=== block 1 ===
Figure 1. Wiring by layer (block 1).
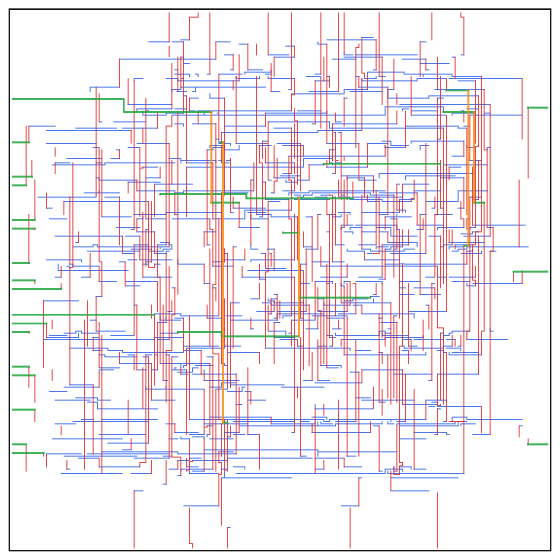

## config.mk

```make
export PLATFORM = sky130hd
export DESIGN_NAME = bcd2binary
export DESIGN_NICKNAME = d
export VERILOG_FILES = /design/src/rtl/calc_pkg.sv /design/src/rtl/bcd_mac10.sv /design/src/rtl/bcd2binary.sv
export SDC_FILE = /design/constraint.sdc
export NUM_CORES = 1
export LEC_CHECK = 0
export CAP_MARGIN = 20
export CORE_MARGIN = 2
export CORE_UTILIZATION = 40
export CTS_BUF_LIST = sky130_fd_sc_hd__clkbuf_8
export DETAILED_ROUTE_END_ITERATION = 16
export SYNTH_ARGS = -nofsm -noshare
export SYNTH_HDL_FRONTEND = slang
export SYNTH_SLANG_ARGS = --single-unit
```

## constraint.sdc

```tcl
create_clock -name clk -period 2.9 [get_ports clk]
set_input_delay 0.58 -clock clk [delete_from_list [all_inputs] [get_ports clk]]
set_output_delay 0.58 -clock clk [all_outputs]
set_load 0.1 [all_outputs]
```

## src/rtl/calc_pkg.sv

```systemverilog
// calc_pkg: shared definitions for the calculator datapath blocks.
//   BCD_DIGITS  number of packed BCD digits handled by a converter
//   BIN_W       width of the binary accumulator / result
//   DIGIT_MAX   largest legal BCD digit value
//   state_t     converter control states
package calc_pkg;

    localparam int         BCD_DIGITS = 4;
    localparam int         BIN_W      = 14;
    localparam logic [3:0] DIGIT_MAX  = 4'd9;

    typedef enum logic [1:0] {
        IDLE = 2'd0,
        CONV = 2'd1,
        DONE = 2'd2
    } state_t;

endpackage

```

## src/rtl/bcd_mac10.sv

```systemverilog
// bcd_mac10: combinational decimal multiply-accumulate, res = acc*10 + digit.
//   acc     [W-1:0]  running binary value
//   digit   [3:0]    next BCD digit
//   res     [W-1:0]  acc*10 + digit, truncated to W bits
//   invalid          digit is not a legal BCD digit (>9)
module bcd_mac10
    import calc_pkg::*;
#(
    parameter int W = BIN_W
) (
    input  logic [W-1:0] acc,
    input  logic [3:0]   digit,
    output logic [W-1:0] res,
    output logic         invalid
);

    // x10 as shift-and-add so no multiplier is inferred.
    assign res     = (acc << 3) + (acc << 1) + W'(digit);
    assign invalid = (digit > DIGIT_MAX);

endmodule

```

## src/rtl/bcd2binary.sv

```systemverilog
// bcd2binary: sequential packed-BCD to binary converter, one digit per clock,
// most significant digit first. Fixed latency: done is high in the 5th cycle
// after the start edge.
//   clk     system clock, rising edge
//   rst     asynchronous active-high reset
//   start   request pulse, sampled only in IDLE
//   bcd     packed BCD input, top nibble is the most significant digit
//   binary  registered result (0 when any digit was invalid)
//   busy    conversion in progress or completing
//   done    one-cycle completion strobe
//   err     invalid digit seen in the last conversion
module bcd2binary
    import calc_pkg::*;
#(
    parameter int BCD_DIGITS = calc_pkg::BCD_DIGITS,
    parameter int BIN_W      = calc_pkg::BIN_W
) (
    input  logic                    clk,
    input  logic                    rst,
    input  logic                    start,
    input  logic [4*BCD_DIGITS-1:0] bcd,
    output logic [BIN_W-1:0]        binary,
    output logic                    busy,
    output logic                    done,
    output logic                    err
);

    localparam int IDX_W = (BCD_DIGITS > 1) ? $clog2(BCD_DIGITS) : 1;

    state_t                  state, state_nxt;
    logic [4*BCD_DIGITS-1:0] bcd_q;
    logic [BIN_W-1:0]        acc;
    logic [BIN_W-1:0]        mac_res;
    logic [IDX_W-1:0]        idx;
    logic [3:0]              digit;
    logic                    err_lat;
    logic                    dig_bad;
    logic                    err_nxt;
    logic                    last;

    assign digit   = bcd_q[{idx, 2'b00} +: 4];
    assign last    = (idx == '0);
    assign err_nxt = err_lat | dig_bad;

    bcd_mac10 #(.W(BIN_W)) u_mac (
        .acc     (acc),
        .digit   (digit),
        .res     (mac_res),
        .invalid (dig_bad)
    );

    // State register
    always_ff @(posedge clk or posedge rst) begin
        if (rst) state <= IDLE;
        else     state <= state_nxt;
    end

    // Next-state logic
    always_comb begin
        state_nxt = state;
        case (state)
            IDLE:    if (start) state_nxt = CONV;
            CONV:    if (last)  state_nxt = DONE;
            DONE:    state_nxt = IDLE;
            default: state_nxt = IDLE;
        endcase
    end

    // Output decode
    always_comb begin
        busy = (state != IDLE);
        done = (state == DONE);
    end

    // Datapath. The final CONV edge registers the result directly from the
    // MAC output so binary/err are valid in the same cycle done is high.
    always_ff @(posedge clk or posedge rst) begin
        if (rst) begin
            bcd_q   <= '0;
            acc     <= '0;
            idx     <= '0;
            err_lat <= 1'b0;
            binary  <= '0;
            err     <= 1'b0;
        end else begin
            case (state)
                IDLE: begin
                    if (start) begin
                        bcd_q   <= bcd;
                        acc     <= '0;
                        err_lat <= 1'b0;
                        idx     <= IDX_W'(BCD_DIGITS - 1);
                    end
                end
                CONV: begin
                    acc     <= mac_res;
                    err_lat <= err_nxt;
                    idx     <= idx - IDX_W'(1);
                    if (last) begin
                        binary <= err_nxt ? '0 : mac_res;
                        err    <= err_nxt;
                    end
                end
                default: ;
            endcase
        end
    end

endmodule
```

=== block 2 ===
<file path="src/rtl/branch_resolver.sv">
// branch_resolver: execute-stage branch resolution.
// Computes the real next PC for branches/jumps, issues a registered one-cycle
// redirect/flush pulse, keeps resolution statistics, and (when the macro
// BRANCH_PREDICT_EN is defined) trains a 2-bit-counter branch history table
// whose prediction is served combinationally to fetch.
//
// Acceptance handshake: an EX instruction is consumed in a cycle exactly when
// ex_valid & ~ex_stall & ~redirect_valid. While a redirect pulse is visible the
// EX instruction is wrong-path and has no effect at all; ex_stall only holds
// the instruction and never stretches or cancels a registered pulse.
module branch_resolver #(
  parameter int BHT_ENTRIES = 16,
  parameter int XLEN        = 64
) (
  input  logic            clk,
  input  logic            rst,
  input  logic [XLEN-1:0] if_pc,
  output logic            if_pred_taken,
  input  logic            ex_valid,
  input  logic            ex_stall,
  input  logic            ex_is_branch,
  input  logic            ex_is_jal,
  input  logic            ex_is_jalr,
  input  logic [XLEN-1:0] ex_pc,
  input  logic [XLEN-1:0] ex_imm,
  input  logic [XLEN-1:0] ex_rs1,
  input  logic            ex_cmp_res,
  input  logic            ex_pred_taken,
  output logic            redirect_valid,
  output logic [XLEN-1:0] redirect_pc,
  output logic [31:0]     branch_cnt,
  output logic [31:0]     mispred_cnt
);

  logic            accept;
  logic            is_cond;
  logic            taken;
  logic            redirect_d;
  logic [XLEN-1:0] jalr_sum;
  logic [XLEN-1:0] target;

  // Decode class with JALR > JAL > branch precedence, resolve outcome and target.
  always_comb begin
    accept   = ex_valid & ~ex_stall & ~redirect_valid;
    is_cond  = ex_is_branch & ~ex_is_jal & ~ex_is_jalr;
    taken    = ex_is_jal | ex_is_jalr | (ex_is_branch & ex_cmp_res);
    jalr_sum = ex_rs1 + ex_imm;
    target   = ex_pc + XLEN'(4);
    if (ex_is_jalr) begin
      target = {jalr_sum[XLEN-1:1], 1'b0};
    end else if (taken) begin
      target = ex_pc + ex_imm;
    end
    redirect_d = 1'b0;
    if (ex_is_jalr || ex_is_jal) begin
      redirect_d = 1'b1;
    end else if (is_cond) begin
`ifdef BRANCH_PREDICT_EN
      redirect_d = (taken != ex_pred_taken);
`else
      redirect_d = taken;
`endif
    end
  end

  // Redirect pulse register; the target holds its last value between pulses.
  always_ff @(posedge clk or posedge rst) begin
    if (rst) begin
      redirect_valid <= 1'b0;
      redirect_pc    <= '0;
    end else begin
      redirect_valid <= accept & redirect_d;
      if (accept && redirect_d) begin
        redirect_pc <= target;
      end
    end
  end

  // Statistics: resolved conditional branches and those that redirected.
  always_ff @(posedge clk or posedge rst) begin
    if (rst) begin
      branch_cnt  <= '0;
      mispred_cnt <= '0;
    end else if (accept && is_cond) begin
      branch_cnt <= branch_cnt + 32'd1;
      if (redirect_d) begin
        mispred_cnt <= mispred_cnt + 32'd1;
      end
    end
  end

`ifdef BRANCH_PREDICT_EN
  localparam int IDX_W = $clog2(BHT_ENTRIES);

  logic [1:0]       bht [BHT_ENTRIES];
  logic [IDX_W-1:0] if_idx;
  logic [IDX_W-1:0] ex_idx;
  logic             unused_pc_bits;

  // Word-aligned PC bits select the counter; lookup reads pre-update contents.
  always_comb begin
    if_idx         = if_pc[IDX_W+1:2];
    ex_idx         = ex_pc[IDX_W+1:2];
    if_pred_taken  = bht[if_idx][1];
    unused_pc_bits = ^{if_pc[XLEN-1:IDX_W+2], if_pc[1:0]};
  end

  // Saturating 2-bit counter training on accepted conditional branches.
  always_ff @(posedge clk or posedge rst) begin
    if (rst) begin
      for (int i = 0; i < BHT_ENTRIES; i++) begin
        bht[i] <= 2'b01;
      end
    end else if (accept && is_cond) begin
      if (taken && bht[ex_idx] != 2'b11) begin
        bht[ex_idx] <= bht[ex_idx] + 2'd1;
      end else if (!taken && bht[ex_idx] != 2'b00) begin
        bht[ex_idx] <= bht[ex_idx] - 2'd1;
      end
    end
  end
`else
  localparam int UNUSED_ENTRIES = BHT_ENTRIES;

  logic unused_pred_inputs;

  // Without a predictor fetch always assumes not-taken.
  always_comb begin
    if_pred_taken      = 1'b0;
    unused_pred_inputs = ^{if_pc, ex_pred_taken};
  end
`endif

endmodule

</file>
<file path="config.mk">
export PLATFORM = sky130hd
export DESIGN_NAME = branch_resolver
export DESIGN_NICKNAME = d
export VERILOG_FILES = /design/src/rtl/branch_resolver.sv
export SDC_FILE = /design/constraint.sdc
export NUM_CORES = 1
export LEC_CHECK = 0
export ABC_AREA = 1
export CAP_MARGIN = 20
export CORE_MARGIN = 2
export CORE_UTILIZATION = 45
export CTS_CLUSTER_SIZE = 16
export DETAILED_ROUTE_END_ITERATION = 6
export PLACE_DENSITY_LB_ADDON = 0.12
export SLEW_MARGIN = 20
export SYNTH_ARGS = -nofsm -noshare
export SYNTH_HDL_FRONTEND = slang
export SYNTH_SLANG_ARGS = --single-unit
</file>
<file path="constraint.sdc">
create_clock -name clk -period 9.4 [get_ports clk]
set_input_delay 0.94 -clock clk [delete_from_list [all_inputs] [get_ports clk]]
set_output_delay 0.94 -clock clk [all_outputs]
set_load 0.02 [all_outputs]
</file>
=== block 3 ===
## src/rtl/issue_bru_fifo_pkg.sv

```systemverilog
// Shared types and defaults for the issue->BRU decoupling FIFO.
// Build option: ISSUE_BRU_FIFO_BYPASS_EN enables same-cycle empty-queue bypass.
`ifndef ISSUE_BRU_FIFO_DEPTH
`define ISSUE_BRU_FIFO_DEPTH 4
`endif

package issue_bru_fifo_pkg;

   localparam int ISSUE_BRU_FIFO_DEPTH_P = `ISSUE_BRU_FIFO_DEPTH;

   typedef struct packed {
      logic [31:0] pc;
      logic [31:0] target;
      logic [5:0]  rob_idx;
      logic [3:0]  br_op;
   } issue_execute_pack_t;

endpackage

```

## src/rtl/issue_bru_fifo_if.sv

```systemverilog
// Issue/BRU side bundle of the FIFO; master = issue+BRU+commit, slave = FIFO.
import issue_bru_fifo_pkg::*;

interface issue_bru_fifo_if #(
   parameter int DEPTH = ISSUE_BRU_FIFO_DEPTH_P
);
   localparam int CW = $clog2(DEPTH) + 1;

   issue_execute_pack_t issue_bru_fifo_data_in;
   logic                issue_bru_fifo_push;
   logic                issue_bru_fifo_full;
   issue_execute_pack_t issue_bru_fifo_data_out;
   logic                issue_bru_fifo_data_out_valid;
   logic                issue_bru_fifo_pop;
   logic                issue_bru_fifo_flush;
   logic [CW-1:0]       issue_bru_fifo_count;

   modport master (
      output issue_bru_fifo_data_in, issue_bru_fifo_push, issue_bru_fifo_pop,
             issue_bru_fifo_flush,
      input  issue_bru_fifo_full, issue_bru_fifo_data_out,
             issue_bru_fifo_data_out_valid, issue_bru_fifo_count
   );

   modport slave (
      input  issue_bru_fifo_data_in, issue_bru_fifo_push, issue_bru_fifo_pop,
             issue_bru_fifo_flush,
      output issue_bru_fifo_full, issue_bru_fifo_data_out,
             issue_bru_fifo_data_out_valid, issue_bru_fifo_count
   );
endinterface

```

## src/rtl/issue_bru_fifo_chk.sv

```systemverilog
// Simulation-only checks for the issue->BRU FIFO.
module issue_bru_fifo_chk (
   input logic clk,
   input logic rst,
   input logic flush,
   input logic push,
   input logic full
);
   // Flags issue pushes that arrive while no slot is free (the op is dropped).
   always @(posedge clk) begin
      if (!rst && !flush && push) begin
         assert (!full) else $warning("issue_bru_fifo: push dropped while full");
      end
   end
endmodule

```

## src/rtl/issue_bru_fifo_ptr_ctrl.sv

```systemverilog
// Pointer control: wrap-bit pointers, full/empty/count, flush and reset priority.
import issue_bru_fifo_pkg::*;

module issue_bru_fifo_ptr_ctrl #(
   parameter  int DEPTH = ISSUE_BRU_FIFO_DEPTH_P,
   localparam int PW    = $clog2(DEPTH) + 1
) (
   input  logic          clk,
   input  logic          rst,
   input  logic          flush,
   input  logic          push,
   input  logic          pop,
   output logic [PW-1:0] rptr,
   output logic [PW-1:0] wptr,
   output logic          full,
   output logic          empty,
   output logic [PW-1:0] count,
   output logic          push_acc
);
   localparam logic [PW-1:0] PTR_ZERO = {PW{1'b0}};
   localparam logic [PW-1:0] PTR_ONE  = {{(PW-1){1'b0}}, 1'b1};

   logic [PW-1:0] rptr_r;
   logic [PW-1:0] wptr_r;
   logic          pop_acc_s;

   // Status and acceptance decode; a pop never frees space for a same-cycle push.
   always_comb begin
      empty     = (rptr_r == wptr_r);
      full      = (rptr_r[PW-2:0] == wptr_r[PW-2:0]) && (rptr_r[PW-1] != wptr_r[PW-1]);
      count     = wptr_r - rptr_r;
      push_acc  = 1'b0;
      pop_acc_s = 1'b0;
      if (!rst && !flush) begin
         push_acc  = push && !full;
         pop_acc_s = pop && !empty;
      end else begin
         push_acc  = 1'b0;
         pop_acc_s = 1'b0;
      end
   end

   // Pointer state; reset and flush both return the queue to empty at index 0.
   always_ff @(posedge clk) begin
      if (rst || flush) begin
         rptr_r <= PTR_ZERO;
         wptr_r <= PTR_ZERO;
      end else begin
         if (push_acc) begin
            wptr_r <= wptr_r + PTR_ONE;
         end
         if (pop_acc_s) begin
            rptr_r <= rptr_r + PTR_ONE;
         end
      end
   end

   assign rptr = rptr_r;
   assign wptr = wptr_r;
endmodule

```

## src/rtl/issue_bru_fifo.sv

```systemverilog
// Issue->BRU decoupling FIFO: circular buffer with first-word-fall-through read.
// Build option: ISSUE_BRU_FIFO_BYPASS_EN forwards data_in when the queue is empty.
import issue_bru_fifo_pkg::*;

module issue_bru_fifo #(
   parameter int DEPTH = ISSUE_BRU_FIFO_DEPTH_P
) (
   input logic              clk,
   input logic              rst,
   issue_bru_fifo_if.slave  bus
);
   localparam int IW = $clog2(DEPTH);
   localparam int PW = IW + 1;

   issue_execute_pack_t mem_r [DEPTH];
   logic                push_req_s;
   logic                pop_req_s;
   logic                push_acc_s;
   logic [PW-1:0]       rptr_s;
   logic [PW-1:0]       wptr_s;
   logic                full_s;
   logic                empty_s;
   logic [PW-1:0]       count_s;

   // Request gating; a bypassed op that is popped at once never enters the queue.
   always_comb begin
      push_req_s = bus.issue_bru_fifo_push;
      pop_req_s  = bus.issue_bru_fifo_pop && !empty_s;
`ifdef ISSUE_BRU_FIFO_BYPASS_EN
      if (empty_s && bus.issue_bru_fifo_push && bus.issue_bru_fifo_pop) begin
         push_req_s = 1'b0;
      end else begin
         push_req_s = bus.issue_bru_fifo_push;
      end
`endif
   end

   issue_bru_fifo_ptr_ctrl #(.DEPTH(DEPTH)) u_ptr (
      .clk      (clk),
      .rst      (rst),
      .flush    (bus.issue_bru_fifo_flush),
      .push     (push_req_s),
      .pop      (pop_req_s),
      .rptr     (rptr_s),
      .wptr     (wptr_s),
      .full     (full_s),
      .empty    (empty_s),
      .count    (count_s),
      .push_acc (push_acc_s)
   );

   // Storage write; contents are intentionally not reset.
   always_ff @(posedge clk) begin
      if (push_acc_s) begin
         mem_r[wptr_s[IW-1:0]] <= bus.issue_bru_fifo_data_in;
      end
   end

   // Head presentation.
   always_comb begin
      bus.issue_bru_fifo_data_out       = mem_r[rptr_s[IW-1:0]];
      bus.issue_bru_fifo_data_out_valid = !empty_s;
`ifdef ISSUE_BRU_FIFO_BYPASS_EN
      if (empty_s && bus.issue_bru_fifo_push && !bus.issue_bru_fifo_flush && !rst) begin
         bus.issue_bru_fifo_data_out       = bus.issue_bru_fifo_data_in;
         bus.issue_bru_fifo_data_out_valid = 1'b1;
      end else begin
         bus.issue_bru_fifo_data_out       = mem_r[rptr_s[IW-1:0]];
         bus.issue_bru_fifo_data_out_valid = !empty_s;
      end
`endif
   end

   assign bus.issue_bru_fifo_full  = full_s;
   assign bus.issue_bru_fifo_count = count_s;

   issue_bru_fifo_chk u_chk (
      .clk   (clk),
      .rst   (rst),
      .flush (bus.issue_bru_fifo_flush),
      .push  (bus.issue_bru_fifo_push),
      .full  (full_s)
   );
endmodule
```

## src/flat_wrapper.sv

```systemverilog
// flat-port wrapper written by rule: the top's interface ports become plain ports
module issue_bru_fifo_flat 
#(
   parameter int DEPTH = ISSUE_BRU_FIFO_DEPTH_P
)
  (clk, rst, bus_issue_bru_fifo_data_in, bus_issue_bru_fifo_push, bus_issue_bru_fifo_pop, bus_issue_bru_fifo_flush, bus_issue_bru_fifo_full, bus_issue_bru_fifo_data_out, bus_issue_bru_fifo_data_out_valid, bus_issue_bru_fifo_count);
  issue_bru_fifo_if #(.DEPTH(DEPTH)) bus_i ();
  input logic clk;
  input logic rst;
  input wire logic [$bits(bus_i.issue_bru_fifo_data_in)-1:0] bus_issue_bru_fifo_data_in;
  input wire logic [$bits(bus_i.issue_bru_fifo_push)-1:0] bus_issue_bru_fifo_push;
  input wire logic [$bits(bus_i.issue_bru_fifo_pop)-1:0] bus_issue_bru_fifo_pop;
  input wire logic [$bits(bus_i.issue_bru_fifo_flush)-1:0] bus_issue_bru_fifo_flush;
  output wire logic [$bits(bus_i.issue_bru_fifo_full)-1:0] bus_issue_bru_fifo_full;
  output wire logic [$bits(bus_i.issue_bru_fifo_data_out)-1:0] bus_issue_bru_fifo_data_out;
  output wire logic [$bits(bus_i.issue_bru_fifo_data_out_valid)-1:0] bus_issue_bru_fifo_data_out_valid;
  output wire logic [$bits(bus_i.issue_bru_fifo_count)-1:0] bus_issue_bru_fifo_count;
  assign bus_i.issue_bru_fifo_data_in = bus_issue_bru_fifo_data_in;
  assign bus_i.issue_bru_fifo_push = bus_issue_bru_fifo_push;
  assign bus_i.issue_bru_fifo_pop = bus_issue_bru_fifo_pop;
  assign bus_i.issue_bru_fifo_flush = bus_issue_bru_fifo_flush;
  assign bus_issue_bru_fifo_full = bus_i.issue_bru_fifo_full;
  assign bus_issue_bru_fifo_data_out = bus_i.issue_bru_fifo_data_out;
  assign bus_issue_bru_fifo_data_out_valid = bus_i.issue_bru_fifo_data_out_valid;
  assign bus_issue_bru_fifo_count = bus_i.issue_bru_fifo_count;
  issue_bru_fifo #(.DEPTH(DEPTH)) u_core (.clk(clk), .rst(rst), .bus(bus_i));
endmodule
```

## config.mk

```make
export PLATFORM = sky130hd
export DESIGN_NAME = issue_bru_fifo_flat
export DESIGN_NICKNAME = d
export VERILOG_FILES = /design/src/rtl/issue_bru_fifo_pkg.sv /design/src/rtl/issue_bru_fifo_if.sv /design/src/rtl/issue_bru_fifo_chk.sv /design/src/rtl/issue_bru_fifo_ptr_ctrl.sv /design/src/rtl/issue_bru_fifo.sv /design/src/flat_wrapper.sv
export SDC_FILE = /design/constraint.sdc
export NUM_CORES = 1
export LEC_CHECK = 0
export CORE_MARGIN = 2
export CORE_UTILIZATION = 25
export DETAILED_ROUTE_END_ITERATION = 7
export HOLD_SLACK_MARGIN = 0.03
export PLACE_DENSITY = 0.45
export SYNTH_ARGS = -nofsm -noshare
export SYNTH_HDL_FRONTEND = slang
export SYNTH_SLANG_ARGS = --single-unit
export TNS_END_PERCENT = 5
```

## constraint.sdc

```tcl
create_clock -name clk -period 4.1 [get_ports clk]
set_clock_uncertainty 0.15 [all_clocks]
set_input_delay 0.82 -clock clk [delete_from_list [all_inputs] [get_ports clk]]
set_output_delay 0.82 -clock clk [all_outputs]
set_load 0.005 [all_outputs]
```

Figure 2. Clock distribution (block 2).
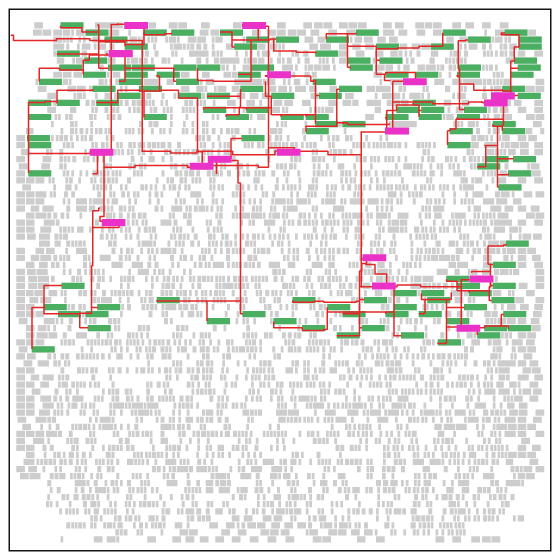
Red is clock wires, length 2190 um. Magenta is cells driving clock nets, count 17. Green is flip-flops, count 129.
There are 18 routed clock nets.

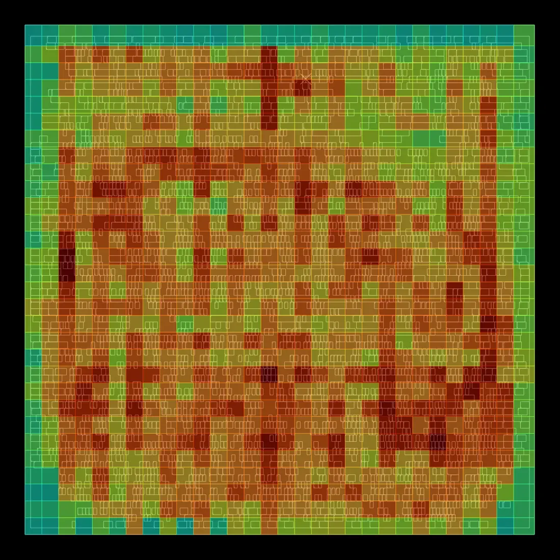
Figure 3: block 2, routing congestion map.
met1 Usage GRT: 0.499
busiest grt layer: met2
grt met2 use: 0.539
GRT Util Overall: 0.359

==> GITHUB_STEP_SUMMARY, block 2 <==
## PnR job results

| Metric | Value |
|---|---|
| Clock latency on the worst-skew pair | 450 ps |
| H-tree levels | 4 |
| EDFF count, synth | 0 |
| Flop share of the area | 0.138 |
| Port Buffer Count | 328 |
| Outcome | finished, violations left |
| Num CTS Buffers | 17 |
| Top Layer Used | met4 |
| Crit Reg-Reg Startpoint | redirect_valid |
| Share of post-route cells with drive strength above 1 | 0.0219 |
| Met3 Wirelength | 7.24 mm |
| Largest cell class by area | multi-input combinational cells |
| Worst Hold Class | reg -> reg |
| Rows | 74 |
| Initial drt markers | 2534 |
| Syn nets | 3859 |
| Grt ovf | 0 |
| Hold Buf Count CTS | 0 |
| DRC viols | 2 |
| Max Root-Sink Buffers | 2 |
| Via Count | 22500 |
| Buffers, non-clock | 335 |
| #MultiIn Comb | 2660 |
| TritonCTS clock tree | built |
| Mux cell area share | 0 |
| Violated checks | design-rule violations |
| Largest net degree at the start of global routing | 68 |
| Slew Limit Fails | 0 |
| Max Fclk | 0.249 GHz |
| Largest registers | redirect_pc: 64 flops, branch_cnt: 32 flops, mispred_cnt: 32 flops |
| OpenROAD warnings | 91 |
| Worst slack, placed | 5010 ps |
| Critical Path Fanout Max | 67 |
| Core ar. | 41100 sq um |
| Cell area after layout | 23300 sq um |
| Distinct cells, synth | 54 |
| Top non-seq family | simple AND/OR/NAND/NOR gates |
| CP Launch Point | ex_is_jalr |
| GR Util met3 | 0.0496 |
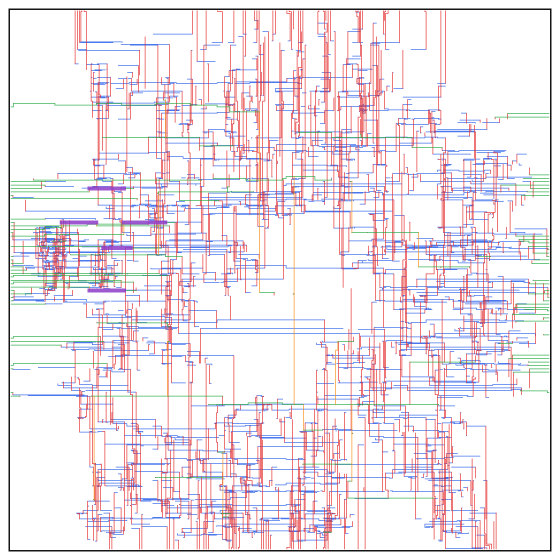
Figure 4: block 3, wiring by layer.
Blue is met1, wire length 10300 um. Orange is met4, wire length 404 um. Purple is met5, wire length 69.0 um. Red is met2, wire length 12300 um. Green is met3, wire length 1940 um.

==> GITHUB_STEP_SUMMARY, block 3 <==
## PnR job results

| Metric | Value |
|---|---|
| GR Util met3 | 0.0413 |
| Register area share after synthesis | 0.806 |
| Syn avg cell area | 25.2 sq um |
| Top Layer Used | met5 |
| Post-synth top area share | 0.792 |
| Vias in the first global route | 5870 |
| #MultiIn Comb | 116 |
| Post-synthesis simple-gate area fraction | 0.00992 |
| Hold endpoint | u_core.u_ptr.wptr[0] |
| Distinct cells, synth | 26 |
| Crit-path max cell delay | 720 ps |
| Mux cell area share | 0.153 |
| Initial drt markers | 268 |
| Worst endpoint data arrival time | 2670 ps |
| Area leader, netlist | edfxtp_1 |
| H-tree levels | 2 |
| Grt met2 use | 0.181 |
| Hold Violations, Final | 0 |
| Syn Inst Count | 445 |
| Die height | 216 um |
| OpenROAD warnings | 30 |
| Critical Path Fanout Max | 26 |
| Root buffer cell | clkbuf_16 |
| EDFF count, synth | 296 |
| Outcome | finished, final reports clean |
| R2R depth | 6 |
| Fin nets | 720 |
| Setup TNS | 0 ps |
| Slew @ Worst Pin | 698 ps |
| Syn nets | 532 |
| Met2 WL post-DR | 12.3 mm |
| Max FFs per register | 296 |
| Clock slew at reported path FFs | 60 ps |
| Finished Layout Cells | 1252 |
| HP Start | u_core.u_ptr.wptr[0] |
| Setup crit start kind | flip-flop |
| Adder Area Share | 0.00959 |
| Detail Placement HPWL | 14.7 mm |
| Num CTS Buffers | 37 |
| Final period util | 0.887 |
| ANT nets after route | 0 |
| Crit path capture | bus_issue_bru_fifo_data_out[21] |
| Hold Crit Depth | 2 |
| Async S/R FF share, synth | 0 |
| Max-cap check violation count | 0 |
| Top-Level Pins | 158 |
| Slew Limit Fails | 0 |
| Max Fclk | 0.275 GHz |
| Max Root-Sink Buffers | 3 |
| XORs/XNORs by Area | 0.00223 |
| Top cell family by delay on the critical path | buffers and inverters |
| Non-clk buf share | 0.118 |
| Final core utilization | 0.334 |
| Buf+Inv Stages, Crit Path | 2 |
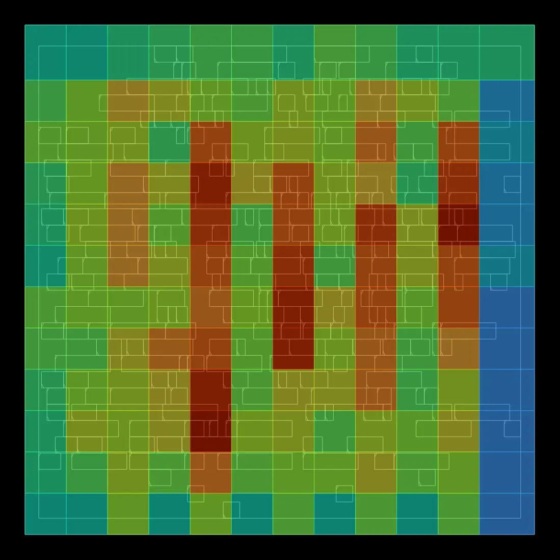
Figure 5: block 1, routing congestion map.
busiest grt layer: met2
met1 Usage GRT: 0.218
GR Util met3: 0.0467
WL/cell: 16.7 um

## Picture notes: Figure 1
Red is met2, wire length 2990 um. Green is met3, wire length 218 um. Orange is met4, wire length 119 um. Blue is met1, wire length 2500 um.

==> GITHUB_STEP_SUMMARY, block 1 <==
## PnR job results

| Metric | Value |
|---|---|
| Root buffer cell | clkbuf_8 |
| Top non-seq family | AND-OR/OR-AND gates |
| Largest Register | bcd_q |
| Initial DRT Pass Iterations | 4 |
| ANT nets after route | 0 |
| Area after DPL | 3070 sq um |
| Post-synthesis simple-gate area fraction | 0.0718 |
| Clock skew | 5.17 ps |
| Grt ovf | 0 |
| Port Buffer Count | 35 |
| Outcome | finished, final reports clean |
| Clock latency on the worst-skew pair | 310 ps |
| Tapcells | 77 |
| First-pass GRT wire length | 10.0 mm |
| Area leader, netlist | dfrtp_1 |
| Buf+Inv Stages, Crit Path | 2 |
| DRC viols | 0 |
| Post-synth top area share | 0.466 |
| Final setup margin | 85.0 ps |

=== block 4 ===
Figure 6. Clock distribution (block 4).
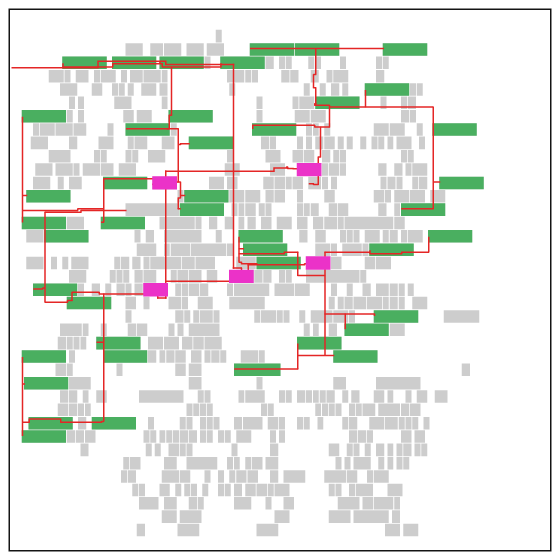

### config.mk
export PLATFORM = sky130hd
export DESIGN_NAME = laser_fire_ctrl
export DESIGN_NICKNAME = d
export VERILOG_FILES = /design/src/rtl/laser_fire_pkg.sv /design/src/rtl/frame_qualifier.sv /design/src/rtl/laser_fire_ctrl.sv
export SDC_FILE = /design/constraint.sdc
export NUM_CORES = 1
export LEC_CHECK = 0
export ABC_AREA = 1
export CORE_MARGIN = 2
export CORE_UTILIZATION = 30
export DETAILED_ROUTE_END_ITERATION = 8
export GPL_TIMING_DRIVEN = 0
export PLACE_DENSITY = 0.49
export SLEW_MARGIN = 15
export SYNTH_ARGS = -nofsm -noshare
export SYNTH_HDL_FRONTEND = slang
export SYNTH_SLANG_ARGS = --single-unit
### constraint.sdc
create_clock -name clk -period 2.65 [get_ports clk]
set_input_delay 0.6625 -clock clk [delete_from_list [all_inputs] [get_ports clk]]
set_output_delay 0.6625 -clock clk [all_outputs]
set_load 0.02 [all_outputs]
### src/rtl/laser_fire_pkg.sv
// Shared types, limits and helpers for the laser fire controller.
package laser_fire_pkg;

  // Controller states; the encoding is visible on state_o.
  typedef enum logic [2:0] {
    IDLE     = 3'd0,
    SEARCH   = 3'd1,
    LOCKING  = 3'd2,
    FIRE     = 3'd3,
    COOLDOWN = 3'd4
  } fire_state_e;

  // The shot counter saturates here instead of wrapping.
  localparam int unsigned SHOT_MAX = 255;

  // |a - b| for 10-bit pixel coordinates. The difference is formed in signed
  // 11 bits so a target near x=0 cannot wrap around into the aim window.
  function automatic logic [10:0] abs_diff11(input logic [9:0] a, input logic [9:0] b);
    logic signed [10:0] d;
    d = $signed({1'b0, a}) - $signed({1'b0, b});
    return d[10] ? $unsigned(-d) : $unsigned(d);
  endfunction

endpackage

### src/rtl/frame_qualifier.sv
// Frame-start detection from v_sync plus the aim-window test on the tracker result.
module frame_qualifier
  import laser_fire_pkg::*;
#(
  parameter int CENTER_X = 320,
  parameter int CENTER_Y = 240,
  parameter int TOL      = 16
) (
  input  logic       clk,
  input  logic       reset,
  input  logic       v_sync,
  input  logic       aim_detected,
  input  logic [9:0] aim_x,
  input  logic [9:0] aim_y,
  output logic       frame_evt,
  output logic       qualify
);

  localparam logic [9:0]  CX    = 10'(CENTER_X);
  localparam logic [9:0]  CY    = 10'(CENTER_Y);
  localparam logic [10:0] TOL11 = 11'(TOL);

  logic        v_sync_d;
  logic        v_sync_q;
  logic [10:0] dx;
  logic [10:0] dy;

  // Next value of the delayed v_sync is simply the current input.
  always_comb begin
    v_sync_d = v_sync;
  end

  // Delayed v_sync; resets high so a low v_sync out of reset is not a frame edge.
  always_ff @(posedge clk or negedge reset) begin
    if (!reset) v_sync_q <= 1'b1;
    else        v_sync_q <= v_sync_d;
  end

  // Falling edge of v_sync marks a new frame; window compare is combinational.
  always_comb begin
    dx        = abs_diff11(aim_x, CX);
    dy        = abs_diff11(aim_y, CY);
    frame_evt = v_sync_q & ~v_sync;
    qualify   = aim_detected && (dx <= TOL11) && (dy <= TOL11);
  end

endmodule

### src/rtl/laser_fire_ctrl.sv
// Laser shot sequencer: search, multi-frame lock, timed fire pulse, cooldown.
module laser_fire_ctrl
  import laser_fire_pkg::*;
#(
  parameter int CENTER_X        = 320,
  parameter int CENTER_Y        = 240,
  parameter int TOL             = 16,
  parameter int LOCK_FRAMES     = 3,
  parameter int FIRE_CYCLES     = 2500000,
  parameter int COOLDOWN_FRAMES = 30
) (
  input  logic       clk,
  input  logic       reset,
  input  logic       v_sync,
  input  logic       arm,
  input  logic       aim_detected,
  input  logic [9:0] aim_x,
  input  logic [9:0] aim_y,
  input  logic       target_off,
  output logic       laser_en,
  output logic       locked,
  output logic [2:0] state_o,
  output logic [7:0] shot_count
);

  // Counter widths; guarded so a parameter of 1 still yields a 1-bit counter.
  localparam int FW = (FIRE_CYCLES > 1) ? $clog2(FIRE_CYCLES) : 1;
  localparam int LW = $clog2(LOCK_FRAMES + 1);
  localparam int CW = $clog2(COOLDOWN_FRAMES + 1);

  localparam logic [FW-1:0] FIRE_LAST = FW'(FIRE_CYCLES - 1);
  localparam logic [LW-1:0] LOCK_LAST = LW'(LOCK_FRAMES - 1);
  localparam logic [CW-1:0] CD_LAST   = CW'(COOLDOWN_FRAMES - 1);
  localparam logic [7:0]    SHOT_SAT  = 8'(SHOT_MAX);

  logic frame_evt;
  logic qualify;

  fire_state_e   state_d,      state_q;
  logic [LW-1:0] lock_cnt_d,   lock_cnt_q;
  logic [FW-1:0] fire_cnt_d,   fire_cnt_q;
  logic [CW-1:0] cd_cnt_d,     cd_cnt_q;
  logic [7:0]    shot_count_d, shot_count_q;
  logic          laser_en_d,   laser_en_q;
  logic          locked_d,     locked_q;

  frame_qualifier #(
    .CENTER_X (CENTER_X),
    .CENTER_Y (CENTER_Y),
    .TOL      (TOL)
  ) u_frame_qualifier (
    .clk          (clk),
    .reset        (reset),
    .v_sync       (v_sync),
    .aim_detected (aim_detected),
    .aim_x        (aim_x),
    .aim_y        (aim_y),
    .frame_evt    (frame_evt),
    .qualify      (qualify)
  );

  // Next-state and counter logic; arm=0 overrides target_off, which overrides normal flow.
  always_comb begin
    state_d      = state_q;
    lock_cnt_d   = lock_cnt_q;
    fire_cnt_d   = fire_cnt_q;
    cd_cnt_d     = cd_cnt_q;
    shot_count_d = shot_count_q;

    if (!arm) begin
      state_d    = IDLE;
      lock_cnt_d = '0;
      fire_cnt_d = '0;
      cd_cnt_d   = '0;
    end else begin
      case (state_q)
        IDLE: begin
          state_d = SEARCH;
        end

        SEARCH: begin
          // target_off holds us here: no lock may start while it is set.
          if (!target_off && frame_evt && qualify) begin
            if (LOCK_FRAMES == 1) begin
              state_d = FIRE;
            end else begin
              state_d    = LOCKING;
              lock_cnt_d = LW'(1);
            end
          end
        end

        LOCKING: begin
          if (target_off) begin
            state_d    = SEARCH;
            lock_cnt_d = '0;
          end else if (frame_evt) begin
            if (!qualify) begin
              state_d    = SEARCH;
              lock_cnt_d = '0;
            end else if (lock_cnt_q == LOCK_LAST) begin
              state_d    = FIRE;
              lock_cnt_d = '0;
            end else begin
              lock_cnt_d = lock_cnt_q + 1'b1;
            end
          end
        end

        FIRE: begin
          // Frame events are ignored here, so one landing on the terminal
          // cycle never counts toward cooldown.
          if (target_off || (fire_cnt_q == FIRE_LAST)) begin
            state_d    = COOLDOWN;
            fire_cnt_d = '0;
            cd_cnt_d   = '0;
          end else begin
            fire_cnt_d = fire_cnt_q + 1'b1;
          end
        end

        COOLDOWN: begin
          if (frame_evt) begin
            if (cd_cnt_q == CD_LAST) begin
              state_d  = SEARCH;
              cd_cnt_d = '0;
            end else begin
              cd_cnt_d = cd_cnt_q + 1'b1;
            end
          end
        end

        default: begin
          state_d    = IDLE;
          lock_cnt_d = '0;
          fire_cnt_d = '0;
          cd_cnt_d   = '0;
        end
      endcase

      // A shot is counted on entry to FIRE, whether or not it is cut short later.
      if ((state_d == FIRE) && (state_q != FIRE)) begin
        fire_cnt_d = '0;
        if (shot_count_q != SHOT_SAT) shot_count_d = shot_count_q + 1'b1;
      end
    end

    // Outputs derive from the next state so laser_en can only be high in FIRE.
    laser_en_d = (state_d == FIRE);
    locked_d   = (state_d == FIRE) ||
                 ((state_d == LOCKING) && (lock_cnt_d >= LOCK_LAST));
  end

  // State, counters and registered outputs; reset drops laser_en without a clock.
  always_ff @(posedge clk or negedge reset) begin
    if (!reset) begin
      state_q      <= IDLE;
      lock_cnt_q   <= '0;
      fire_cnt_q   <= '0;
      cd_cnt_q     <= '0;
      shot_count_q <= '0;
      laser_en_q   <= 1'b0;
      locked_q     <= 1'b0;
    end else begin
      state_q      <= state_d;
      lock_cnt_q   <= lock_cnt_d;
      fire_cnt_q   <= fire_cnt_d;
      cd_cnt_q     <= cd_cnt_d;
      shot_count_q <= shot_count_d;
      laser_en_q   <= laser_en_d;
      locked_q     <= locked_d;
    end
  end

  assign laser_en   = laser_en_q;
  assign locked     = locked_q;
  assign state_o    = state_q;
  assign shot_count = shot_count_q;

endmodule

=== block 5 ===
File: src/rtl/argon_regfile_mp.sv
// Argon multi-port register file: 2 read ports, 1 write port, SP push/pop, flags port, busy scoreboard.
// Optional same-cycle write forwarding and stall exemption: define REGFILE_BYPASS_EN.

module argon_regfile_cell #(
   parameter int                DATA_W  = 16,
   parameter logic [DATA_W-1:0] RST_VAL = '0
) (
   input  logic              i_Clk,
   input  logic              i_Reset_n,
   input  logic              ld,
   input  logic [DATA_W-1:0] d,
   input  logic              busy_set,
   input  logic              busy_clr,
   output logic [DATA_W-1:0] q,
   output logic              busy
);

   // A claim landing with a write to the same register keeps it busy (new owner).
   always_ff @(posedge i_Clk or negedge i_Reset_n) begin
      if (!i_Reset_n) begin
         q    <= RST_VAL;
         busy <= 1'b0;
      end else begin
         if (ld)
            q <= d;
         if (busy_set)
            busy <= 1'b1;
         else if (busy_clr)
            busy <= 1'b0;
      end
   end

endmodule

module argon_regfile_mp #(
   parameter int          DATA_W   = 16,
   parameter int          NUM_REGS = 8,
   parameter int          IDX_W    = $clog2(NUM_REGS),
   parameter int          SP_STEP  = 2,
   parameter int unsigned SP_RESET = 32'h0000_FFFE
) (
   input  logic              i_Clk,
   input  logic              i_Reset_n,
   input  logic              i_rd_valid,
   input  logic [IDX_W-1:0]  i_rd_idx_a,
   input  logic [IDX_W-1:0]  i_rd_idx_b,
   output logic              o_stall,
   output logic              o_rd_valid,
   output logic [DATA_W-1:0] o_rd_data_a,
   output logic [DATA_W-1:0] o_rd_data_b,
   input  logic              i_wr_valid,
   input  logic [IDX_W-1:0]  i_wr_idx,
   input  logic [DATA_W-1:0] i_wr_data,
   input  logic              i_claim_valid,
   input  logic [IDX_W-1:0]  i_claim_idx,
   input  logic [1:0]        i_sp_op,
   output logic [DATA_W-1:0] o_sp,
   input  logic              i_flags_valid,
   input  logic [DATA_W-1:0] i_flags_data,
   output logic [DATA_W-1:0] o_flags
);

   localparam int                SP_IDX  = NUM_REGS - 2;
   localparam int                F_IDX   = NUM_REGS - 1;
   localparam int                STAGES  = 1;
   localparam logic [DATA_W-1:0] SP_RST  = DATA_W'(SP_RESET);
   localparam logic [DATA_W-1:0] STEP    = DATA_W'(SP_STEP);
   localparam logic [1:0]        SP_PUSH = 2'b01;
   localparam logic [1:0]        SP_POP  = 2'b10;

   typedef struct packed {
      logic              vld;
      logic [IDX_W-1:0]  idx;
      logic [DATA_W-1:0] data;
   } wr_req_t;

   wr_req_t                         wr;
   logic [NUM_REGS-1:0][DATA_W-1:0] regs_q;
   logic [NUM_REGS-1:0]             busy_q;
   logic [NUM_REGS-1:0]             busy_eff;
   logic [NUM_REGS-1:1]             wr_hit;
   logic [DATA_W-1:0]               rd_a;
   logic [DATA_W-1:0]               rd_b;
   logic                            rd_acc;
   logic [STAGES:0]                 vld_pipe;

   // r0 writes are squashed here so nothing downstream needs to special-case index 0
   always_comb begin
      wr.vld  = i_wr_valid && (i_wr_idx != '0);
      wr.idx  = i_wr_idx;
      wr.data = i_wr_data;
   end

   for (genvar gi = 0; gi < NUM_REGS; gi++) begin : g_reg
      if (gi == 0) begin : g_zero
         assign regs_q[gi] = '0;
         assign busy_q[gi] = 1'b0;
      end else begin : g_cell
         logic              cell_ld;
         logic [DATA_W-1:0] cell_d;
         logic              cell_claim;

         assign wr_hit[gi]  = wr.vld && (wr.idx == IDX_W'(gi));
         assign cell_claim  = i_claim_valid && (i_claim_idx == IDX_W'(gi));

         // General write wins over the dedicated SP / flags update of the same register.
         always_comb begin
            cell_ld = wr_hit[gi];
            cell_d  = wr.data;
            if (!wr_hit[gi]) begin
               if (gi == SP_IDX) begin
                  cell_ld = (i_sp_op == SP_PUSH) || (i_sp_op == SP_POP);
                  cell_d  = (i_sp_op == SP_PUSH) ? regs_q[gi] - STEP : regs_q[gi] + STEP;
               end else if (gi == F_IDX) begin
                  cell_ld = i_flags_valid;
                  cell_d  = i_flags_data;
               end
            end
         end

         argon_regfile_cell #(
            .DATA_W  (DATA_W),
            .RST_VAL ((gi == SP_IDX) ? SP_RST : {DATA_W{1'b0}})
         ) u_cell (
            .i_Clk     (i_Clk),
            .i_Reset_n (i_Reset_n),
            .ld        (cell_ld),
            .d         (cell_d),
            .busy_set  (cell_claim),
            .busy_clr  (wr_hit[gi]),
            .q         (regs_q[gi]),
            .busy      (busy_q[gi])
         );
      end
   end

   always_comb begin
      busy_eff = busy_q;
      rd_a     = regs_q[i_rd_idx_a];
      rd_b     = regs_q[i_rd_idx_b];
`ifdef REGFILE_BYPASS_EN
      for (int i = 0; i < NUM_REGS; i++)
         busy_eff[i] = busy_q[i] && !(wr.vld && (wr.idx == IDX_W'(i)));
      if (wr.vld && (wr.idx == i_rd_idx_a))
         rd_a = wr.data;
      if (wr.vld && (wr.idx == i_rd_idx_b))
         rd_b = wr.data;
`endif
   end

   assign o_stall     = i_rd_valid && (busy_eff[i_rd_idx_a] || busy_eff[i_rd_idx_b]);
   assign rd_acc      = i_rd_valid && !o_stall;
   assign vld_pipe[0] = rd_acc;

   // Data outputs hold across refused/idle cycles; only valid drops.
   always_ff @(posedge i_Clk or negedge i_Reset_n) begin
      if (!i_Reset_n) begin
         vld_pipe[STAGES:1] <= '0;
         o_rd_data_a        <= '0;
         o_rd_data_b        <= '0;
      end else begin
         vld_pipe[STAGES:1] <= vld_pipe[STAGES-1:0];
         if (rd_acc) begin
            o_rd_data_a <= rd_a;
            o_rd_data_b <= rd_b;
         end
      end
   end

   assign o_rd_valid = vld_pipe[STAGES];
   assign o_sp       = regs_q[SP_IDX];
   assign o_flags    = regs_q[F_IDX];

endmodule

File: config.mk
export PLATFORM = sky130hd
export DESIGN_NAME = argon_regfile_mp
export DESIGN_NICKNAME = d
export VERILOG_FILES = /design/src/rtl/argon_regfile_mp.sv
export SDC_FILE = /design/constraint.sdc
export NUM_CORES = 1
export LEC_CHECK = 0
export ABC_AREA = 1
export ABC_CLOCK_PERIOD_IN_PS = 2900
export CAP_MARGIN = 20
export CORE_MARGIN = 5
export CORE_UTILIZATION = 55
export CTS_BUF_LIST = sky130_fd_sc_hd__clkbuf_4
export DETAILED_ROUTE_END_ITERATION = 12
export MAX_ROUTING_LAYER = met4
export PLACE_DENSITY = 0.8
export SYNTH_ARGS = -nofsm -noshare
export SYNTH_HDL_FRONTEND = slang
export SYNTH_SLANG_ARGS = --single-unit
File: constraint.sdc
create_clock -name i_Clk -period 2.9 [get_ports i_Clk]
set_input_delay 0.58 -clock i_Clk [delete_from_list [all_inputs] [get_ports i_Clk]]
set_output_delay 0.58 -clock i_Clk [all_outputs]
set_load 0.05 [all_outputs]

## Gallery

Wiring by layer.
Plate I
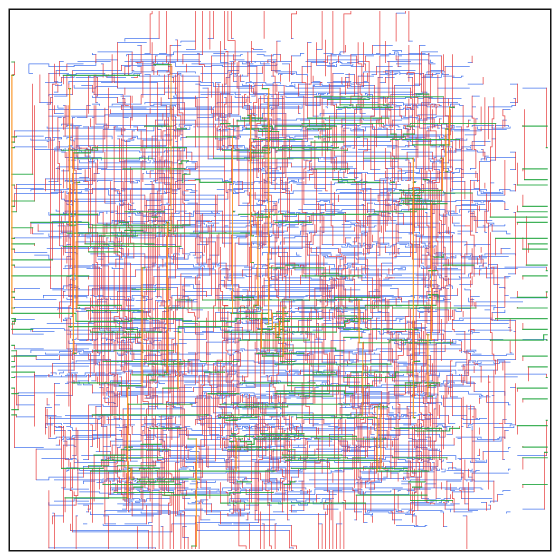
Plate II
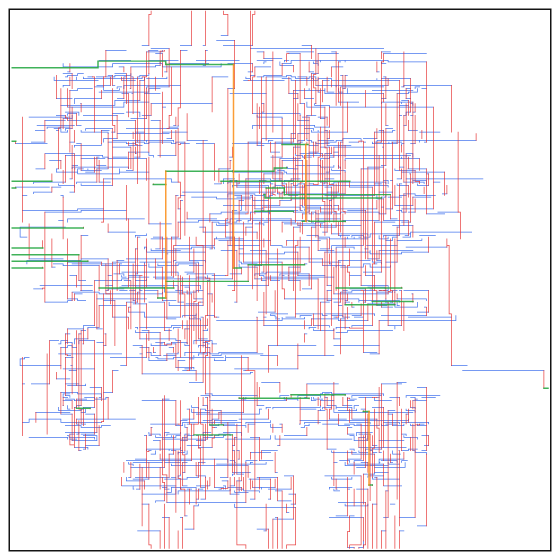
Of these, most wire: Plate I
| from | picture |
|---|---|
| block 5 | Plate I |
| block 4 | Plate II |

Key to Plate I:
Blue is met1, wire length 12600 um. Red is met2, wire length 12200 um. Orange is met4, wire length 772 um. Green is met3, wire length 2720 um.

Figure 7. PDN straps and rails (block 4).
The bar under the picture is 20 um long. Pins as bars on the die edge. Tap cells in grey.
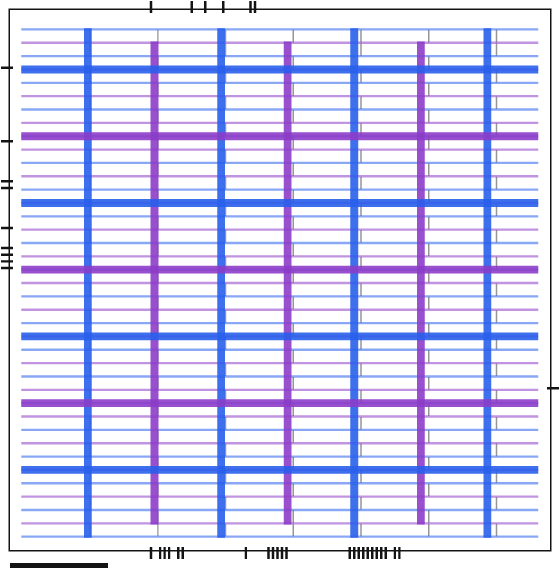
Blue is VSS. Purple is VDD.
39 signal pins sit on the boundary. The core has 38 rows.

About Figure 6:
Green is flip-flops, count 43. Magenta is cells driving clock nets, count 5. Red is clock wires, length 709 um.
There are 6 routed clock nets.

==> GITHUB_STEP_SUMMARY, block 4 <==
## PnR job results

| Metric | Value |
|---|---|
| Compound-Gate Fraction of Synth Area | 0.0987 |
| Top cell excl fill/tap | nand2_1 |
| Crit path kind | in -> reg |
| DRT met1 WL | 4.23 mm |
| Cell area after layout | 4420 sq um |
| Crit path DRT | 2900 ps |
| Worst setup EP type | flip-flop |
| Core ar. | 10900 sq um |
| Most frequent cells in the layout | nand2_1, inv_1, nor2_1, dfrtp_1, nand3_1 |
| Syn. warnings | 0 |
| Commonest cells post-synth | nand2_1, inv_1, nor2_1, dfrtp_1, nand3_1 |
| Root buffer cell | clkbuf_8 |
| Power per standard cell area | 350 nW/um^2 |
| EDFF count, synth | 0 |
| Crit path capture | shot_count[0] |
| Outcome | finished, final reports clean |
| Switch Pwr | 407 uW |
| Met2 WL post-DR | 4.23 mm |
| GR Util met3 | 0.0235 |
| Largest Register | fire_cnt_q |
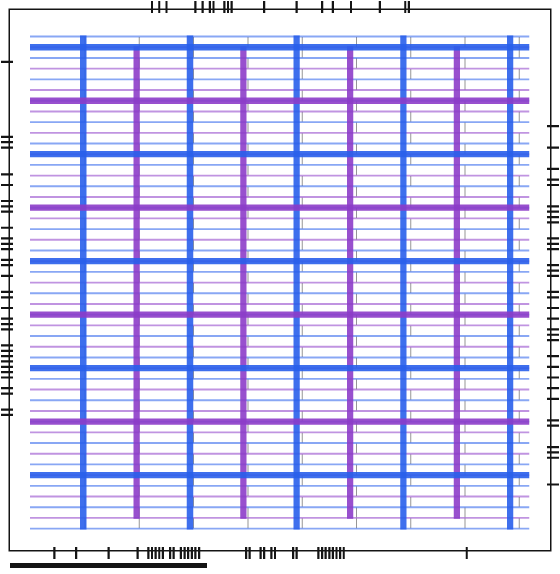
Figure 8: block 5, PDN straps and rails.
The bar under the picture is 50 um long. Pins as bars on the die edge. Tap cells in grey.
Purple is VDD. Blue is VSS.
118 signal pins sit on the boundary. The core has 46 rows. 216 tap cells. 9 straps on met4. 47 met1 rails follow the rows.

==> GITHUB_STEP_SUMMARY, block 5 <==
## PnR job results

| Metric | Value |
|---|---|
| #MultiIn Comb | 851 |
| Cell Count Post-Placement | 1514 |
| Outcome | finished, final reports clean |
| Clk. pwr | 1.55 mW |
| Yosys reg bits | 152 |
| Crit path kind | in -> out |
| Syn Std Cell Area | 8910 sq um |
| Hold slack | 493 ps |
| Max-slew headroom | 0.278 |
| Non-clk buf share | 0.135 |
| ANT nets after route | 0 |
| Buffers, non-clock | 146 |
| Vias in the first global route | 8151 |
| HP Start | o_rd_data_a[2] |
| Top Layer Used | met4 |
| Clock latency on the worst-skew pair | 560 ps |
| RSZ-0062 raised after global routing | no |
| Final period util | 0.934 |
| OpenROAD warnings | 27 |
| Core ar. | 15900 sq um |
| Met3 Wirelength | 2.72 mm |
| Port Buffer Count | 117 |
| R2r setup slk | 1040 ps |
| Rows | 46 |
| Yosys chip area | 8910 sq um |
| Max Root-Sink Buffers | 2 |
| Max Fclk | 0.369 GHz |
| EDFF count, synth | 0 |
| # Post-CTS Setup Buffers | 0 |
| Top cell excl fill/tap | nand2_1 |
| Initial core utilization | 0.561 |
| Yosys Instances | 1229 |
| Distinct cells, synth | 43 |
| Final setup margin | 190 ps |
| Peak VDD IR | 0.000539 V |
| DR vias/cell | 5.84 |
| Largest Register | g.g_cell.u_cell.q |
| Sequential power share | 0.372 |
| Grt ovf | 0 |
| Area Overhead vs Synth | 18.4% |
| Most used flip-flop cell after synthesis | dfrtp_1 |
| Worst Hold Class | reg -> reg |
| R2R depth | 12 |

=== block 6 ===
[src/rtl/fir_stream_ctrl.sv]
// fir_stream_ctrl
// Host-side sequencer for the 4-tap FIR core. After cfg_start it resets the
// core, sends the mode word (always 0) and the coefficients (highest tap
// first). It then streams one sample per cycle from a small input FIFO into
// the core and returns each real sample's filter output with a valid strobe.
//
// Ports
//   clk        system clock, shared with the FIR core
//   reset_n    synchronous active-low reset
//   cfg_coef   packed taps; [BW_IN*i +: BW_IN] is tap i (tap 0 = newest sample)
//   cfg_start  one-cycle pulse: capture cfg_coef and (re)program the core
//   busy       high while the core is being programmed
//   s_data     signed input sample
//   s_valid    input sample valid
//   s_ready    sample accepted when s_valid && s_ready at a rising edge
//   fir_reset  core reset pin, active-high
//   fir_x      core data pins
//   fir_y      core output byte
//   m_data     captured filter output, held between strobes
//   m_valid    one-cycle strobe per accepted sample, no backpressure
module fir_stream_ctrl #(
   parameter int N_TAPS     = 4,
   parameter int BW_IN      = 6,
   parameter int BW_OUT     = 8,
   parameter int FIFO_DEPTH = 4
) (
   input  logic                      clk,
   input  logic                      reset_n,
   input  logic [N_TAPS*BW_IN-1:0]   cfg_coef,
   input  logic                      cfg_start,
   output logic                      busy,
   input  logic [BW_IN-1:0]          s_data,
   input  logic                      s_valid,
   output logic                      s_ready,
   output logic                      fir_reset,
   output logic [BW_IN-1:0]          fir_x,
   input  logic [BW_OUT-1:0]         fir_y,
   output logic [BW_OUT-1:0]         m_data,
   output logic                      m_valid
);

   localparam int IW = (N_TAPS > 1) ? $clog2(N_TAPS) : 1;
   localparam int PW = (FIFO_DEPTH > 1) ? $clog2(FIFO_DEPTH) : 1;
   localparam int CW = PW + 1;

   localparam logic [2:0] IDLE = 3'd0;
   localparam logic [2:0] FRST = 3'd1;
   localparam logic [2:0] MODE = 3'd2;
   localparam logic [2:0] COEF = 3'd3;
   localparam logic [2:0] RUN  = 3'd4;

   logic [2:0]              state, state_n;
   logic [IW-1:0]           idx, idx_n;
   logic [N_TAPS*BW_IN-1:0] shadow;
   logic [BW_IN-1:0]        tap [N_TAPS];
   logic [BW_IN-1:0]        mem [FIFO_DEPTH];
   logic [PW-1:0]           wr_ptr, rd_ptr;
   logic [CW-1:0]           count, count_n;
   logic                    tag0, tag1;
   logic                    restart, push, pop;
   logic                    fir_reset_d, busy_d, s_ready_d;
   logic [BW_IN-1:0]        fir_x_d;

   always_comb begin
      for (int unsigned i = 0; i < N_TAPS; i++) begin
         tap[i] = shadow[BW_IN*i +: BW_IN];
      end
   end

   always_comb begin
      restart = cfg_start && (state != IDLE);
      push    = s_valid && s_ready && !restart;
      pop     = (state == RUN) && (count != '0) && !restart;

      state_n = state;
      idx_n   = idx;
      case (state)
         IDLE: if (cfg_start) state_n = FRST;
         FRST: state_n = MODE;
         MODE: begin
            state_n = COEF;
            idx_n   = IW'(N_TAPS - 1);
         end
         COEF: begin
            if (idx == '0) state_n = RUN;
            else           idx_n   = idx - IW'(1);
         end
         RUN:     state_n = RUN;
         default: state_n = IDLE;
      endcase
      if (restart) state_n = FRST;

      count_n = count + CW'(push) - CW'(pop);
      if (restart) count_n = '0;

      // Outputs are registered, so they are decoded from the next state:
      // what the core sees in a cycle is what that cycle's state dictates.
      fir_reset_d = (state_n == IDLE) || (state_n == FRST);
      busy_d      = (state_n == FRST) || (state_n == MODE) || (state_n == COEF);
      s_ready_d   = (state_n == RUN) && (count_n < CW'(FIFO_DEPTH));

      fir_x_d = '0;
      if (state_n == COEF) fir_x_d = tap[idx_n];
      else if (pop)        fir_x_d = mem[rd_ptr];
   end

   always_ff @(posedge clk) begin
      if (!reset_n) begin
         state     <= IDLE;
         idx       <= '0;
         shadow    <= '0;
         wr_ptr    <= '0;
         rd_ptr    <= '0;
         count     <= '0;
         tag0      <= 1'b0;
         tag1      <= 1'b0;
         fir_reset <= 1'b1;
         fir_x     <= '0;
         busy      <= 1'b0;
         s_ready   <= 1'b0;
         m_data    <= '0;
         m_valid   <= 1'b0;
      end else begin
         state <= state_n;
         idx   <= idx_n;
         if (cfg_start) shadow <= cfg_coef;

         count <= count_n;
         if (restart) begin
            wr_ptr <= '0;
            rd_ptr <= '0;
         end else begin
            if (push) wr_ptr <= wr_ptr + PW'(1);
            if (pop)  rd_ptr <= rd_ptr + PW'(1);
         end

         // Tag pipe tracks real samples vs bubbles through the core's
         // one-cycle input register and one-cycle sum register.
         tag0 <= pop;
         tag1 <= tag0 && !restart;

         fir_reset <= fir_reset_d;
         fir_x     <= fir_x_d;
         busy      <= busy_d;
         s_ready   <= s_ready_d;

         m_valid <= tag1 && !restart;
         if (tag1 && !restart) m_data <= fir_y;
      end
   end

   // Storage needs no reset: occupancy is governed by count and the pointers.
   always_ff @(posedge clk) begin
      if (push) mem[wr_ptr] <= s_data;
   end

endmodule

[config.mk]
export PLATFORM = sky130hd
export DESIGN_NAME = fir_stream_ctrl
export DESIGN_NICKNAME = d
export VERILOG_FILES = /design/src/rtl/fir_stream_ctrl.sv
export SDC_FILE = /design/constraint.sdc
export NUM_CORES = 1
export LEC_CHECK = 0
export CAP_MARGIN = 20
export CELL_PAD_IN_SITES_DETAIL_PLACEMENT = 1
export CELL_PAD_IN_SITES_GLOBAL_PLACEMENT = 2
export CORE_ASPECT_RATIO = 0.9
export CORE_MARGIN = 2
export CORE_UTILIZATION = 34
export DETAILED_ROUTE_END_ITERATION = 10
export GPL_TIMING_DRIVEN = 0
export PLACE_DENSITY = 0.9
export SLEW_MARGIN = 20
export SYNTH_ARGS = -nofsm -noshare
export SYNTH_HDL_FRONTEND = slang
export SYNTH_SLANG_ARGS = --single-unit
[constraint.sdc]
create_clock -name clk -period 3.4 [get_ports clk]
set_input_delay 0.34 -clock clk [delete_from_list [all_inputs] [get_ports clk]]
set_output_delay 0.34 -clock clk [all_outputs]
set_load 0.05 [all_outputs]
=== block 7 ===
`src/rtl/vr_sink_gen.sv`:
```
// vr_sink_gen: programmable valid/ready sink with fixed/random/always/stall backpressure and beat counters.
// Optional sequence checker enabled by defining VR_SINK_SEQ_CHECK_EN.
module vr_sink_gen #(
  parameter int          DATA_WIDTH  = 8,
  parameter int          DELAY_BITS  = 3,
  parameter int          COUNT_WIDTH = 16,
  parameter logic [15:0] LFSR_SEED   = 16'hACE1
) (
  input  logic                   clk,
  input  logic                   reset,
  input  logic [DELAY_BITS-1:0]  delay,
  input  logic [1:0]             mode,
  input  logic                   vr_bus_valid,
  input  logic [DATA_WIDTH-1:0]  vr_bus_data,
  output logic                   vr_bus_ready,
  output logic [DATA_WIDTH-1:0]  last_data,
  output logic [COUNT_WIDTH-1:0] rx_count,
  output logic [COUNT_WIDTH-1:0] err_count,
  output logic                   err_pulse
);
  typedef enum logic {PROCESS_DELAY, WAIT_HANDSHAKE} state_t;
  localparam logic [DELAY_BITS:0] ONE = 1;
  state_t state;
  logic [DELAY_BITS-1:0] delay_count, target, t_new, t_eff, lfsr_low;
  logic [15:0] lfsr, lfsr_nx;
  logic armed, hs, done;
  assign hs       = vr_bus_valid && vr_bus_ready;
  assign lfsr_nx  = {1'b0, lfsr[15:1]} ^ (lfsr[0] ? 16'hB400 : 16'h0000);
  assign lfsr_low = lfsr[DELAY_BITS-1:0];
  assign t_new    = (mode == 2'b01 && lfsr_low < delay) ? lfsr_low : delay;
  // armed is clear when no target has been sampled yet for this delay phase
  assign t_eff    = armed ? target : t_new;
  assign done     = t_eff == '0 || ({1'b0, delay_count} + ONE) == {1'b0, t_eff};
  always_ff @(posedge clk or posedge reset) begin
    if (reset) begin
      state        <= PROCESS_DELAY;
      delay_count  <= '0;
      target       <= '0;
      armed        <= 1'b0;
      lfsr         <= LFSR_SEED;
      vr_bus_ready <= 1'b0;
      last_data    <= '0;
      rx_count     <= '0;
    end else begin
      lfsr <= lfsr_nx;
      if (hs) begin
        last_data <= vr_bus_data;
        if (!(&rx_count)) rx_count <= rx_count + COUNT_WIDTH'(1);
      end
      if (mode == 2'b10) begin
        vr_bus_ready <= 1'b1;
        state        <= WAIT_HANDSHAKE;
      end else if (mode == 2'b11) begin
        vr_bus_ready <= 1'b0;
        state        <= PROCESS_DELAY;
        delay_count  <= '0;
        armed        <= 1'b0;
      end else if (state == PROCESS_DELAY) begin
        armed       <= 1'b1;
        target      <= t_eff;
        delay_count <= delay_count + DELAY_BITS'(1);
        if (done) begin
          vr_bus_ready <= 1'b1;
          state        <= WAIT_HANDSHAKE;
        end
      end else if (hs) begin
        target <= t_new;
        armed  <= 1'b1;
        if (t_new != '0) begin
          vr_bus_ready <= 1'b0;
          delay_count  <= '0;
          state        <= PROCESS_DELAY;
        end
      end
    end
  end
`ifdef VR_SINK_SEQ_CHECK_EN
  logic                  seeded;
  logic [DATA_WIDTH-1:0] exp_data;
  always_ff @(posedge clk or posedge reset) begin
    if (reset) begin
      seeded    <= 1'b0;
      exp_data  <= '0;
      err_count <= '0;
      err_pulse <= 1'b0;
    end else begin
      err_pulse <= 1'b0;
      if (hs) begin
        seeded   <= 1'b1;
        exp_data <= vr_bus_data + DATA_WIDTH'(1);
        if (seeded && vr_bus_data != exp_data) begin
          err_pulse <= 1'b1;
          if (!(&err_count)) err_count <= err_count + COUNT_WIDTH'(1);
        end
      end
    end
  end
`else
  assign err_count = '0;
  assign err_pulse = 1'b0;
`endif
endmodule
```
`config.mk`:
```
export PLATFORM = sky130hd
export DESIGN_NAME = vr_sink_gen
export DESIGN_NICKNAME = d
export VERILOG_FILES = /design/src/rtl/vr_sink_gen.sv
export SDC_FILE = /design/constraint.sdc
export NUM_CORES = 1
export LEC_CHECK = 0
export ABC_AREA = 1
export CAP_MARGIN = 0
export CORE_MARGIN = 3
export CORE_UTILIZATION = 49
export DETAILED_ROUTE_END_ITERATION = 10
export GPL_TIMING_DRIVEN = 0
export HOLD_SLACK_MARGIN = 0.08
export PLACE_DENSITY = 0.79
export RECOVER_POWER = 100
export REMOVE_ABC_BUFFERS = 1
export SKIP_LAST_GASP = 1
export SYNTH_ARGS = -nofsm -noshare
export SYNTH_HDL_FRONTEND = slang
export SYNTH_SLANG_ARGS = --single-unit
```
`constraint.sdc`:
```
create_clock -name clk -period 2.05 [get_ports clk]
set_input_delay 0.3075 -clock clk [delete_from_list [all_inputs] [get_ports clk]]
set_output_delay 0.3075 -clock clk [all_outputs]
set_load 0.02 [all_outputs]
```
Figure 9. Clock distribution (block 6).
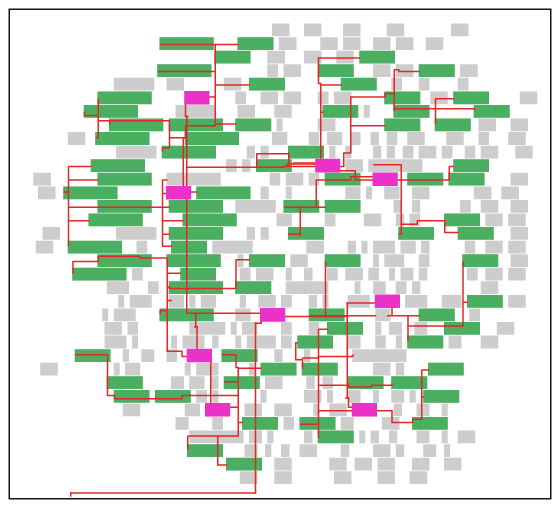
Green is flip-flops, count 82. Red is clock wires, length 1000 um. Magenta is cells driving clock nets, count 9.
There are 10 routed clock nets.

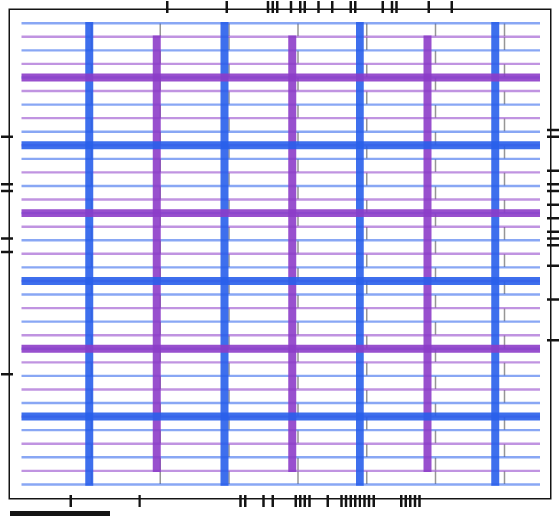
Figure 10: block 6, PDN straps and rails.
The bar under the picture is 20 um long. Pins as bars on the die edge. Tap cells in grey.
Blue is VSS. Purple is VDD.
7 straps on met4. 126 tap cells. The core has 34 rows.

==> GITHUB_STEP_SUMMARY, block 6 <==
## PnR job results

| Metric | Value |
|---|---|
| Outcome | finished, final reports clean |
| Yosys reg bits | 82 |
| Largest registers | mem: 24 flops, shadow: 24 flops, m_data: 8 flops |
| Yosys chip area | 3330 sq um |
| DR vias/cell | 4.74 |
| Most frequent cells in the layout | dfxtp_1, clkdlybuf4s50_1, mux2i_1, nor2b_1, edfxtp_1 |
| R2r setup slk | 290 ps |
| Tapcells | 126 |
| Fin nets | 392 |
| XORs/XNORs by Area | 0.0132 |
| Most used flip-flop cell after synthesis | dfxtp_1 |
| Port Buffer Count | 58 |
| Compound-Gate Fraction of Synth Area | 0.0767 |
| Max Root-Sink Buffers | 2 |
| Area after DPL | 4070 sq um |
| Grt met2 use | 0.260 |
| Tmin final | 3110 ps |
| R2R depth | 11 |
| Syn Std Cell Area | 3330 sq um |
| Core ar. | 9610 sq um |
| Worst Hold Class | in -> reg |
| Top cell family by delay on the critical path | adder cells |
| Met3 Wirelength | 277 um |
| Max-slew headroom | 0.315 |
| Final period util | 0.914 |
| Largest net degree at the start of global routing | 15 |
| Met2 WL post-DR | 3.80 mm |
| Power per standard cell area | 488 nW/um^2 |
| Syn avg cell area | 12.1 sq um |
| Worst slack, placed | 285 ps |
| Register Area | 1880 sq um |
| Hold endpoint | fir_x[5] |
| Setup-failing EPs final | 0 |
| Async S/R FF share, synth | 0 |
| Distinct cells, synth | 37 |
| Area leader, netlist | dfxtp_1 |
| Hold Crit Depth | 4 |
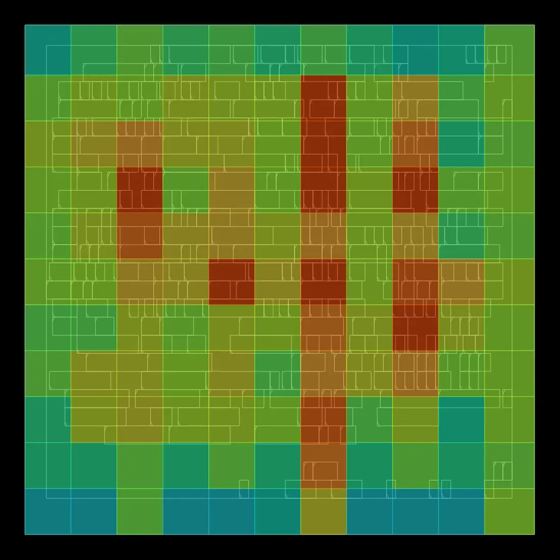
Figure 11: block 7, routing congestion map.
met1 Usage GRT: 0.233
WL/cell: 12.1 um
GR Util met3: 0.0343

==> GITHUB_STEP_SUMMARY, block 7 <==
## PnR job results

| Metric | Value |
|---|---|
| Outcome | finished, final reports clean |
| Die width | 76.5 um |
| Clk pwr share | 0.228 |
| Worst endpoint data arrival time | 2080 ps |
| Max-cap check violation count | 0 |
| Peak VDD IR | 0.000702 V |
| Met2 WL post-DR | 2.31 mm |
| HP Start | lfsr[9] |
| Hold Buf Count CTS | 0 |
| Setup-failing EPs final | 0 |
| Area after DPL | 2860 sq um |
| Clock-cell share | 0.0443 |
| Root buffer cell | clkbuf_8 |
| Top non-seq family | simple AND/OR/NAND/NOR gates |
| Max Fclk | 0.530 GHz |
| Seq group | 1.40 mW |
| Crit-path slowest cell | clkdlybuf4s50_1 |
| Setup TNS | 0 ps |
| GRT Util Overall | 0.170 |
| EDFF count, synth | 0 |
| Syn Std Cell Area | 2440 sq um |
| ANT nets after route | 0 |

=== block 8 ===
Figure 12. Cell classes on the final placement (block 8).
The bar under the picture is 20 um long.
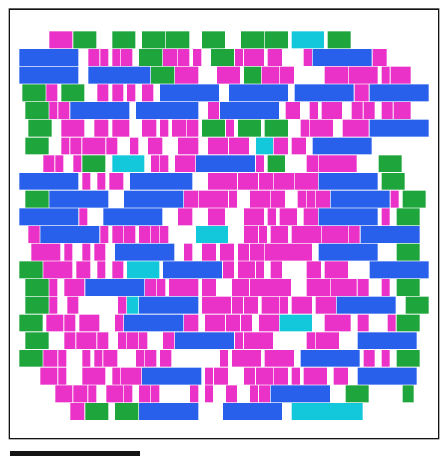

### config.mk
export PLATFORM = sky130hd
export DESIGN_NAME = lfsr_rand_gen
export DESIGN_NICKNAME = d
export VERILOG_FILES = /design/src/rtl/lfsr_rand_gen.sv
export SDC_FILE = /design/constraint.sdc
export NUM_CORES = 1
export LEC_CHECK = 0
export CAP_MARGIN = 5
export CORE_UTILIZATION = 59
export CTS_BUF_LIST = sky130_fd_sc_hd__clkbuf_2 sky130_fd_sc_hd__clkbuf_4 sky130_fd_sc_hd__clkbuf_8
export CTS_CLUSTER_SIZE = 30
export DETAILED_ROUTE_END_ITERATION = 8
export PLACE_DENSITY_LB_ADDON = 0.1
export REMOVE_ABC_BUFFERS = 1
export SLEW_MARGIN = 20
export SYNTH_ARGS = -nofsm -noshare
export SYNTH_HDL_FRONTEND = slang
export SYNTH_SLANG_ARGS = --single-unit
### constraint.sdc
create_clock -name clk -period 3.8 [get_ports clk]
set_clock_uncertainty 0.1 [all_clocks]
set_input_delay 0.57 -clock clk [delete_from_list [all_inputs] [get_ports clk]]
set_output_delay 0.57 -clock clk [all_outputs]
set_load 0.1 [all_outputs]
### src/rtl/lfsr_rand_gen.sv
// Fibonacci-LFSR random source with prescaled free-run stepping, runtime seed load
// and a req/valid port returning unbiased bounded draws by rejection sampling.
module lfsr_rand_gen #(
  parameter int                 WIDTH      = 8,
  parameter logic [WIDTH-1:0]   TAPS       = 8'hB8,
  parameter logic [WIDTH-1:0]   RESET_SEED = 8'd200,
  parameter int                 STEP_DIV   = 2,
  parameter int                 OUT_W      = 8,
  parameter int                 MAX_TRIES  = 16
) (
  input  logic             clk,
  input  logic             rst_n,
  input  logic             en,
  input  logic             load,
  input  logic [WIDTH-1:0] seed,
  input  logic             req,
  input  logic [OUT_W-1:0] range,
  output logic [WIDTH-1:0] rand_num,
  output logic             rsp_valid,
  output logic [OUT_W-1:0] rsp_data,
  output logic             rsp_fallback,
  output logic             busy,
  output logic             seed_zero
);

  localparam int DIV_W = (STEP_DIV > 1) ? $clog2(STEP_DIV) : 1;
  localparam int TRY_W = (MAX_TRIES > 1) ? $clog2(MAX_TRIES) : 1;
  localparam logic [DIV_W-1:0] DIV_LAST = DIV_W'(STEP_DIV - 1);
  localparam logic [TRY_W-1:0] TRY_LAST = TRY_W'(MAX_TRIES - 1);

  typedef enum logic {
    IDLE,
    DRAW
  } fsm_t;

  fsm_t             fsm;
  fsm_t             fsm_nxt;
  logic [DIV_W-1:0] div_cnt;
  logic [TRY_W-1:0] try_cnt;
  logic [OUT_W-1:0] range_q;
  logic [OUT_W-1:0] mask_q;
  logic [OUT_W-1:0] cand;
  logic             in_range;
  logic             last_try;
  logic             start;
  logic             accept;
  logic             take_fallback;

  // One shift of the register; a zero result is replaced so the LFSR can never lock up.
  function automatic logic [WIDTH-1:0] lfsr_step(input logic [WIDTH-1:0] s);
    logic [WIDTH-1:0] n;
    n = {s[WIDTH-2:0], ^(s & TAPS)};
    return (n == '0) ? RESET_SEED : n;
  endfunction

  // Smallest all-ones mask covering range-1; range=0 wraps to all ones.
  function automatic logic [OUT_W-1:0] range_mask(input logic [OUT_W-1:0] r);
    logic [OUT_W-1:0] v;
    logic [OUT_W-1:0] m;
    v = r - OUT_W'(1);
    m = v;
    for (int i = 1; i < OUT_W; i++) begin
      m = m | (v >> i);
    end
    return m;
  endfunction

  assign cand     = rand_num[OUT_W-1:0] & mask_q;
  assign in_range = (range_q == '0) || (cand < range_q);
  assign last_try = (try_cnt == TRY_LAST);
  assign busy     = (fsm != IDLE);

  always_comb begin
    fsm_nxt       = fsm;
    start         = 1'b0;
    accept        = 1'b0;
    take_fallback = 1'b0;
    if (load) begin
      fsm_nxt = IDLE;
    end else begin
      case (fsm)
        IDLE: begin
          if (req) begin
            start   = 1'b1;
            fsm_nxt = DRAW;
          end
        end
        DRAW: begin
          if (in_range) begin
            accept  = 1'b1;
            fsm_nxt = IDLE;
          end else if (last_try) begin
            accept        = 1'b1;
            take_fallback = 1'b1;
            fsm_nxt       = IDLE;
          end
        end
        default: fsm_nxt = IDLE;
      endcase
    end
  end

  always_ff @(posedge clk or negedge rst_n) begin
    if (!rst_n) begin
      fsm <= IDLE;
    end else begin
      fsm <= fsm_nxt;
    end
  end

  // LFSR state, prescaler and sticky zero-seed flag
  always_ff @(posedge clk or negedge rst_n) begin
    if (!rst_n) begin
      rand_num  <= RESET_SEED;
      div_cnt   <= '0;
      seed_zero <= 1'b0;
    end else if (load) begin
      div_cnt <= '0;
      if (seed == '0) begin
        rand_num  <= RESET_SEED;
        seed_zero <= 1'b1;
      end else begin
        rand_num <= seed;
      end
    end else if (fsm == DRAW) begin
      rand_num <= lfsr_step(rand_num);
    end else if (en) begin
      if (div_cnt == DIV_LAST) begin
        rand_num <= lfsr_step(rand_num);
        div_cnt  <= '0;
      end else begin
        div_cnt <= div_cnt + DIV_W'(1);
      end
    end
  end

  // Draw bookkeeping and response registers
  always_ff @(posedge clk or negedge rst_n) begin
    if (!rst_n) begin
      try_cnt      <= '0;
      range_q      <= '0;
      mask_q       <= '0;
      rsp_valid    <= 1'b0;
      rsp_data     <= '0;
      rsp_fallback <= 1'b0;
    end else begin
      rsp_valid <= accept;
      if (load || start) begin
        try_cnt <= '0;
      end else if ((fsm == DRAW) && !accept) begin
        try_cnt <= try_cnt + TRY_W'(1);
      end
      if (start) begin
        range_q <= range;
        mask_q  <= range_mask(range);
      end
      if (accept) begin
        rsp_data     <= take_fallback ? (cand - range_q) : cand;
        rsp_fallback <= take_fallback;
      end
    end
  end

endmodule

=== block 9 ===
$ cat config.mk
export PLATFORM = sky130hd
export DESIGN_NAME = cpu_run_ctrl
export DESIGN_NICKNAME = d
export VERILOG_FILES = /design/src/rtl/cpu_run_ctrl.sv
export SDC_FILE = /design/constraint.sdc
export NUM_CORES = 1
export LEC_CHECK = 0
export CAP_MARGIN = 10
export CELL_PAD_IN_SITES_DETAIL_PLACEMENT = 2
export CELL_PAD_IN_SITES_GLOBAL_PLACEMENT = 2
export CORE_UTILIZATION = 25
export CTS_CLUSTER_SIZE = 10
export DETAILED_ROUTE_END_ITERATION = 12
export PLACE_DENSITY = 0.84
export SLEW_MARGIN = 20
export SYNTH_ARGS = -nofsm -noshare
export SYNTH_HDL_FRONTEND = slang
export SYNTH_SLANG_ARGS = --single-unit
$ cat constraint.sdc
create_clock -name CLOCK_50 -period 3.2 [get_ports CLOCK_50]
set_input_delay 0.96 -clock CLOCK_50 [delete_from_list [all_inputs] [get_ports CLOCK_50]]
set_output_delay 0.96 -clock CLOCK_50 [all_outputs]
set_load 0.01 [all_outputs]
$ cat src/rtl/cpu_run_ctrl.sv
// Run/step/breakpoint sequencer for the single-cycle CPU.
// Generates datapath reset, execute enable and a retired-instruction count.
module cpu_run_ctrl #(
  parameter int PC_W       = 7,
  parameter int CNT_W      = 16,
  parameter int RST_CYCLES = 4
) (
  input  logic             CLOCK_50,
  input  logic             rst_n,
  input  logic             run_req,
  input  logic             halt_req,
  input  logic             step_req,
  input  logic             cpu_reset_req,
  input  logic             bp_en,
  input  logic [PC_W-1:0]  bp_addr,
  input  logic [PC_W-1:0]  pc,
  output logic             cpu_rst,
  output logic             cpu_en,
  output logic [1:0]       state,
  output logic [CNT_W-1:0] instr_count,
  output logic             halted_bp
);

  localparam int RC_W = (RST_CYCLES > 1) ? $clog2(RST_CYCLES) : 1;
  localparam logic [RC_W-1:0] RC_INIT = RC_W'(RST_CYCLES - 1);

  typedef enum logic [1:0] {
    S_RESET = 2'b00,
    S_HALT  = 2'b01,
    S_RUN   = 2'b10,
    S_STEP  = 2'b11
  } state_t;

  state_t           r_state;
  logic             r_cpu_rst;
  logic [RC_W-1:0]  r_rc;
  logic [CNT_W-1:0] r_cnt;
  logic             r_hbp;
  logic             r_skip;

  logic w_match;
  logic w_bp_hit;
  logic w_en;
  logic w_cnt_max;

  assign w_match   = bp_en & (pc == bp_addr);
  assign w_bp_hit  = w_match & ~r_skip;
  assign w_en      = ~cpu_reset_req &
                     (((r_state == S_RUN) & ~w_bp_hit) |
                      (r_state == S_STEP));
  assign w_cnt_max = &r_cnt;

  always_ff @(posedge CLOCK_50) begin
    if (!rst_n) begin
      r_state   <= S_RESET;
      r_cpu_rst <= 1'b1;
      r_rc      <= RC_INIT;
      r_cnt     <= '0;
      r_hbp     <= 1'b0;
      r_skip    <= 1'b0;
    end else begin
      if (w_en && !w_cnt_max)
        r_cnt <= r_cnt + CNT_W'(1);
      if (r_state == S_RESET) begin
        if (r_rc == '0) begin
          r_state   <= S_HALT;
          r_cpu_rst <= 1'b0;
        end else begin
          r_rc <= r_rc - RC_W'(1);
        end
      end else if (cpu_reset_req) begin
        r_state   <= S_RESET;
        r_cpu_rst <= 1'b1;
        r_rc      <= RC_INIT;
        r_cnt     <= '0;
        r_hbp     <= 1'b0;
        r_skip    <= 1'b0;
      end else begin
        unique case (r_state)
          S_HALT: begin
            unique case (1'b1)
              halt_req: ;
              run_req: begin
                r_state <= S_RUN;
                r_hbp   <= 1'b0;
                r_skip  <= w_match;
              end
              step_req: begin
                r_state <= S_STEP;
                r_hbp   <= 1'b0;
              end
              default: ;
            endcase
          end
          // Skip only shields the very first cycle of a resumed run
          S_RUN: begin
            r_skip <= 1'b0;
            if (w_bp_hit) begin
              r_state <= S_HALT;
              r_hbp   <= 1'b1;
            end else if (halt_req) begin
              r_state <= S_HALT;
            end
          end
          S_STEP:  r_state <= S_HALT;
          default: r_state <= S_HALT;
        endcase
      end
    end
  end

  assign cpu_rst     = r_cpu_rst;
  assign cpu_en      = w_en;
  assign state       = r_state;
  assign instr_count = r_cnt;
  assign halted_bp   = r_hbp;

endmodule
=== block 10 ===
--- src/rtl/decode_fwd_stage_pkg.sv ---
`default_nettype none
// ============================================================================
//  Module      : decode_fwd_stage_pkg
//  Description : Shared constants for the Y86 decode/forwarding stage:
//                datapath widths, instruction codes, register indices and
//                the values loaded into the E register on a bubble.
//  Revision    : 1.0  initial release
// ============================================================================
package decode_fwd_stage_pkg;

    localparam int DEF_DATA_WID = 64;
    localparam int DEF_ADDR_WID = 4;

    // Register indices with special meaning
    localparam logic [3:0] DEF_RNONE = 4'hF;
    localparam logic [3:0] DEF_RSP   = 4'h4;

    // Instruction codes
    localparam logic [3:0] ICODE_HALT   = 4'h0;
    localparam logic [3:0] ICODE_NOP    = 4'h1;
    localparam logic [3:0] ICODE_RRMOVQ = 4'h2;
    localparam logic [3:0] ICODE_IRMOVQ = 4'h3;
    localparam logic [3:0] ICODE_RMMOVQ = 4'h4;
    localparam logic [3:0] ICODE_MRMOVQ = 4'h5;
    localparam logic [3:0] ICODE_OPQ    = 4'h6;
    localparam logic [3:0] ICODE_JXX    = 4'h7;
    localparam logic [3:0] ICODE_CALL   = 4'h8;
    localparam logic [3:0] ICODE_RET    = 4'h9;
    localparam logic [3:0] ICODE_PUSHQ  = 4'hA;
    localparam logic [3:0] ICODE_POPQ   = 4'hB;

    // Contents of the E register after a bubble or reset
    localparam logic [3:0] BUBBLE_ICODE = ICODE_NOP;
    localparam logic [3:0] BUBBLE_IFUN  = 4'h0;

endpackage : decode_fwd_stage_pkg
`default_nettype wire

--- src/rtl/decode_fwd_stage_fwd_select.sv ---
`default_nettype none
// ============================================================================
//  Module      : fwd_select
//  Description : Combinational 5-way priority forwarding mux. The first
//                source whose destination matches srcIdx supplies the value;
//                otherwise the register file value passes through. A source
//                index of RNONE never matches anything.
//  Revision    : 1.0  initial release
// ============================================================================
module fwd_select #(
    parameter int                DATA_WID = 64,
    parameter int                ADDR_WID = 4,
    parameter logic [ADDR_WID-1:0] RNONE  = '1
) (
    input  logic [ADDR_WID-1:0] srcIdx,
    input  logic [DATA_WID-1:0] regVal,
    input  logic [ADDR_WID-1:0] dst0,
    input  logic [DATA_WID-1:0] val0,
    input  logic [ADDR_WID-1:0] dst1,
    input  logic [DATA_WID-1:0] val1,
    input  logic [ADDR_WID-1:0] dst2,
    input  logic [DATA_WID-1:0] val2,
    input  logic [ADDR_WID-1:0] dst3,
    input  logic [DATA_WID-1:0] val3,
    input  logic [ADDR_WID-1:0] dst4,
    input  logic [DATA_WID-1:0] val4,
    output logic [DATA_WID-1:0] selVal
);

    // Lowest-numbered matching source wins; RNONE suppresses forwarding
    always_comb begin
        selVal = regVal;
        if (srcIdx != RNONE) begin
            if (srcIdx == dst0) begin
                selVal = val0;
            end else if (srcIdx == dst1) begin
                selVal = val1;
            end else if (srcIdx == dst2) begin
                selVal = val2;
            end else if (srcIdx == dst3) begin
                selVal = val3;
            end else if (srcIdx == dst4) begin
                selVal = val4;
            end
        end
    end

endmodule : fwd_select
`default_nettype wire

--- src/rtl/decode_fwd_stage.sv ---
`default_nettype none
// ============================================================================
//  Module      : decode_fwd_stage
//  Description : Y86 decode stage. Derives register read/write indices from
//                the D-stage fields, merges register file read data with
//                forwarded E/M/W results and captures the outcome in the E
//                pipeline register under stall/bubble control.
//  Revision    : 1.0  initial release
// ============================================================================
module decode_fwd_stage
    import decode_fwd_stage_pkg::*;
#(
    parameter int                  DATA_WID = DEF_DATA_WID,
    parameter int                  ADDR_WID = DEF_ADDR_WID,
    parameter logic [ADDR_WID-1:0] RNONE    = ADDR_WID'(DEF_RNONE),
    parameter logic [ADDR_WID-1:0] RSP      = ADDR_WID'(DEF_RSP)
) (
    input  logic                CLK,
    input  logic                RST_N,
    input  logic [3:0]          D_icode,
    input  logic [3:0]          D_ifun,
    input  logic [ADDR_WID-1:0] D_rA,
    input  logic [ADDR_WID-1:0] D_rB,
    input  logic [DATA_WID-1:0] D_valC,
    input  logic [DATA_WID-1:0] D_valP,
    output logic [ADDR_WID-1:0] srcA,
    output logic [ADDR_WID-1:0] srcB,
    input  logic [DATA_WID-1:0] valA,
    input  logic [DATA_WID-1:0] valB,
    input  logic [ADDR_WID-1:0] e_dstE,
    input  logic [ADDR_WID-1:0] M_dstE,
    input  logic [ADDR_WID-1:0] M_dstM,
    input  logic [ADDR_WID-1:0] W_dstE,
    input  logic [ADDR_WID-1:0] W_dstM,
    input  logic [DATA_WID-1:0] e_valE,
    input  logic [DATA_WID-1:0] M_valE,
    input  logic [DATA_WID-1:0] m_valM,
    input  logic [DATA_WID-1:0] W_valE,
    input  logic [DATA_WID-1:0] W_valM,
    input  logic                E_stall,
    input  logic                E_bubble,
    output logic [3:0]          E_icode,
    output logic [3:0]          E_ifun,
    output logic [DATA_WID-1:0] E_valC,
    output logic [DATA_WID-1:0] E_valA,
    output logic [DATA_WID-1:0] E_valB,
    output logic [ADDR_WID-1:0] E_dstE,
    output logic [ADDR_WID-1:0] E_dstM,
    output logic [ADDR_WID-1:0] E_srcA,
    output logic [ADDR_WID-1:0] E_srcB
);

    logic [ADDR_WID-1:0] w_srcA;
    logic [ADDR_WID-1:0] w_srcB;
    logic [ADDR_WID-1:0] w_dstE;
    logic [ADDR_WID-1:0] w_dstM;
    logic [DATA_WID-1:0] w_fwdA;
    logic [DATA_WID-1:0] w_fwdB;
    logic [DATA_WID-1:0] w_valA;

    logic [3:0]          r_icode;
    logic [3:0]          r_ifun;
    logic [DATA_WID-1:0] r_valC;
    logic [DATA_WID-1:0] r_valA;
    logic [DATA_WID-1:0] r_valB;
    logic [ADDR_WID-1:0] r_dstE;
    logic [ADDR_WID-1:0] r_dstM;
    logic [ADDR_WID-1:0] r_srcA;
    logic [ADDR_WID-1:0] r_srcB;

    // Register indices read and written by the instruction in D
    always_comb begin
        w_srcA = RNONE;
        w_srcB = RNONE;
        w_dstE = RNONE;
        w_dstM = RNONE;
        case (D_icode)
            ICODE_RRMOVQ: begin
                w_srcA = D_rA;
                w_dstE = D_rB;
            end
            ICODE_IRMOVQ: begin
                w_dstE = D_rB;
            end
            ICODE_RMMOVQ: begin
                w_srcA = D_rA;
                w_srcB = D_rB;
            end
            ICODE_MRMOVQ: begin
                w_srcB = D_rB;
                w_dstM = D_rA;
            end
            ICODE_OPQ: begin
                w_srcA = D_rA;
                w_srcB = D_rB;
                w_dstE = D_rB;
            end
            ICODE_CALL: begin
                w_srcB = RSP;
                w_dstE = RSP;
            end
            ICODE_RET: begin
                w_srcA = RSP;
                w_srcB = RSP;
                w_dstE = RSP;
            end
            ICODE_PUSHQ: begin
                w_srcA = D_rA;
                w_srcB = RSP;
                w_dstE = RSP;
            end
            ICODE_POPQ: begin
                w_srcA = RSP;
                w_srcB = RSP;
                w_dstE = RSP;
                w_dstM = D_rA;
            end
            default: begin
                w_srcA = RNONE;
            end
        endcase
    end

    assign srcA = w_srcA;
    assign srcB = w_srcB;

    fwd_select #(
        .DATA_WID (DATA_WID),
        .ADDR_WID (ADDR_WID),
        .RNONE    (RNONE)
    ) u_fwdA (
        .srcIdx (w_srcA),
        .regVal (valA),
        .dst0   (e_dstE),
        .val0   (e_valE),
        .dst1   (M_dstM),
        .val1   (m_valM),
        .dst2   (M_dstE),
        .val2   (M_valE),
        .dst3   (W_dstM),
        .val3   (W_valM),
        .dst4   (W_dstE),
        .val4   (W_valE),
        .selVal (w_fwdA)
    );

    fwd_select #(
        .DATA_WID (DATA_WID),
        .ADDR_WID (ADDR_WID),
        .RNONE    (RNONE)
    ) u_fwdB (
        .srcIdx (w_srcB),
        .regVal (valB),
        .dst0   (e_dstE),
        .val0   (e_valE),
        .dst1   (M_dstM),
        .val1   (m_valM),
        .dst2   (M_dstE),
        .val2   (M_valE),
        .dst3   (W_dstM),
        .val3   (W_valM),
        .dst4   (W_dstE),
        .val4   (W_valE),
        .selVal (w_fwdB)
    );

    // Jumps and calls carry the fall-through PC down the valA lane
    always_comb begin
        w_valA = w_fwdA;
        if (D_icode == ICODE_JXX || D_icode == ICODE_CALL) begin
            w_valA = D_valP;
        end
    end

    // E pipeline register: bubble beats stall; reset loads the bubble
    always_ff @(posedge CLK or negedge RST_N) begin
        if (!RST_N) begin
            r_icode <= BUBBLE_ICODE;
            r_ifun  <= BUBBLE_IFUN;
            r_valC  <= '0;
            r_valA  <= '0;
            r_valB  <= '0;
            r_dstE  <= RNONE;
            r_dstM  <= RNONE;
            r_srcA  <= RNONE;
            r_srcB  <= RNONE;
        end else if (E_bubble) begin
            r_icode <= BUBBLE_ICODE;
            r_ifun  <= BUBBLE_IFUN;
            r_valC  <= '0;
            r_valA  <= '0;
            r_valB  <= '0;
            r_dstE  <= RNONE;
            r_dstM  <= RNONE;
            r_srcA  <= RNONE;
            r_srcB  <= RNONE;
        end else if (!E_stall) begin
            r_icode <= D_icode;
            r_ifun  <= D_ifun;
            r_valC  <= D_valC;
            r_valA  <= w_valA;
            r_valB  <= w_fwdB;
            r_dstE  <= w_dstE;
            r_dstM  <= w_dstM;
            r_srcA  <= w_srcA;
            r_srcB  <= w_srcB;
        end
    end

    assign E_icode = r_icode;
    assign E_ifun  = r_ifun;
    assign E_valC  = r_valC;
    assign E_valA  = r_valA;
    assign E_valB  = r_valB;
    assign E_dstE  = r_dstE;
    assign E_dstM  = r_dstM;
    assign E_srcA  = r_srcA;
    assign E_srcB  = r_srcB;

endmodule : decode_fwd_stage
`default_nettype wire

--- config.mk ---
export PLATFORM = sky130hd
export DESIGN_NAME = decode_fwd_stage
export DESIGN_NICKNAME = d
export VERILOG_FILES = /design/src/rtl/decode_fwd_stage_pkg.sv /design/src/rtl/decode_fwd_stage_fwd_select.sv /design/src/rtl/decode_fwd_stage.sv
export SDC_FILE = /design/constraint.sdc
export NUM_CORES = 1
export LEC_CHECK = 0
export ABC_AREA = 0
export CAP_MARGIN = 20
export CORE_AREA = 2 2 323 325
export CTS_BUF_LIST = sky130_fd_sc_hd__clkbuf_16
export DETAILED_ROUTE_END_ITERATION = 6
export DIE_AREA = 0 0 325 327
export GPL_TIMING_DRIVEN = 0
export PLACE_DENSITY = 0.48
export SYNTH_ARGS = -nofsm -noshare
export SYNTH_HDL_FRONTEND = slang
export SYNTH_SLANG_ARGS = --single-unit
--- constraint.sdc ---
create_clock -name CLK -period 1.4 [get_ports CLK]
set_input_delay 0.28 -clock CLK [delete_from_list [all_inputs] [get_ports CLK]]
set_output_delay 0.28 -clock CLK [all_outputs]
set_load 0.01 [all_outputs]
Figure 13. Routing congestion map (block 8).
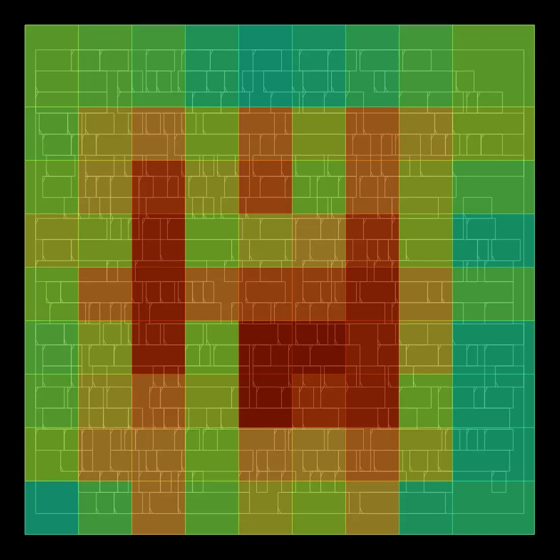
WL/cell: 14.5 um
GR Util met3: 0.0466
grt met2 use: 0.417

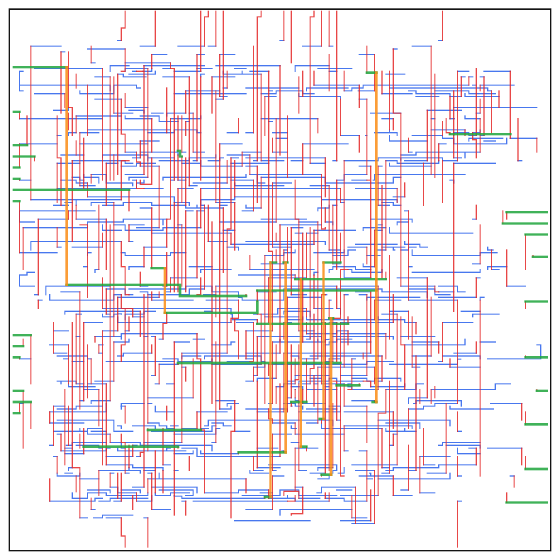
Figure 14: block 8, wiring by layer.
Blue is met1, wire length 2320 um. Orange is met4, wire length 182 um. Green is met3, wire length 204 um. Red is met2, wire length 2370 um.

Notes on Figure 12 above:
Green is other buffers and delay cells, cells 42, share of their area 14%. Cyan is clock drivers and dummy loads, cells 8, share of their area 3.9%. Magenta is all other logic, cells 210, share of their area 46%. Blue is flip-flops, cells 41, share of their area 36%.

==> GITHUB_STEP_SUMMARY, block 8 <==
## PnR job results

| Metric | Value |
|---|---|
| Hold Violations, Final | 0 |
| Number of antenna violations at the first check in global routing | 0 |
| Clock slew at reported path FFs | 80 ps |
| DRT met1 WL | 2.32 mm |
| Top cell family by delay on the critical path | simple AND/OR/NAND/NOR gates |
| Crit-path slowest cell | dfrtp_1 |
| Grt ovf | 0 |
| RSZ-0062 raised after global routing | no |
| Adder Area Share | 0.0657 |
| CLK BUF | 6 |
| Post-synth top area share | 0.396 |
| Worst setup EP type | flip-flop |
| Top non-seq family | simple AND/OR/NAND/NOR gates |
| Post-CTS sizing | 0 |
| Root buffer cell | clkbuf_8 |
| DR vias/cell | 5.72 |
| Crit Reg-Reg Startpoint | rand_num[5] |
| Largest cell class by area | multi-input combinational cells |
| Worst endpoint data arrival time | 2810 ps |
| Yosys chip area | 2400 sq um |
| Initial drt markers | 114 |
| Switch Pwr | 1.04 mW |
| Met2 WL post-DR | 2.37 mm |
| Non-clk buf share | 0.139 |
| Cell area after layout | 2940 sq um |
| Area after DPL | 2830 sq um |
| Detail Placement HPWL | 3.80 mm |
| ANT nets after route | 0 |
| Max-slew headroom | 0.346 |
| Logic share of the area | 0.433 |
| Logic area | 1280 sq um |
| EDFF count, synth | 0 |
| Setup crit start kind | flip-flop |
| Syn. warnings | 0 |
| Sequential power share | 0.288 |
| GRT Util Overall | 0.271 |
| Flops | 41 |
| Vias in the first global route | 1912 |
| Outcome | finished, final reports clean |
| Core ar. | 3770 sq um |
| Finished Layout Cells | 349 |
| Mux cell area share | 0.0428 |
| R2r setup slk | 1080 ps |
| Leakage | 1.30 nW |
| Stages on worst setup path | 7 |
| Initial core utilization | 0.636 |
| DRC viols | 0 |
| Most used flip-flop cell after synthesis | dfrtp_1 |
| Tapcells | 48 |
| Power per standard cell area | 724 nW/um^2 |
| Hold slack | 275 ps |
| Yosys reg bits | 41 |
| Flop share of the area | 0.350 |
| Max Root-Sink Buffers | 2 |
| Crit-path max cell delay | 450 ps |
| Top-Level Pins | 41 |
| Post-synthesis simple-gate area fraction | 0.204 |
| Top power group | combinational logic |
| Synth top area cells | dfrtp_1, ha_1, o21ai_0, nand2_1, xnor2_1 |
| Num CTS Buffers | 5 |
| Syn avg cell area | 9.30 sq um |
| Port Buffer Count | 40 |
| Die height | 65.8 um |
| Seq group | 613 uW |
| GPL Wtd Cong | 0.907 |
| Final setup margin | 1080 ps |
| # Post-CTS Setup Buffers | 0 |
| Share of post-route cells with drive strength above 1 | 0.0831 |
| Ant diodes | 0 |
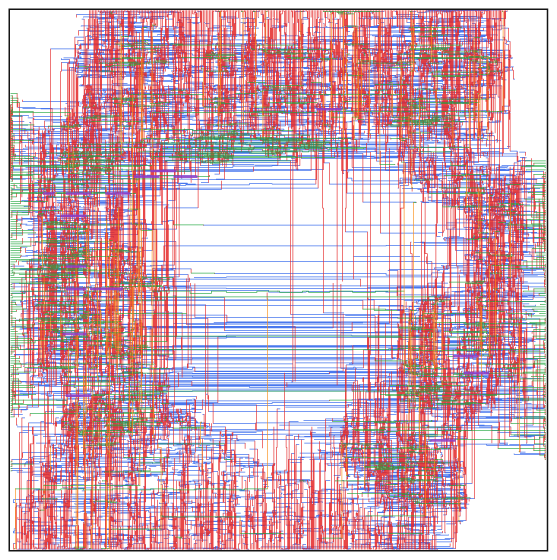
Figure 15: block 10, wiring by layer.
Blue is met1, wire length 68.7 mm. Orange is met4, wire length 6110 um. Red is met2, wire length 74.6 mm. Green is met3, wire length 14400 um. Purple is met5, wire length 210 um.

==> GITHUB_STEP_SUMMARY, block 10 <==
## PnR job results

| Metric | Value |
|---|---|
| Outcome | finished, violations left |
| Violated checks | negative setup slack |
| Final setup margin | -943 ps |
| Busiest grt layer | met2 |
| Cell Int Power | 17.9 mW |
| Non-clk buf share | 0.360 |
| Tapcells | 1380 |
| Initial drt markers | 3180 |
| Synth top area cells | dfrtp_1, a221oi_1, mux2i_1, nand2_1, nor2_1 |
| Ant diodes | 33 |
| Flop share of the area | 0.152 |
| RR Endpoint | E_valA[49] |
| Critical Path Fanout Max | 10 |
| Setup-failing EPs final | 434 |
| Crit-path slowest cell | or3_4 |
| DR vias/cell | 5.54 |
| Setup crit start kind | input pin |
| Met3 Wirelength | 14.4 mm |
| Crit-path max cell delay | 430 ps |
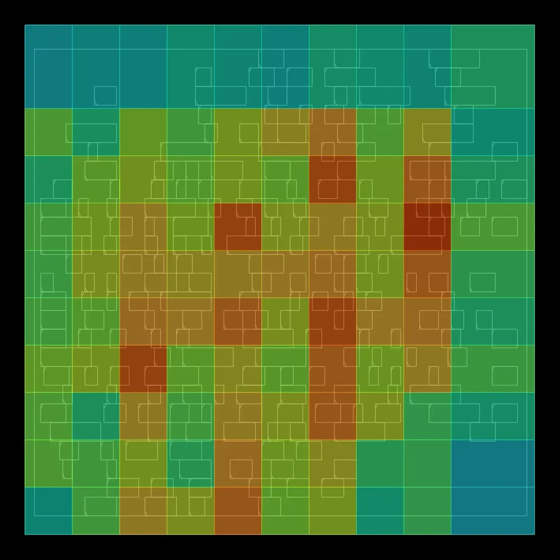
Figure 16: block 9, routing congestion map.
GRT Util Overall: 0.177
final core utilization: 0.388
met1 Usage GRT: 0.200

==> GITHUB_STEP_SUMMARY, block 9 <==
## PnR job results

| Metric | Value |
|---|---|
| Outcome | finished, final reports clean |
| Initial core utilization | 0.267 |
| Hold Buf Count CTS | 0 |
| H-tree levels | 1 |
| HP Start | cpu_rst |
| Yosys chip area | 1310 sq um |
| Hold slack | 454 ps |
| Clock latency on the worst-skew pair | 260 ps |
| Tapcells | 67 |
| DRC viols | 0 |
| Setup TNS | 0 ps |
| Cell Int Power | 463 uW |
| Die height | 74.3 um |
| Largest net degree at the start of global routing | 23 |
| WL/cell | 16.5 um |
| Final Power | 644 uW |
| Stages on worst setup path | 5 |
| Worst Hold Class | reg -> reg |
| CLK BUF | 4 |
| Syn. warnings | 0 |
| Drt total wl | 4.61 mm |
| Buffers, non-clock | 50 |
| Clk pwr share | 0.289 |
| Tmin final | 2980 ps |
| Most used flip-flop cell after synthesis | dfxtp_1 |
| Buf+Inv Stages, Crit Path | 2 |
| Clock slew at reported path FFs | 90 ps |
| Max Fclk | 0.335 GHz |
| Async S/R FF share, synth | 0 |
| Fin nets | 237 |
| Comb pwr share | 0.218 |

## Gallery

PDN straps and rails.
picture 1
The bar under the picture is 100 um long. Pins as bars on the die edge. Tap cells in grey.
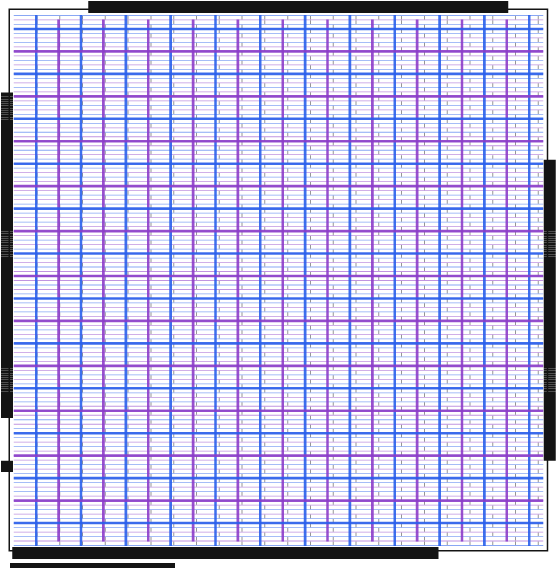
picture 2
The bar under the picture is 20 um long. Pins as bars on the die edge. Tap cells in grey.
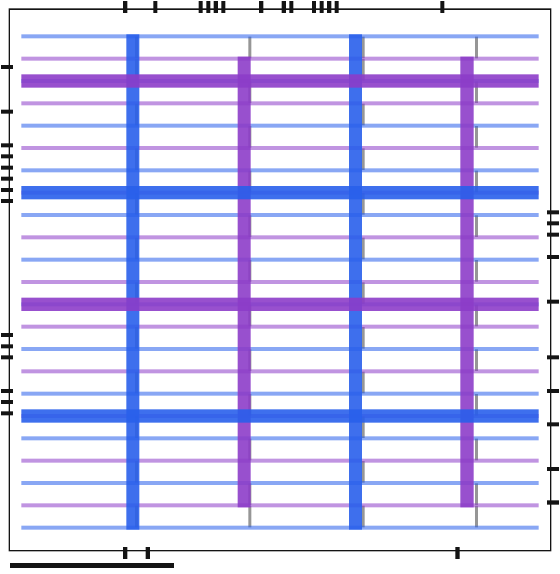
picture 3
The bar under the picture is 20 um long. Pins as bars on the die edge. Tap cells in grey.
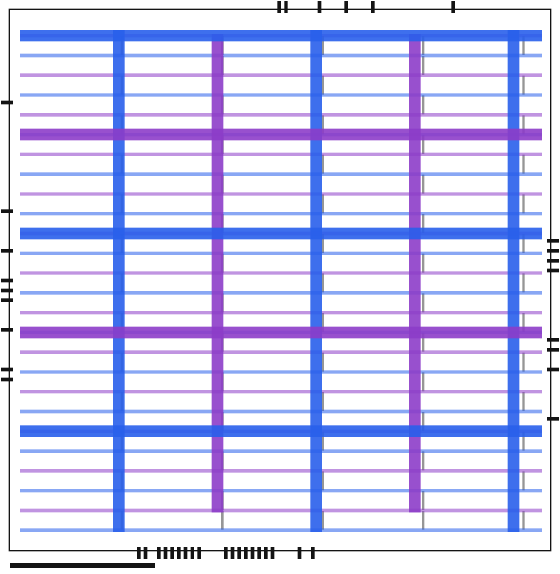
Block 10 is picture 1.
Block 9 is picture 3.
Block 8 is picture 2.
The one with the largest die is picture 1.
The one with the most pins is picture 1.


=== block 11 ===
Figure 17. PDN straps and rails (block 11).
The bar under the picture is 20 um long. Pins as bars on the die edge. Tap cells in grey.
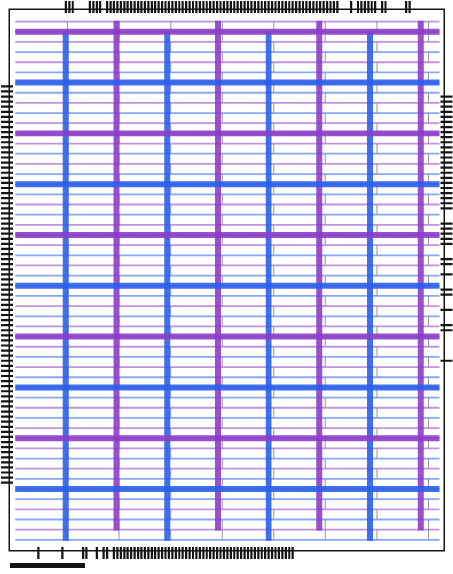

### config.mk
export PLATFORM = sky130hd
export DESIGN_NAME = conv_feed_dispatcher
export DESIGN_NICKNAME = d
export VERILOG_FILES = /design/src/rtl/conv_feed_dispatcher.sv
export SDC_FILE = /design/constraint.sdc
export NUM_CORES = 1
export LEC_CHECK = 0
export CORE_ASPECT_RATIO = 1.25
export CORE_UTILIZATION = 50
export DETAILED_ROUTE_END_ITERATION = 8
export DONT_BUFFER_PORTS = 1
export PLACE_DENSITY = 0.73
export SETUP_SLACK_MARGIN = 0.15
export SYNTH_ARGS = -nofsm -noshare
export SYNTH_HDL_FRONTEND = slang
export SYNTH_SLANG_ARGS = --single-unit
### constraint.sdc
create_clock -name clk -period 7.4 [get_ports clk]
set_input_delay 0.74 -clock clk [delete_from_list [all_inputs] [get_ports clk]]
set_output_delay 0.74 -clock clk [all_outputs]
set_load 0.02 [all_outputs]
### src/rtl/conv_feed_dispatcher.sv
// Header-decoding feeder: routes DDR stream packets into per-unit config ports and weight/ftm buffers.
// Optional CONV_FEED_BCAST_EN: unit index 63 addresses every unit at once.
module conv_feed_dispatcher #(
  parameter int N_CONV_UNIT     = 8,
  parameter int DATA_WIDTH      = 64,
  parameter int UNIT_BURSTS_WEI = 32,
  parameter int UNIT_BURSTS_FTM = 1024
) (
  input  logic                   clk,
  input  logic                   rstn,
  input  logic                   s_valid,
  input  logic [DATA_WIDTH-1:0]  s_data,
  input  logic                   s_last,
  output logic                   s_ready,
  output logic [DATA_WIDTH-1:0]  di,
  output logic [N_CONV_UNIT-1:0] wb_we,
  output logic [N_CONV_UNIT-1:0] fb_we,
  output logic [N_CONV_UNIT-1:0] wb_clr,
  output logic [N_CONV_UNIT-1:0] fb_clr,
  input  logic [N_CONV_UNIT-1:0] wb_full,
  input  logic [N_CONV_UNIT-1:0] fb_full,
  output logic [N_CONV_UNIT-1:0] cfg_valid,
  output logic [63:0]            cfg_data,
  input  logic [N_CONV_UNIT-1:0] cfg_ready,
  output logic                   err
);
  localparam int BW = $clog2(UNIT_BURSTS_FTM) + 1;
  localparam logic [1:0] T_CFG = 2'b00, T_WEI = 2'b01, T_FTM = 2'b10, T_CLR = 2'b11;
  localparam logic [N_CONV_UNIT-1:0] ONE = 1;

  typedef enum logic [2:0] {IDLE, CFGW, CFGH, GAP, CHK, BURST, DRAIN} state_t;
  state_t state, state_nxt;

  logic [1:0]             h_typ;
  logic [5:0]             h_unit;
  logic [15:0]            h_len;
  logic                   h_ok;
  logic [N_CONV_UNIT-1:0] h_mask;

  assign h_typ  = s_data[63:62];
  assign h_unit = s_data[61:56];
  assign h_len  = s_data[55:40];

`ifdef CONV_FEED_BCAST_EN
  assign h_ok   = (h_unit < 6'(N_CONV_UNIT)) || (h_unit == 6'd63);
  assign h_mask = (h_unit == 6'd63) ? '1 : (ONE << h_unit);
`else
  assign h_ok   = h_unit < 6'(N_CONV_UNIT);
  assign h_mask = ONE << h_unit;
`endif

  logic [N_CONV_UNIT-1:0] mask;
  logic                   typ_ftm;
  logic [15:0]            rem;
  logic [BW-1:0]          bcnt;
  logic [15:0]            ub, blen;
  logic [N_CONV_UNIT-1:0] full_sel;
  logic                   err_set;

  assign ub       = typ_ftm ? 16'(UNIT_BURSTS_FTM) : 16'(UNIT_BURSTS_WEI);
  assign blen     = (rem > ub) ? ub : rem;
  assign full_sel = typ_ftm ? fb_full : wb_full;

  always_comb begin
    state_nxt = state;
    err_set   = 1'b0;
    s_ready   = 1'b0;
    case (state)
      IDLE: begin
        s_ready = 1'b1;
        if (s_valid) begin
          if (!h_ok) begin
            err_set   = 1'b1;
            state_nxt = s_last ? IDLE : DRAIN;
          end else begin
            case (h_typ)
              T_CFG: if (s_last) err_set = 1'b1; else state_nxt = CFGW;
              T_WEI, T_FTM:
                if (h_len != 16'd0) begin
                  if (s_last) err_set = 1'b1; else state_nxt = GAP;
                end
              default: ;
            endcase
          end
        end
      end
      CFGW: begin
        s_ready = 1'b1;
        if (s_valid) begin
          if (s_last) state_nxt = CFGH;
          else begin err_set = 1'b1; state_nxt = DRAIN; end
        end
      end
      // leave once every outstanding bit completes its handshake this cycle
      CFGH:  if ((cfg_valid & ~cfg_ready) == '0) state_nxt = IDLE;
      GAP:   state_nxt = CHK;
      CHK:   if ((full_sel & mask) == '0) state_nxt = BURST;
      BURST: begin
        s_ready = 1'b1;
        if (s_valid) begin
          if (s_last) begin
            if (rem != 16'd1) err_set = 1'b1;
            state_nxt = IDLE;
          end else if (rem == 16'd1) begin
            err_set   = 1'b1;
            state_nxt = DRAIN;
          end else if (bcnt == BW'(1)) begin
            state_nxt = GAP;
          end
        end
      end
      DRAIN: begin
        s_ready = 1'b1;
        if (s_valid && s_last) state_nxt = IDLE;
      end
      default: state_nxt = IDLE;
    endcase
    if (!rstn) s_ready = 1'b0;
  end

  always_ff @(posedge clk) begin
    if (!rstn) begin
      state     <= IDLE;
      di        <= '0;
      wb_we     <= '0;
      fb_we     <= '0;
      wb_clr    <= '0;
      fb_clr    <= '0;
      cfg_valid <= '0;
      cfg_data  <= '0;
      err       <= 1'b0;
      mask      <= '0;
      typ_ftm   <= 1'b0;
      rem       <= '0;
      bcnt      <= '0;
    end else begin
      state  <= state_nxt;
      wb_we  <= '0;
      fb_we  <= '0;
      wb_clr <= '0;
      fb_clr <= '0;
      if (err_set) err <= 1'b1;
      case (state)
        IDLE: if (s_valid) begin
          mask    <= h_mask;
          typ_ftm <= h_typ[1];
          rem     <= h_len;
          if (h_ok && h_typ == T_CLR) begin
            wb_clr <= h_mask;
            fb_clr <= h_mask;
          end
        end
        // a cfg payload without s_last is malformed and is not offered
        CFGW: if (s_valid && s_last) begin
          cfg_data  <= s_data[63:0];
          cfg_valid <= mask;
        end
        CFGH: cfg_valid <= cfg_valid & ~cfg_ready;
        CHK:  if (state_nxt == BURST) bcnt <= BW'(blen);
        BURST: if (s_valid) begin
          di   <= s_data;
          rem  <= rem - 16'd1;
          bcnt <= bcnt - BW'(1);
          if (typ_ftm) fb_we <= mask;
          else         wb_we <= mask;
        end
        default: ;
      endcase
    end
  end
endmodule

=== block 12 ===
<file path="src/rtl/hack_clock_gen.sv">
// Programmable Hack CPU clock generator: derives hack_clk from clk with a runtime half-period,
// run/stop and single-step control, and registered rise/fall/toggle strobes.
module hack_clock_gen #(
  parameter int CNT_W        = 8,
  parameter int DEFAULT_HALF = 18
) (
  input  logic             clk,
  input  logic             reset_n,
  input  logic             run,
  input  logic             step,
  input  logic [CNT_W-1:0] half_period,
  input  logic             load,
  output logic             hack_clk,
  output logic             strobe,
  output logic             rise_strobe,
  output logic             fall_strobe,
  output logic             busy,
  output logic             step_done
);

  typedef enum logic [1:0] {
    S_IDLE = 2'd0,
    S_RUN  = 2'd1,
    S_STEP = 2'd2
  } state_t;

  localparam logic [CNT_W-1:0] CNT_ONE  = {{(CNT_W-1){1'b0}}, 1'b1};
  localparam logic [CNT_W-1:0] CNT_ZERO = {CNT_W{1'b0}};

  state_t           state_q, state_d;
  logic [CNT_W-1:0] cnt_q, cnt_d;
  logic [CNT_W-1:0] term_q, term_d;
  logic [CNT_W-1:0] pend_q, pend_d;
  logic             pflag_q, pflag_d;
  logic             hclk_q, hclk_d;
  logic             strobe_q, strobe_d;
  logic             rise_q, rise_d;
  logic             fall_q, fall_d;
  logic             busy_q, busy_d;
  logic             sdone_q, sdone_d;
  logic             toggle_s;

  // Toggle point: only meaningful while the clock is being generated.
  assign toggle_s = (state_q != S_IDLE) && (cnt_q == term_q);

  // Next-state, counter, divider-load and strobe logic.
  always_comb begin
    state_d  = state_q;
    cnt_d    = cnt_q;
    term_d   = term_q;
    pend_d   = pend_q;
    pflag_d  = pflag_q;
    hclk_d   = hclk_q;
    strobe_d = 1'b0;
    rise_d   = 1'b0;
    fall_d   = 1'b0;
    sdone_d  = 1'b0;

    case (state_q)
      S_IDLE: begin
        cnt_d  = CNT_ZERO;
        hclk_d = 1'b0;
        if (load) begin
          term_d = half_period;
        end else begin
          term_d = term_q;
        end
        if (run) begin
          state_d = S_RUN;
        end else if (step) begin
          state_d = S_STEP;
        end else begin
          state_d = S_IDLE;
        end
      end

      S_RUN, S_STEP: begin
        if (toggle_s) begin
          // A pending divider only lands here, when the counter restarts from zero.
          cnt_d    = CNT_ZERO;
          hclk_d   = ~hclk_q;
          strobe_d = 1'b1;
          rise_d   = ~hclk_q;
          fall_d   = hclk_q;
          if (pflag_q) begin
            term_d  = pend_q;
            pflag_d = 1'b0;
          end else begin
            term_d  = term_q;
          end
        end else begin
          cnt_d = cnt_q + CNT_ONE;
        end

        if (load) begin
          pend_d  = half_period;
          pflag_d = 1'b1;
        end else begin
          pend_d  = pend_q;
        end

        if (state_q == S_RUN) begin
          if (toggle_s && hclk_q && !run) begin
            state_d = S_IDLE;
          end else begin
            state_d = S_RUN;
          end
        end else begin
          if (run) begin
            state_d = S_RUN;
          end else if (toggle_s && hclk_q) begin
            state_d = S_IDLE;
            sdone_d = 1'b1;
          end else begin
            state_d = S_STEP;
          end
        end
      end

      default: begin
        state_d = S_IDLE;
        cnt_d   = CNT_ZERO;
        hclk_d  = 1'b0;
        pflag_d = 1'b0;
      end
    endcase

    busy_d = (state_d != S_IDLE);
  end

  // State and output registers; reset aborts any half-period in progress.
  always_ff @(posedge clk or negedge reset_n) begin
    if (!reset_n) begin
      state_q  <= S_IDLE;
      cnt_q    <= CNT_ZERO;
      term_q   <= CNT_W'(DEFAULT_HALF);
      pend_q   <= CNT_ZERO;
      pflag_q  <= 1'b0;
      hclk_q   <= 1'b0;
      strobe_q <= 1'b0;
      rise_q   <= 1'b0;
      fall_q   <= 1'b0;
      busy_q   <= 1'b0;
      sdone_q  <= 1'b0;
    end else begin
      state_q  <= state_d;
      cnt_q    <= cnt_d;
      term_q   <= term_d;
      pend_q   <= pend_d;
      pflag_q  <= pflag_d;
      hclk_q   <= hclk_d;
      strobe_q <= strobe_d;
      rise_q   <= rise_d;
      fall_q   <= fall_d;
      busy_q   <= busy_d;
      sdone_q  <= sdone_d;
    end
  end

  assign hack_clk    = hclk_q;
  assign strobe      = strobe_q;
  assign rise_strobe = rise_q;
  assign fall_strobe = fall_q;
  assign busy        = busy_q;
  assign step_done   = sdone_q;

endmodule

</file>
<file path="config.mk">
export PLATFORM = sky130hd
export DESIGN_NAME = hack_clock_gen
export DESIGN_NICKNAME = d
export VERILOG_FILES = /design/src/rtl/hack_clock_gen.sv
export SDC_FILE = /design/constraint.sdc
export NUM_CORES = 1
export LEC_CHECK = 0
export CORE_ASPECT_RATIO = 1.2
export CORE_MARGIN = 4
export CORE_UTILIZATION = 40
export CTS_CLUSTER_SIZE = 14
export DETAILED_ROUTE_END_ITERATION = 8
export HOLD_SLACK_MARGIN = 0.08
export MAX_ROUTING_LAYER = met4
export SKIP_LAST_GASP = 1
export SLEW_MARGIN = 5
export SYNTH_ARGS = -nofsm -noshare
export SYNTH_HDL_FRONTEND = slang
export SYNTH_SLANG_ARGS = --single-unit
</file>
<file path="constraint.sdc">
create_clock -name clk -period 2 [get_ports clk]
set_input_delay 0.4 -clock clk [delete_from_list [all_inputs] [get_ports clk]]
set_output_delay 0.4 -clock clk [all_outputs]
set_load 0.01 [all_outputs]
</file>
Figure 18. Cell classes on the final placement (block 12).
The bar under the picture is 20 um long.
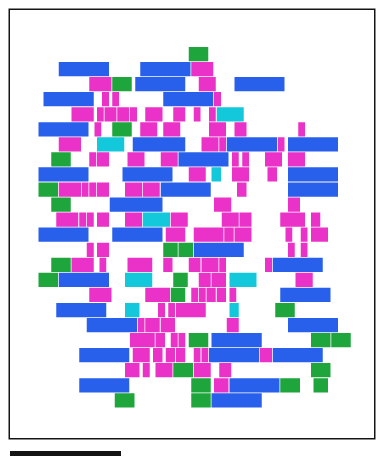
Green is other buffers and delay cells, cells 23, share of their area 12%. Magenta is all other logic, cells 108, share of their area 39%. Blue is flip-flops, cells 33, share of their area 45%. Cyan is clock drivers and dummy loads, cells 8, share of their area 4.6%.

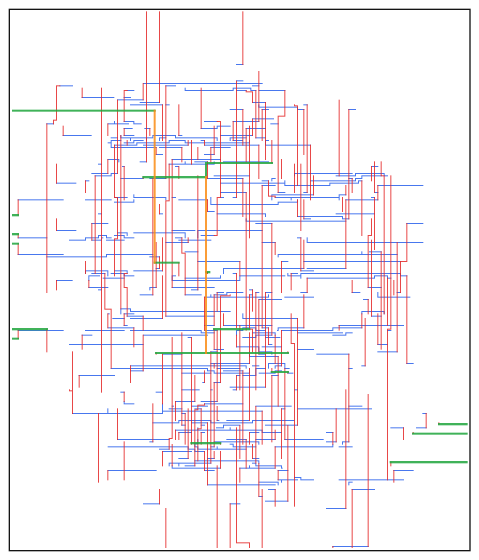
Figure 19: block 12, wiring by layer.
Red is met2, wire length 1510 um. Orange is met4, wire length 46.9 um. Blue is met1, wire length 1290 um. Green is met3, wire length 105 um.

==> GITHUB_STEP_SUMMARY, block 12 <==
## PnR job results

| Metric | Value |
|---|---|
| Buffers, non-clock | 23 |
| Flop share of the area | 0.431 |
| Yosys reg bits | 33 |
| Met3 Wirelength | 104 um |
| Hold Violations, Final | 0 |
| Die height | 77.3 um |
| Top-Level Pins | 19 |
| Syn. warnings | 0 |
| Largest registers | cnt_q: 8 flops, pend_q: 8 flops, term_q: 8 flops |
| HP Start | pend_q[6] |
| Detail Placement HPWL | 2.20 mm |
| Cell area after layout | 1920 sq um |
| Clock-cell share | 0.0449 |
| CP Launch Point | state_q[0] |
| Seq group | 1.07 mW |
| Met2 WL post-DR | 1.51 mm |
| Clock latency on the worst-skew pair | 280 ps |
| Most numerous cell in the Yosys netlist | dfrtp_1 |
| Inverters | 14 |
| GRT Util Overall | 0.136 |
| Max-slew headroom | 0.725 |
| Final period util | 0.934 |
| Comb pwr share | 0.419 |
| Power per standard cell area | 1380 nW/um^2 |
| Die width | 65.8 um |
| Adder Area Share | 0.0313 |
| Top non-seq family | simple AND/OR/NAND/NOR gates |
| Largest net degree at the start of global routing | 34 |
| Grt ovf | 0 |
| Syn avg cell area | 10.9 sq um |
| Yosys chip area | 1600 sq um |
| R2r setup slk | 130 ps |
| Finished Layout Cells | 224 |
| Grt met2 use | 0.208 |
| Port Buffer Count | 18 |
| Hold endpoint | pend_q[6] |
| Core ar. | 3750 sq um |
| Mux cell area share | 0.0656 |
| Buf+Inv Stages, Crit Path | 1 |
| Clock slew at reported path FFs | 70 ps |
| First-pass GRT wire length | 5.14 mm |
| Yosys Instances | 147 |
| Post-synth top area share | 0.484 |
| Cell Count Post-Placement | 216 |
| Clock skew | 2.24 ps |
| Area Overhead vs Synth | 20.0% |
| Ant diodes | 0 |
| # clock sinks | 33 |
| Sw Ratio | 0.362 |
| Async S/R FF share, synth | 1.00 |
| Register area share after synthesis | 0.517 |
| RR Endpoint | term_q[0] |
| Outcome | finished, final reports clean |
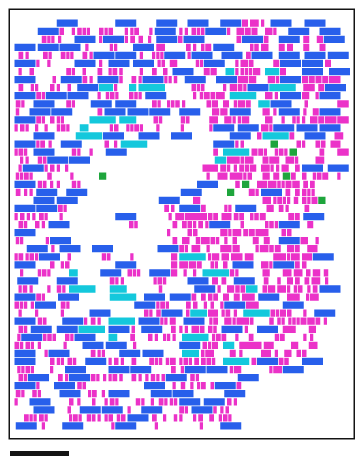
Figure 20: block 11, cell classes on the final placement.
The bar under the picture is 20 um long.
Cyan is clock drivers and dummy loads, cells 32, share of their area 7.1%. Magenta is all other logic, cells 759, share of their area 45%. Blue is flip-flops, cells 200, share of their area 47%. Green is other buffers and delay cells, cells 7, share of their area 0.62%.

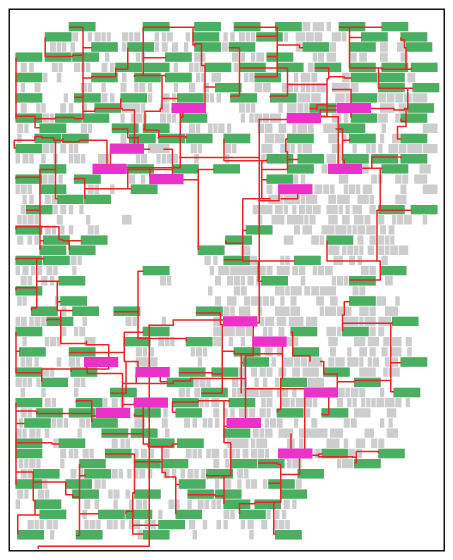
Figure 21: block 11, clock distribution.
Magenta is cells driving clock nets, count 17. Red is clock wires, length 2180 um. Green is flip-flops, count 200.
Position of the flops: spread over the die. There are 18 routed clock nets.

About Figure 17:
Blue is VSS. Purple is VDD.
52 met1 rails follow the rows. 212 tap cells.

==> GITHUB_STEP_SUMMARY, block 11 <==
## PnR job results

| Metric | Value |
|---|---|
| Die width | 116 um |
| Crit path capture | rem[15] |
| Met2 WL post-DR | 10.5 mm |
| Inverters | 18 |
| Area after DPL | 8150 sq um |
| Worst Hold Class | in -> reg |
| Hold Violations, Final | 0 |
| Largest cell class by area | registers |
| Crit path DRT | 7750 ps |
| Crit-path max cell delay | 620 ps |
| Setup TNS | 0 ps |
| Port Buffer Count | 0 |
| Worst endpoint data arrival time | 3200 ps |
| Critical Path Fanout Max | 69 |
| GPL Wtd Cong | 0.863 |
| Busiest grt layer | met2 |
| Peak VDD IR | 0.000160 V |
| Outcome | finished, final reports clean |
| Distinct cells, synth | 58 |
| DRC viols | 0 |
| Logic share of the area | 0.429 |
| Syn. warnings | 0 |
| CP Launch Point | state[1] |
| Final setup margin | 4540 ps |
| Most numerous cell in the Yosys netlist | nand2_1 |
| Num CTS Buffers | 17 |
| Number of antenna violations at the first check in global routing | 0 |
| Fin nets | 1086 |
| Yosys chip area | 8130 sq um |
| Met1 Usage GRT | 0.308 |
| Hold Buf Count CTS | 0 |
| Hold endpoint | di[30] |
| Grt ovf | 0 |
| Clock-cell share | 0.0692 |
| DRT met1 WL | 8.63 mm |
| Cell Int Power | 1.64 mW |
| Rows | 51 |

==> screenshots <==
Routing congestion map.
image #1
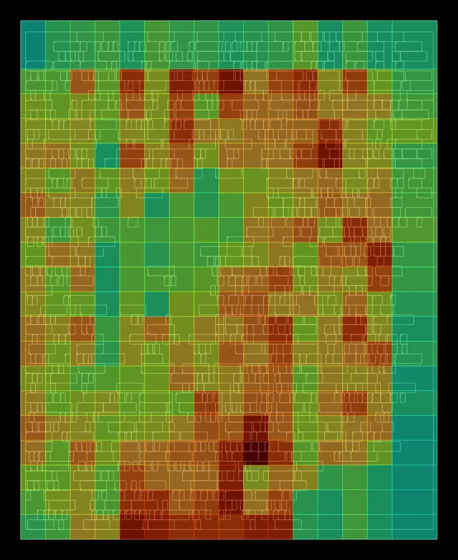
image #2
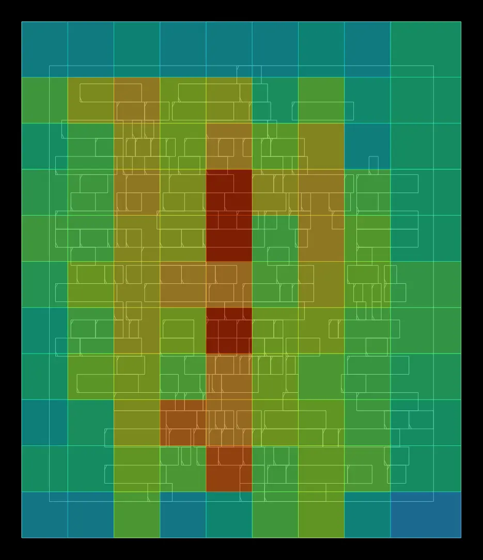
| from | picture |
|---|---|
| block 11 | image #1 |
| block 12 | image #2 |
Of these, most wire per cell: image #1
Of these, highest track usage: image #1



==> screenshots <==
PDN straps and rails.
shot_01.png
The bar under the picture is 20 um long. Pins as bars on the die edge. Tap cells in grey.
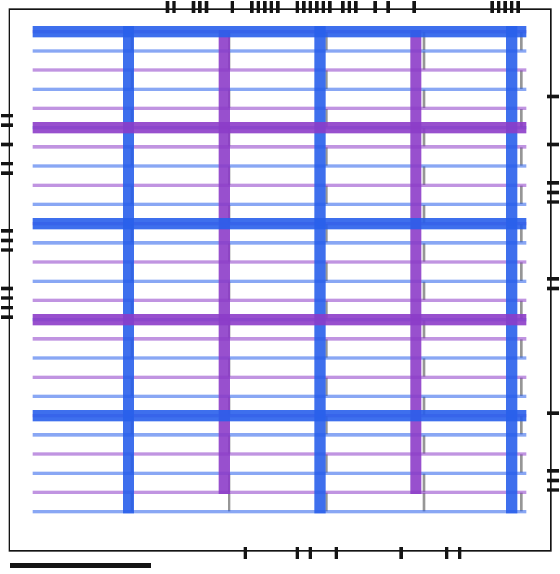
shot_02.png
The bar under the picture is 50 um long. Pins as bars on the die edge. Tap cells in grey.
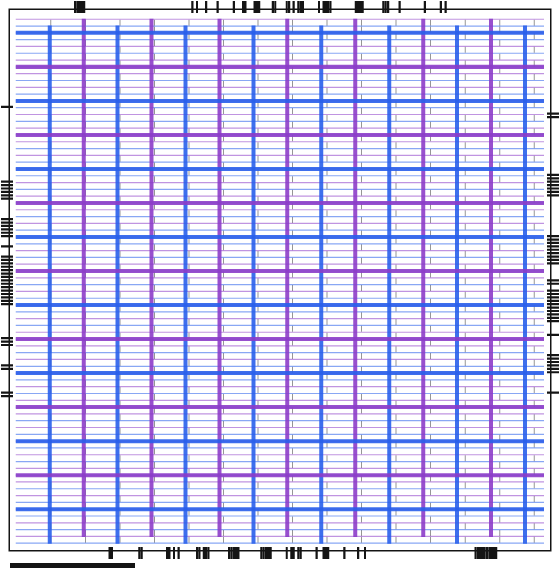
shot_03.png
The bar under the picture is 50 um long. Pins as bars on the die edge. Tap cells in grey.
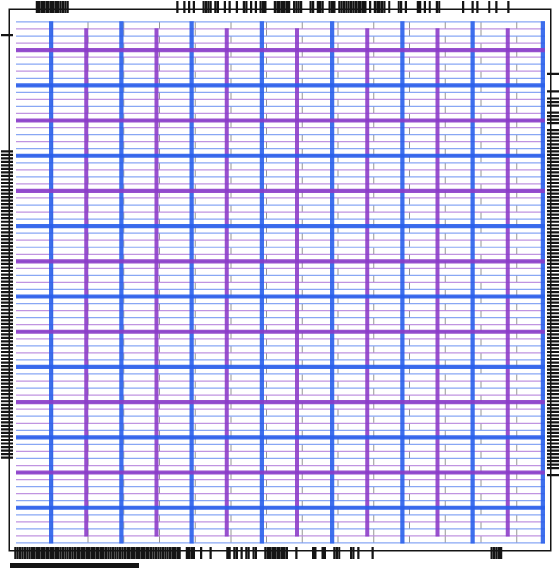
shot_04.png
The bar under the picture is 20 um long. Pins as bars on the die edge. Tap cells in grey.
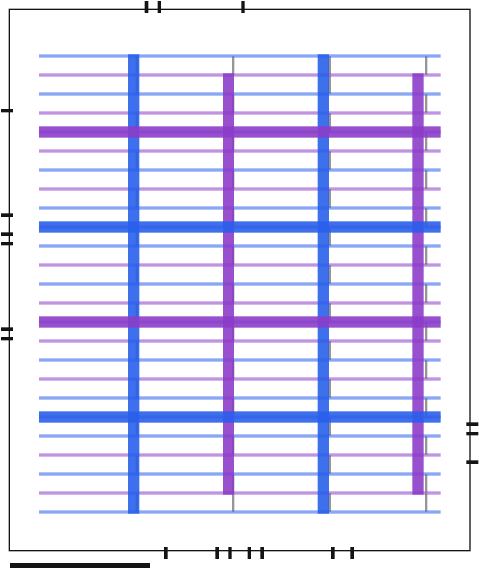
shot_05.png
The bar under the picture is 20 um long. Pins as bars on the die edge. Tap cells in grey.
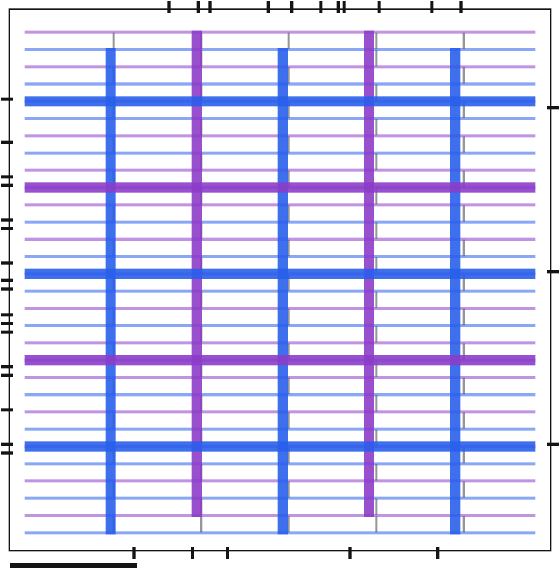
Of these, most pins: shot_03.png
Of these, smallest die: shot_04.png
| picture | from |
|---|---|
| shot_03.png | block 2 |
| shot_01.png | block 7 |
| shot_04.png | block 12 |
| shot_05.png | block 1 |
| shot_02.png | block 3 |


## Gallery

Cell classes on the final placement.
(a)
The bar under the picture is 20 um long.
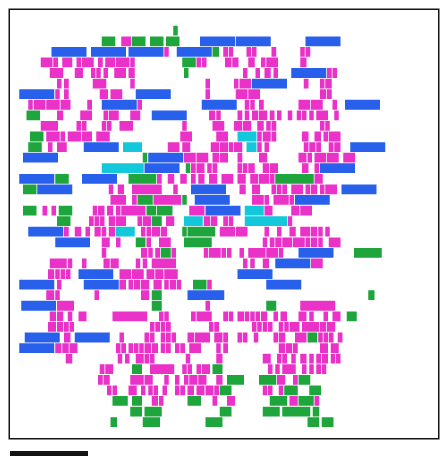
(b)
The bar under the picture is 50 um long.
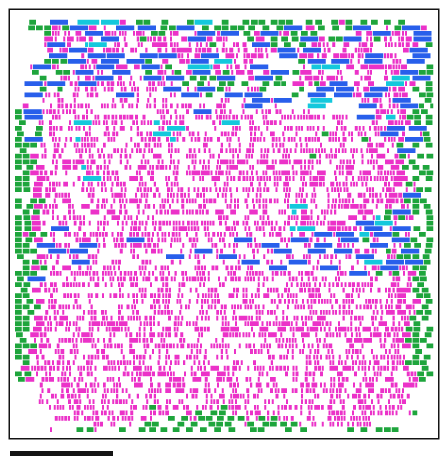
(c)
The bar under the picture is 20 um long.
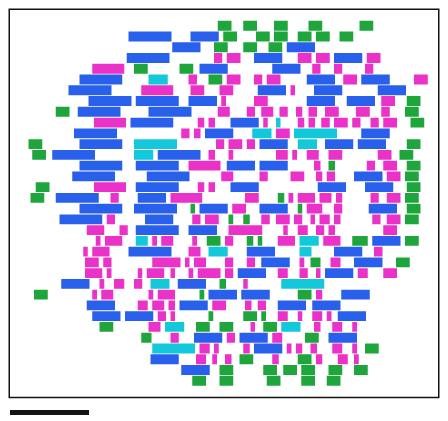
(d)
The bar under the picture is 20 um long.
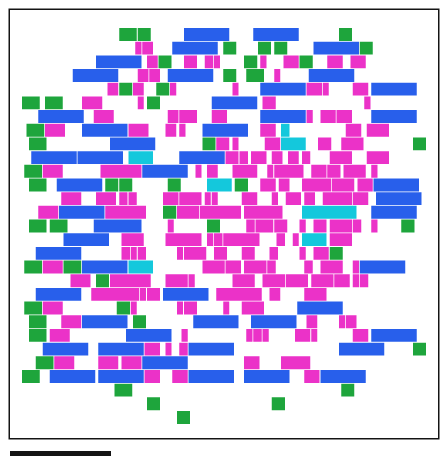
(e)
The bar under the picture is 50 um long.
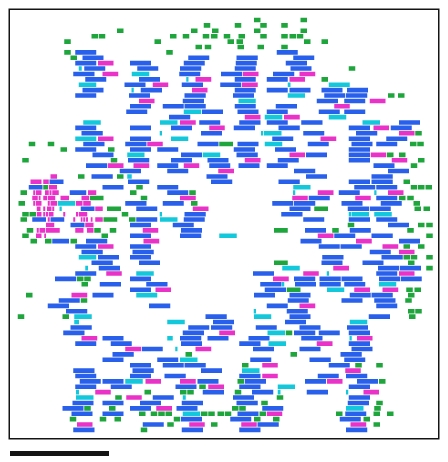
(f)
The bar under the picture is 50 um long.
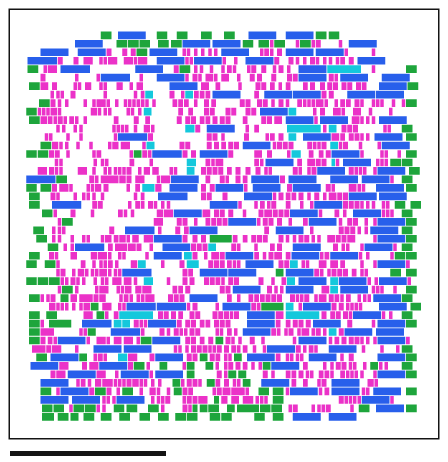
(b) is block 2.
(e) is block 3.
(f) is block 5.
(c) is block 6.
(a) is block 4.
(d) is block 1.
Of these, lowest utilization: (e)

Key to (d):
Green is other buffers and delay cells, cells 49, share of their area 13%. Magenta is all other logic, cells 167, share of their area 45%. Cyan is clock drivers and dummy loads, cells 7, share of their area 3.3%. Blue is flip-flops, cells 49, share of their area 39%.

Power figures rest on the tool's default switching activity, not on a simulated workload.
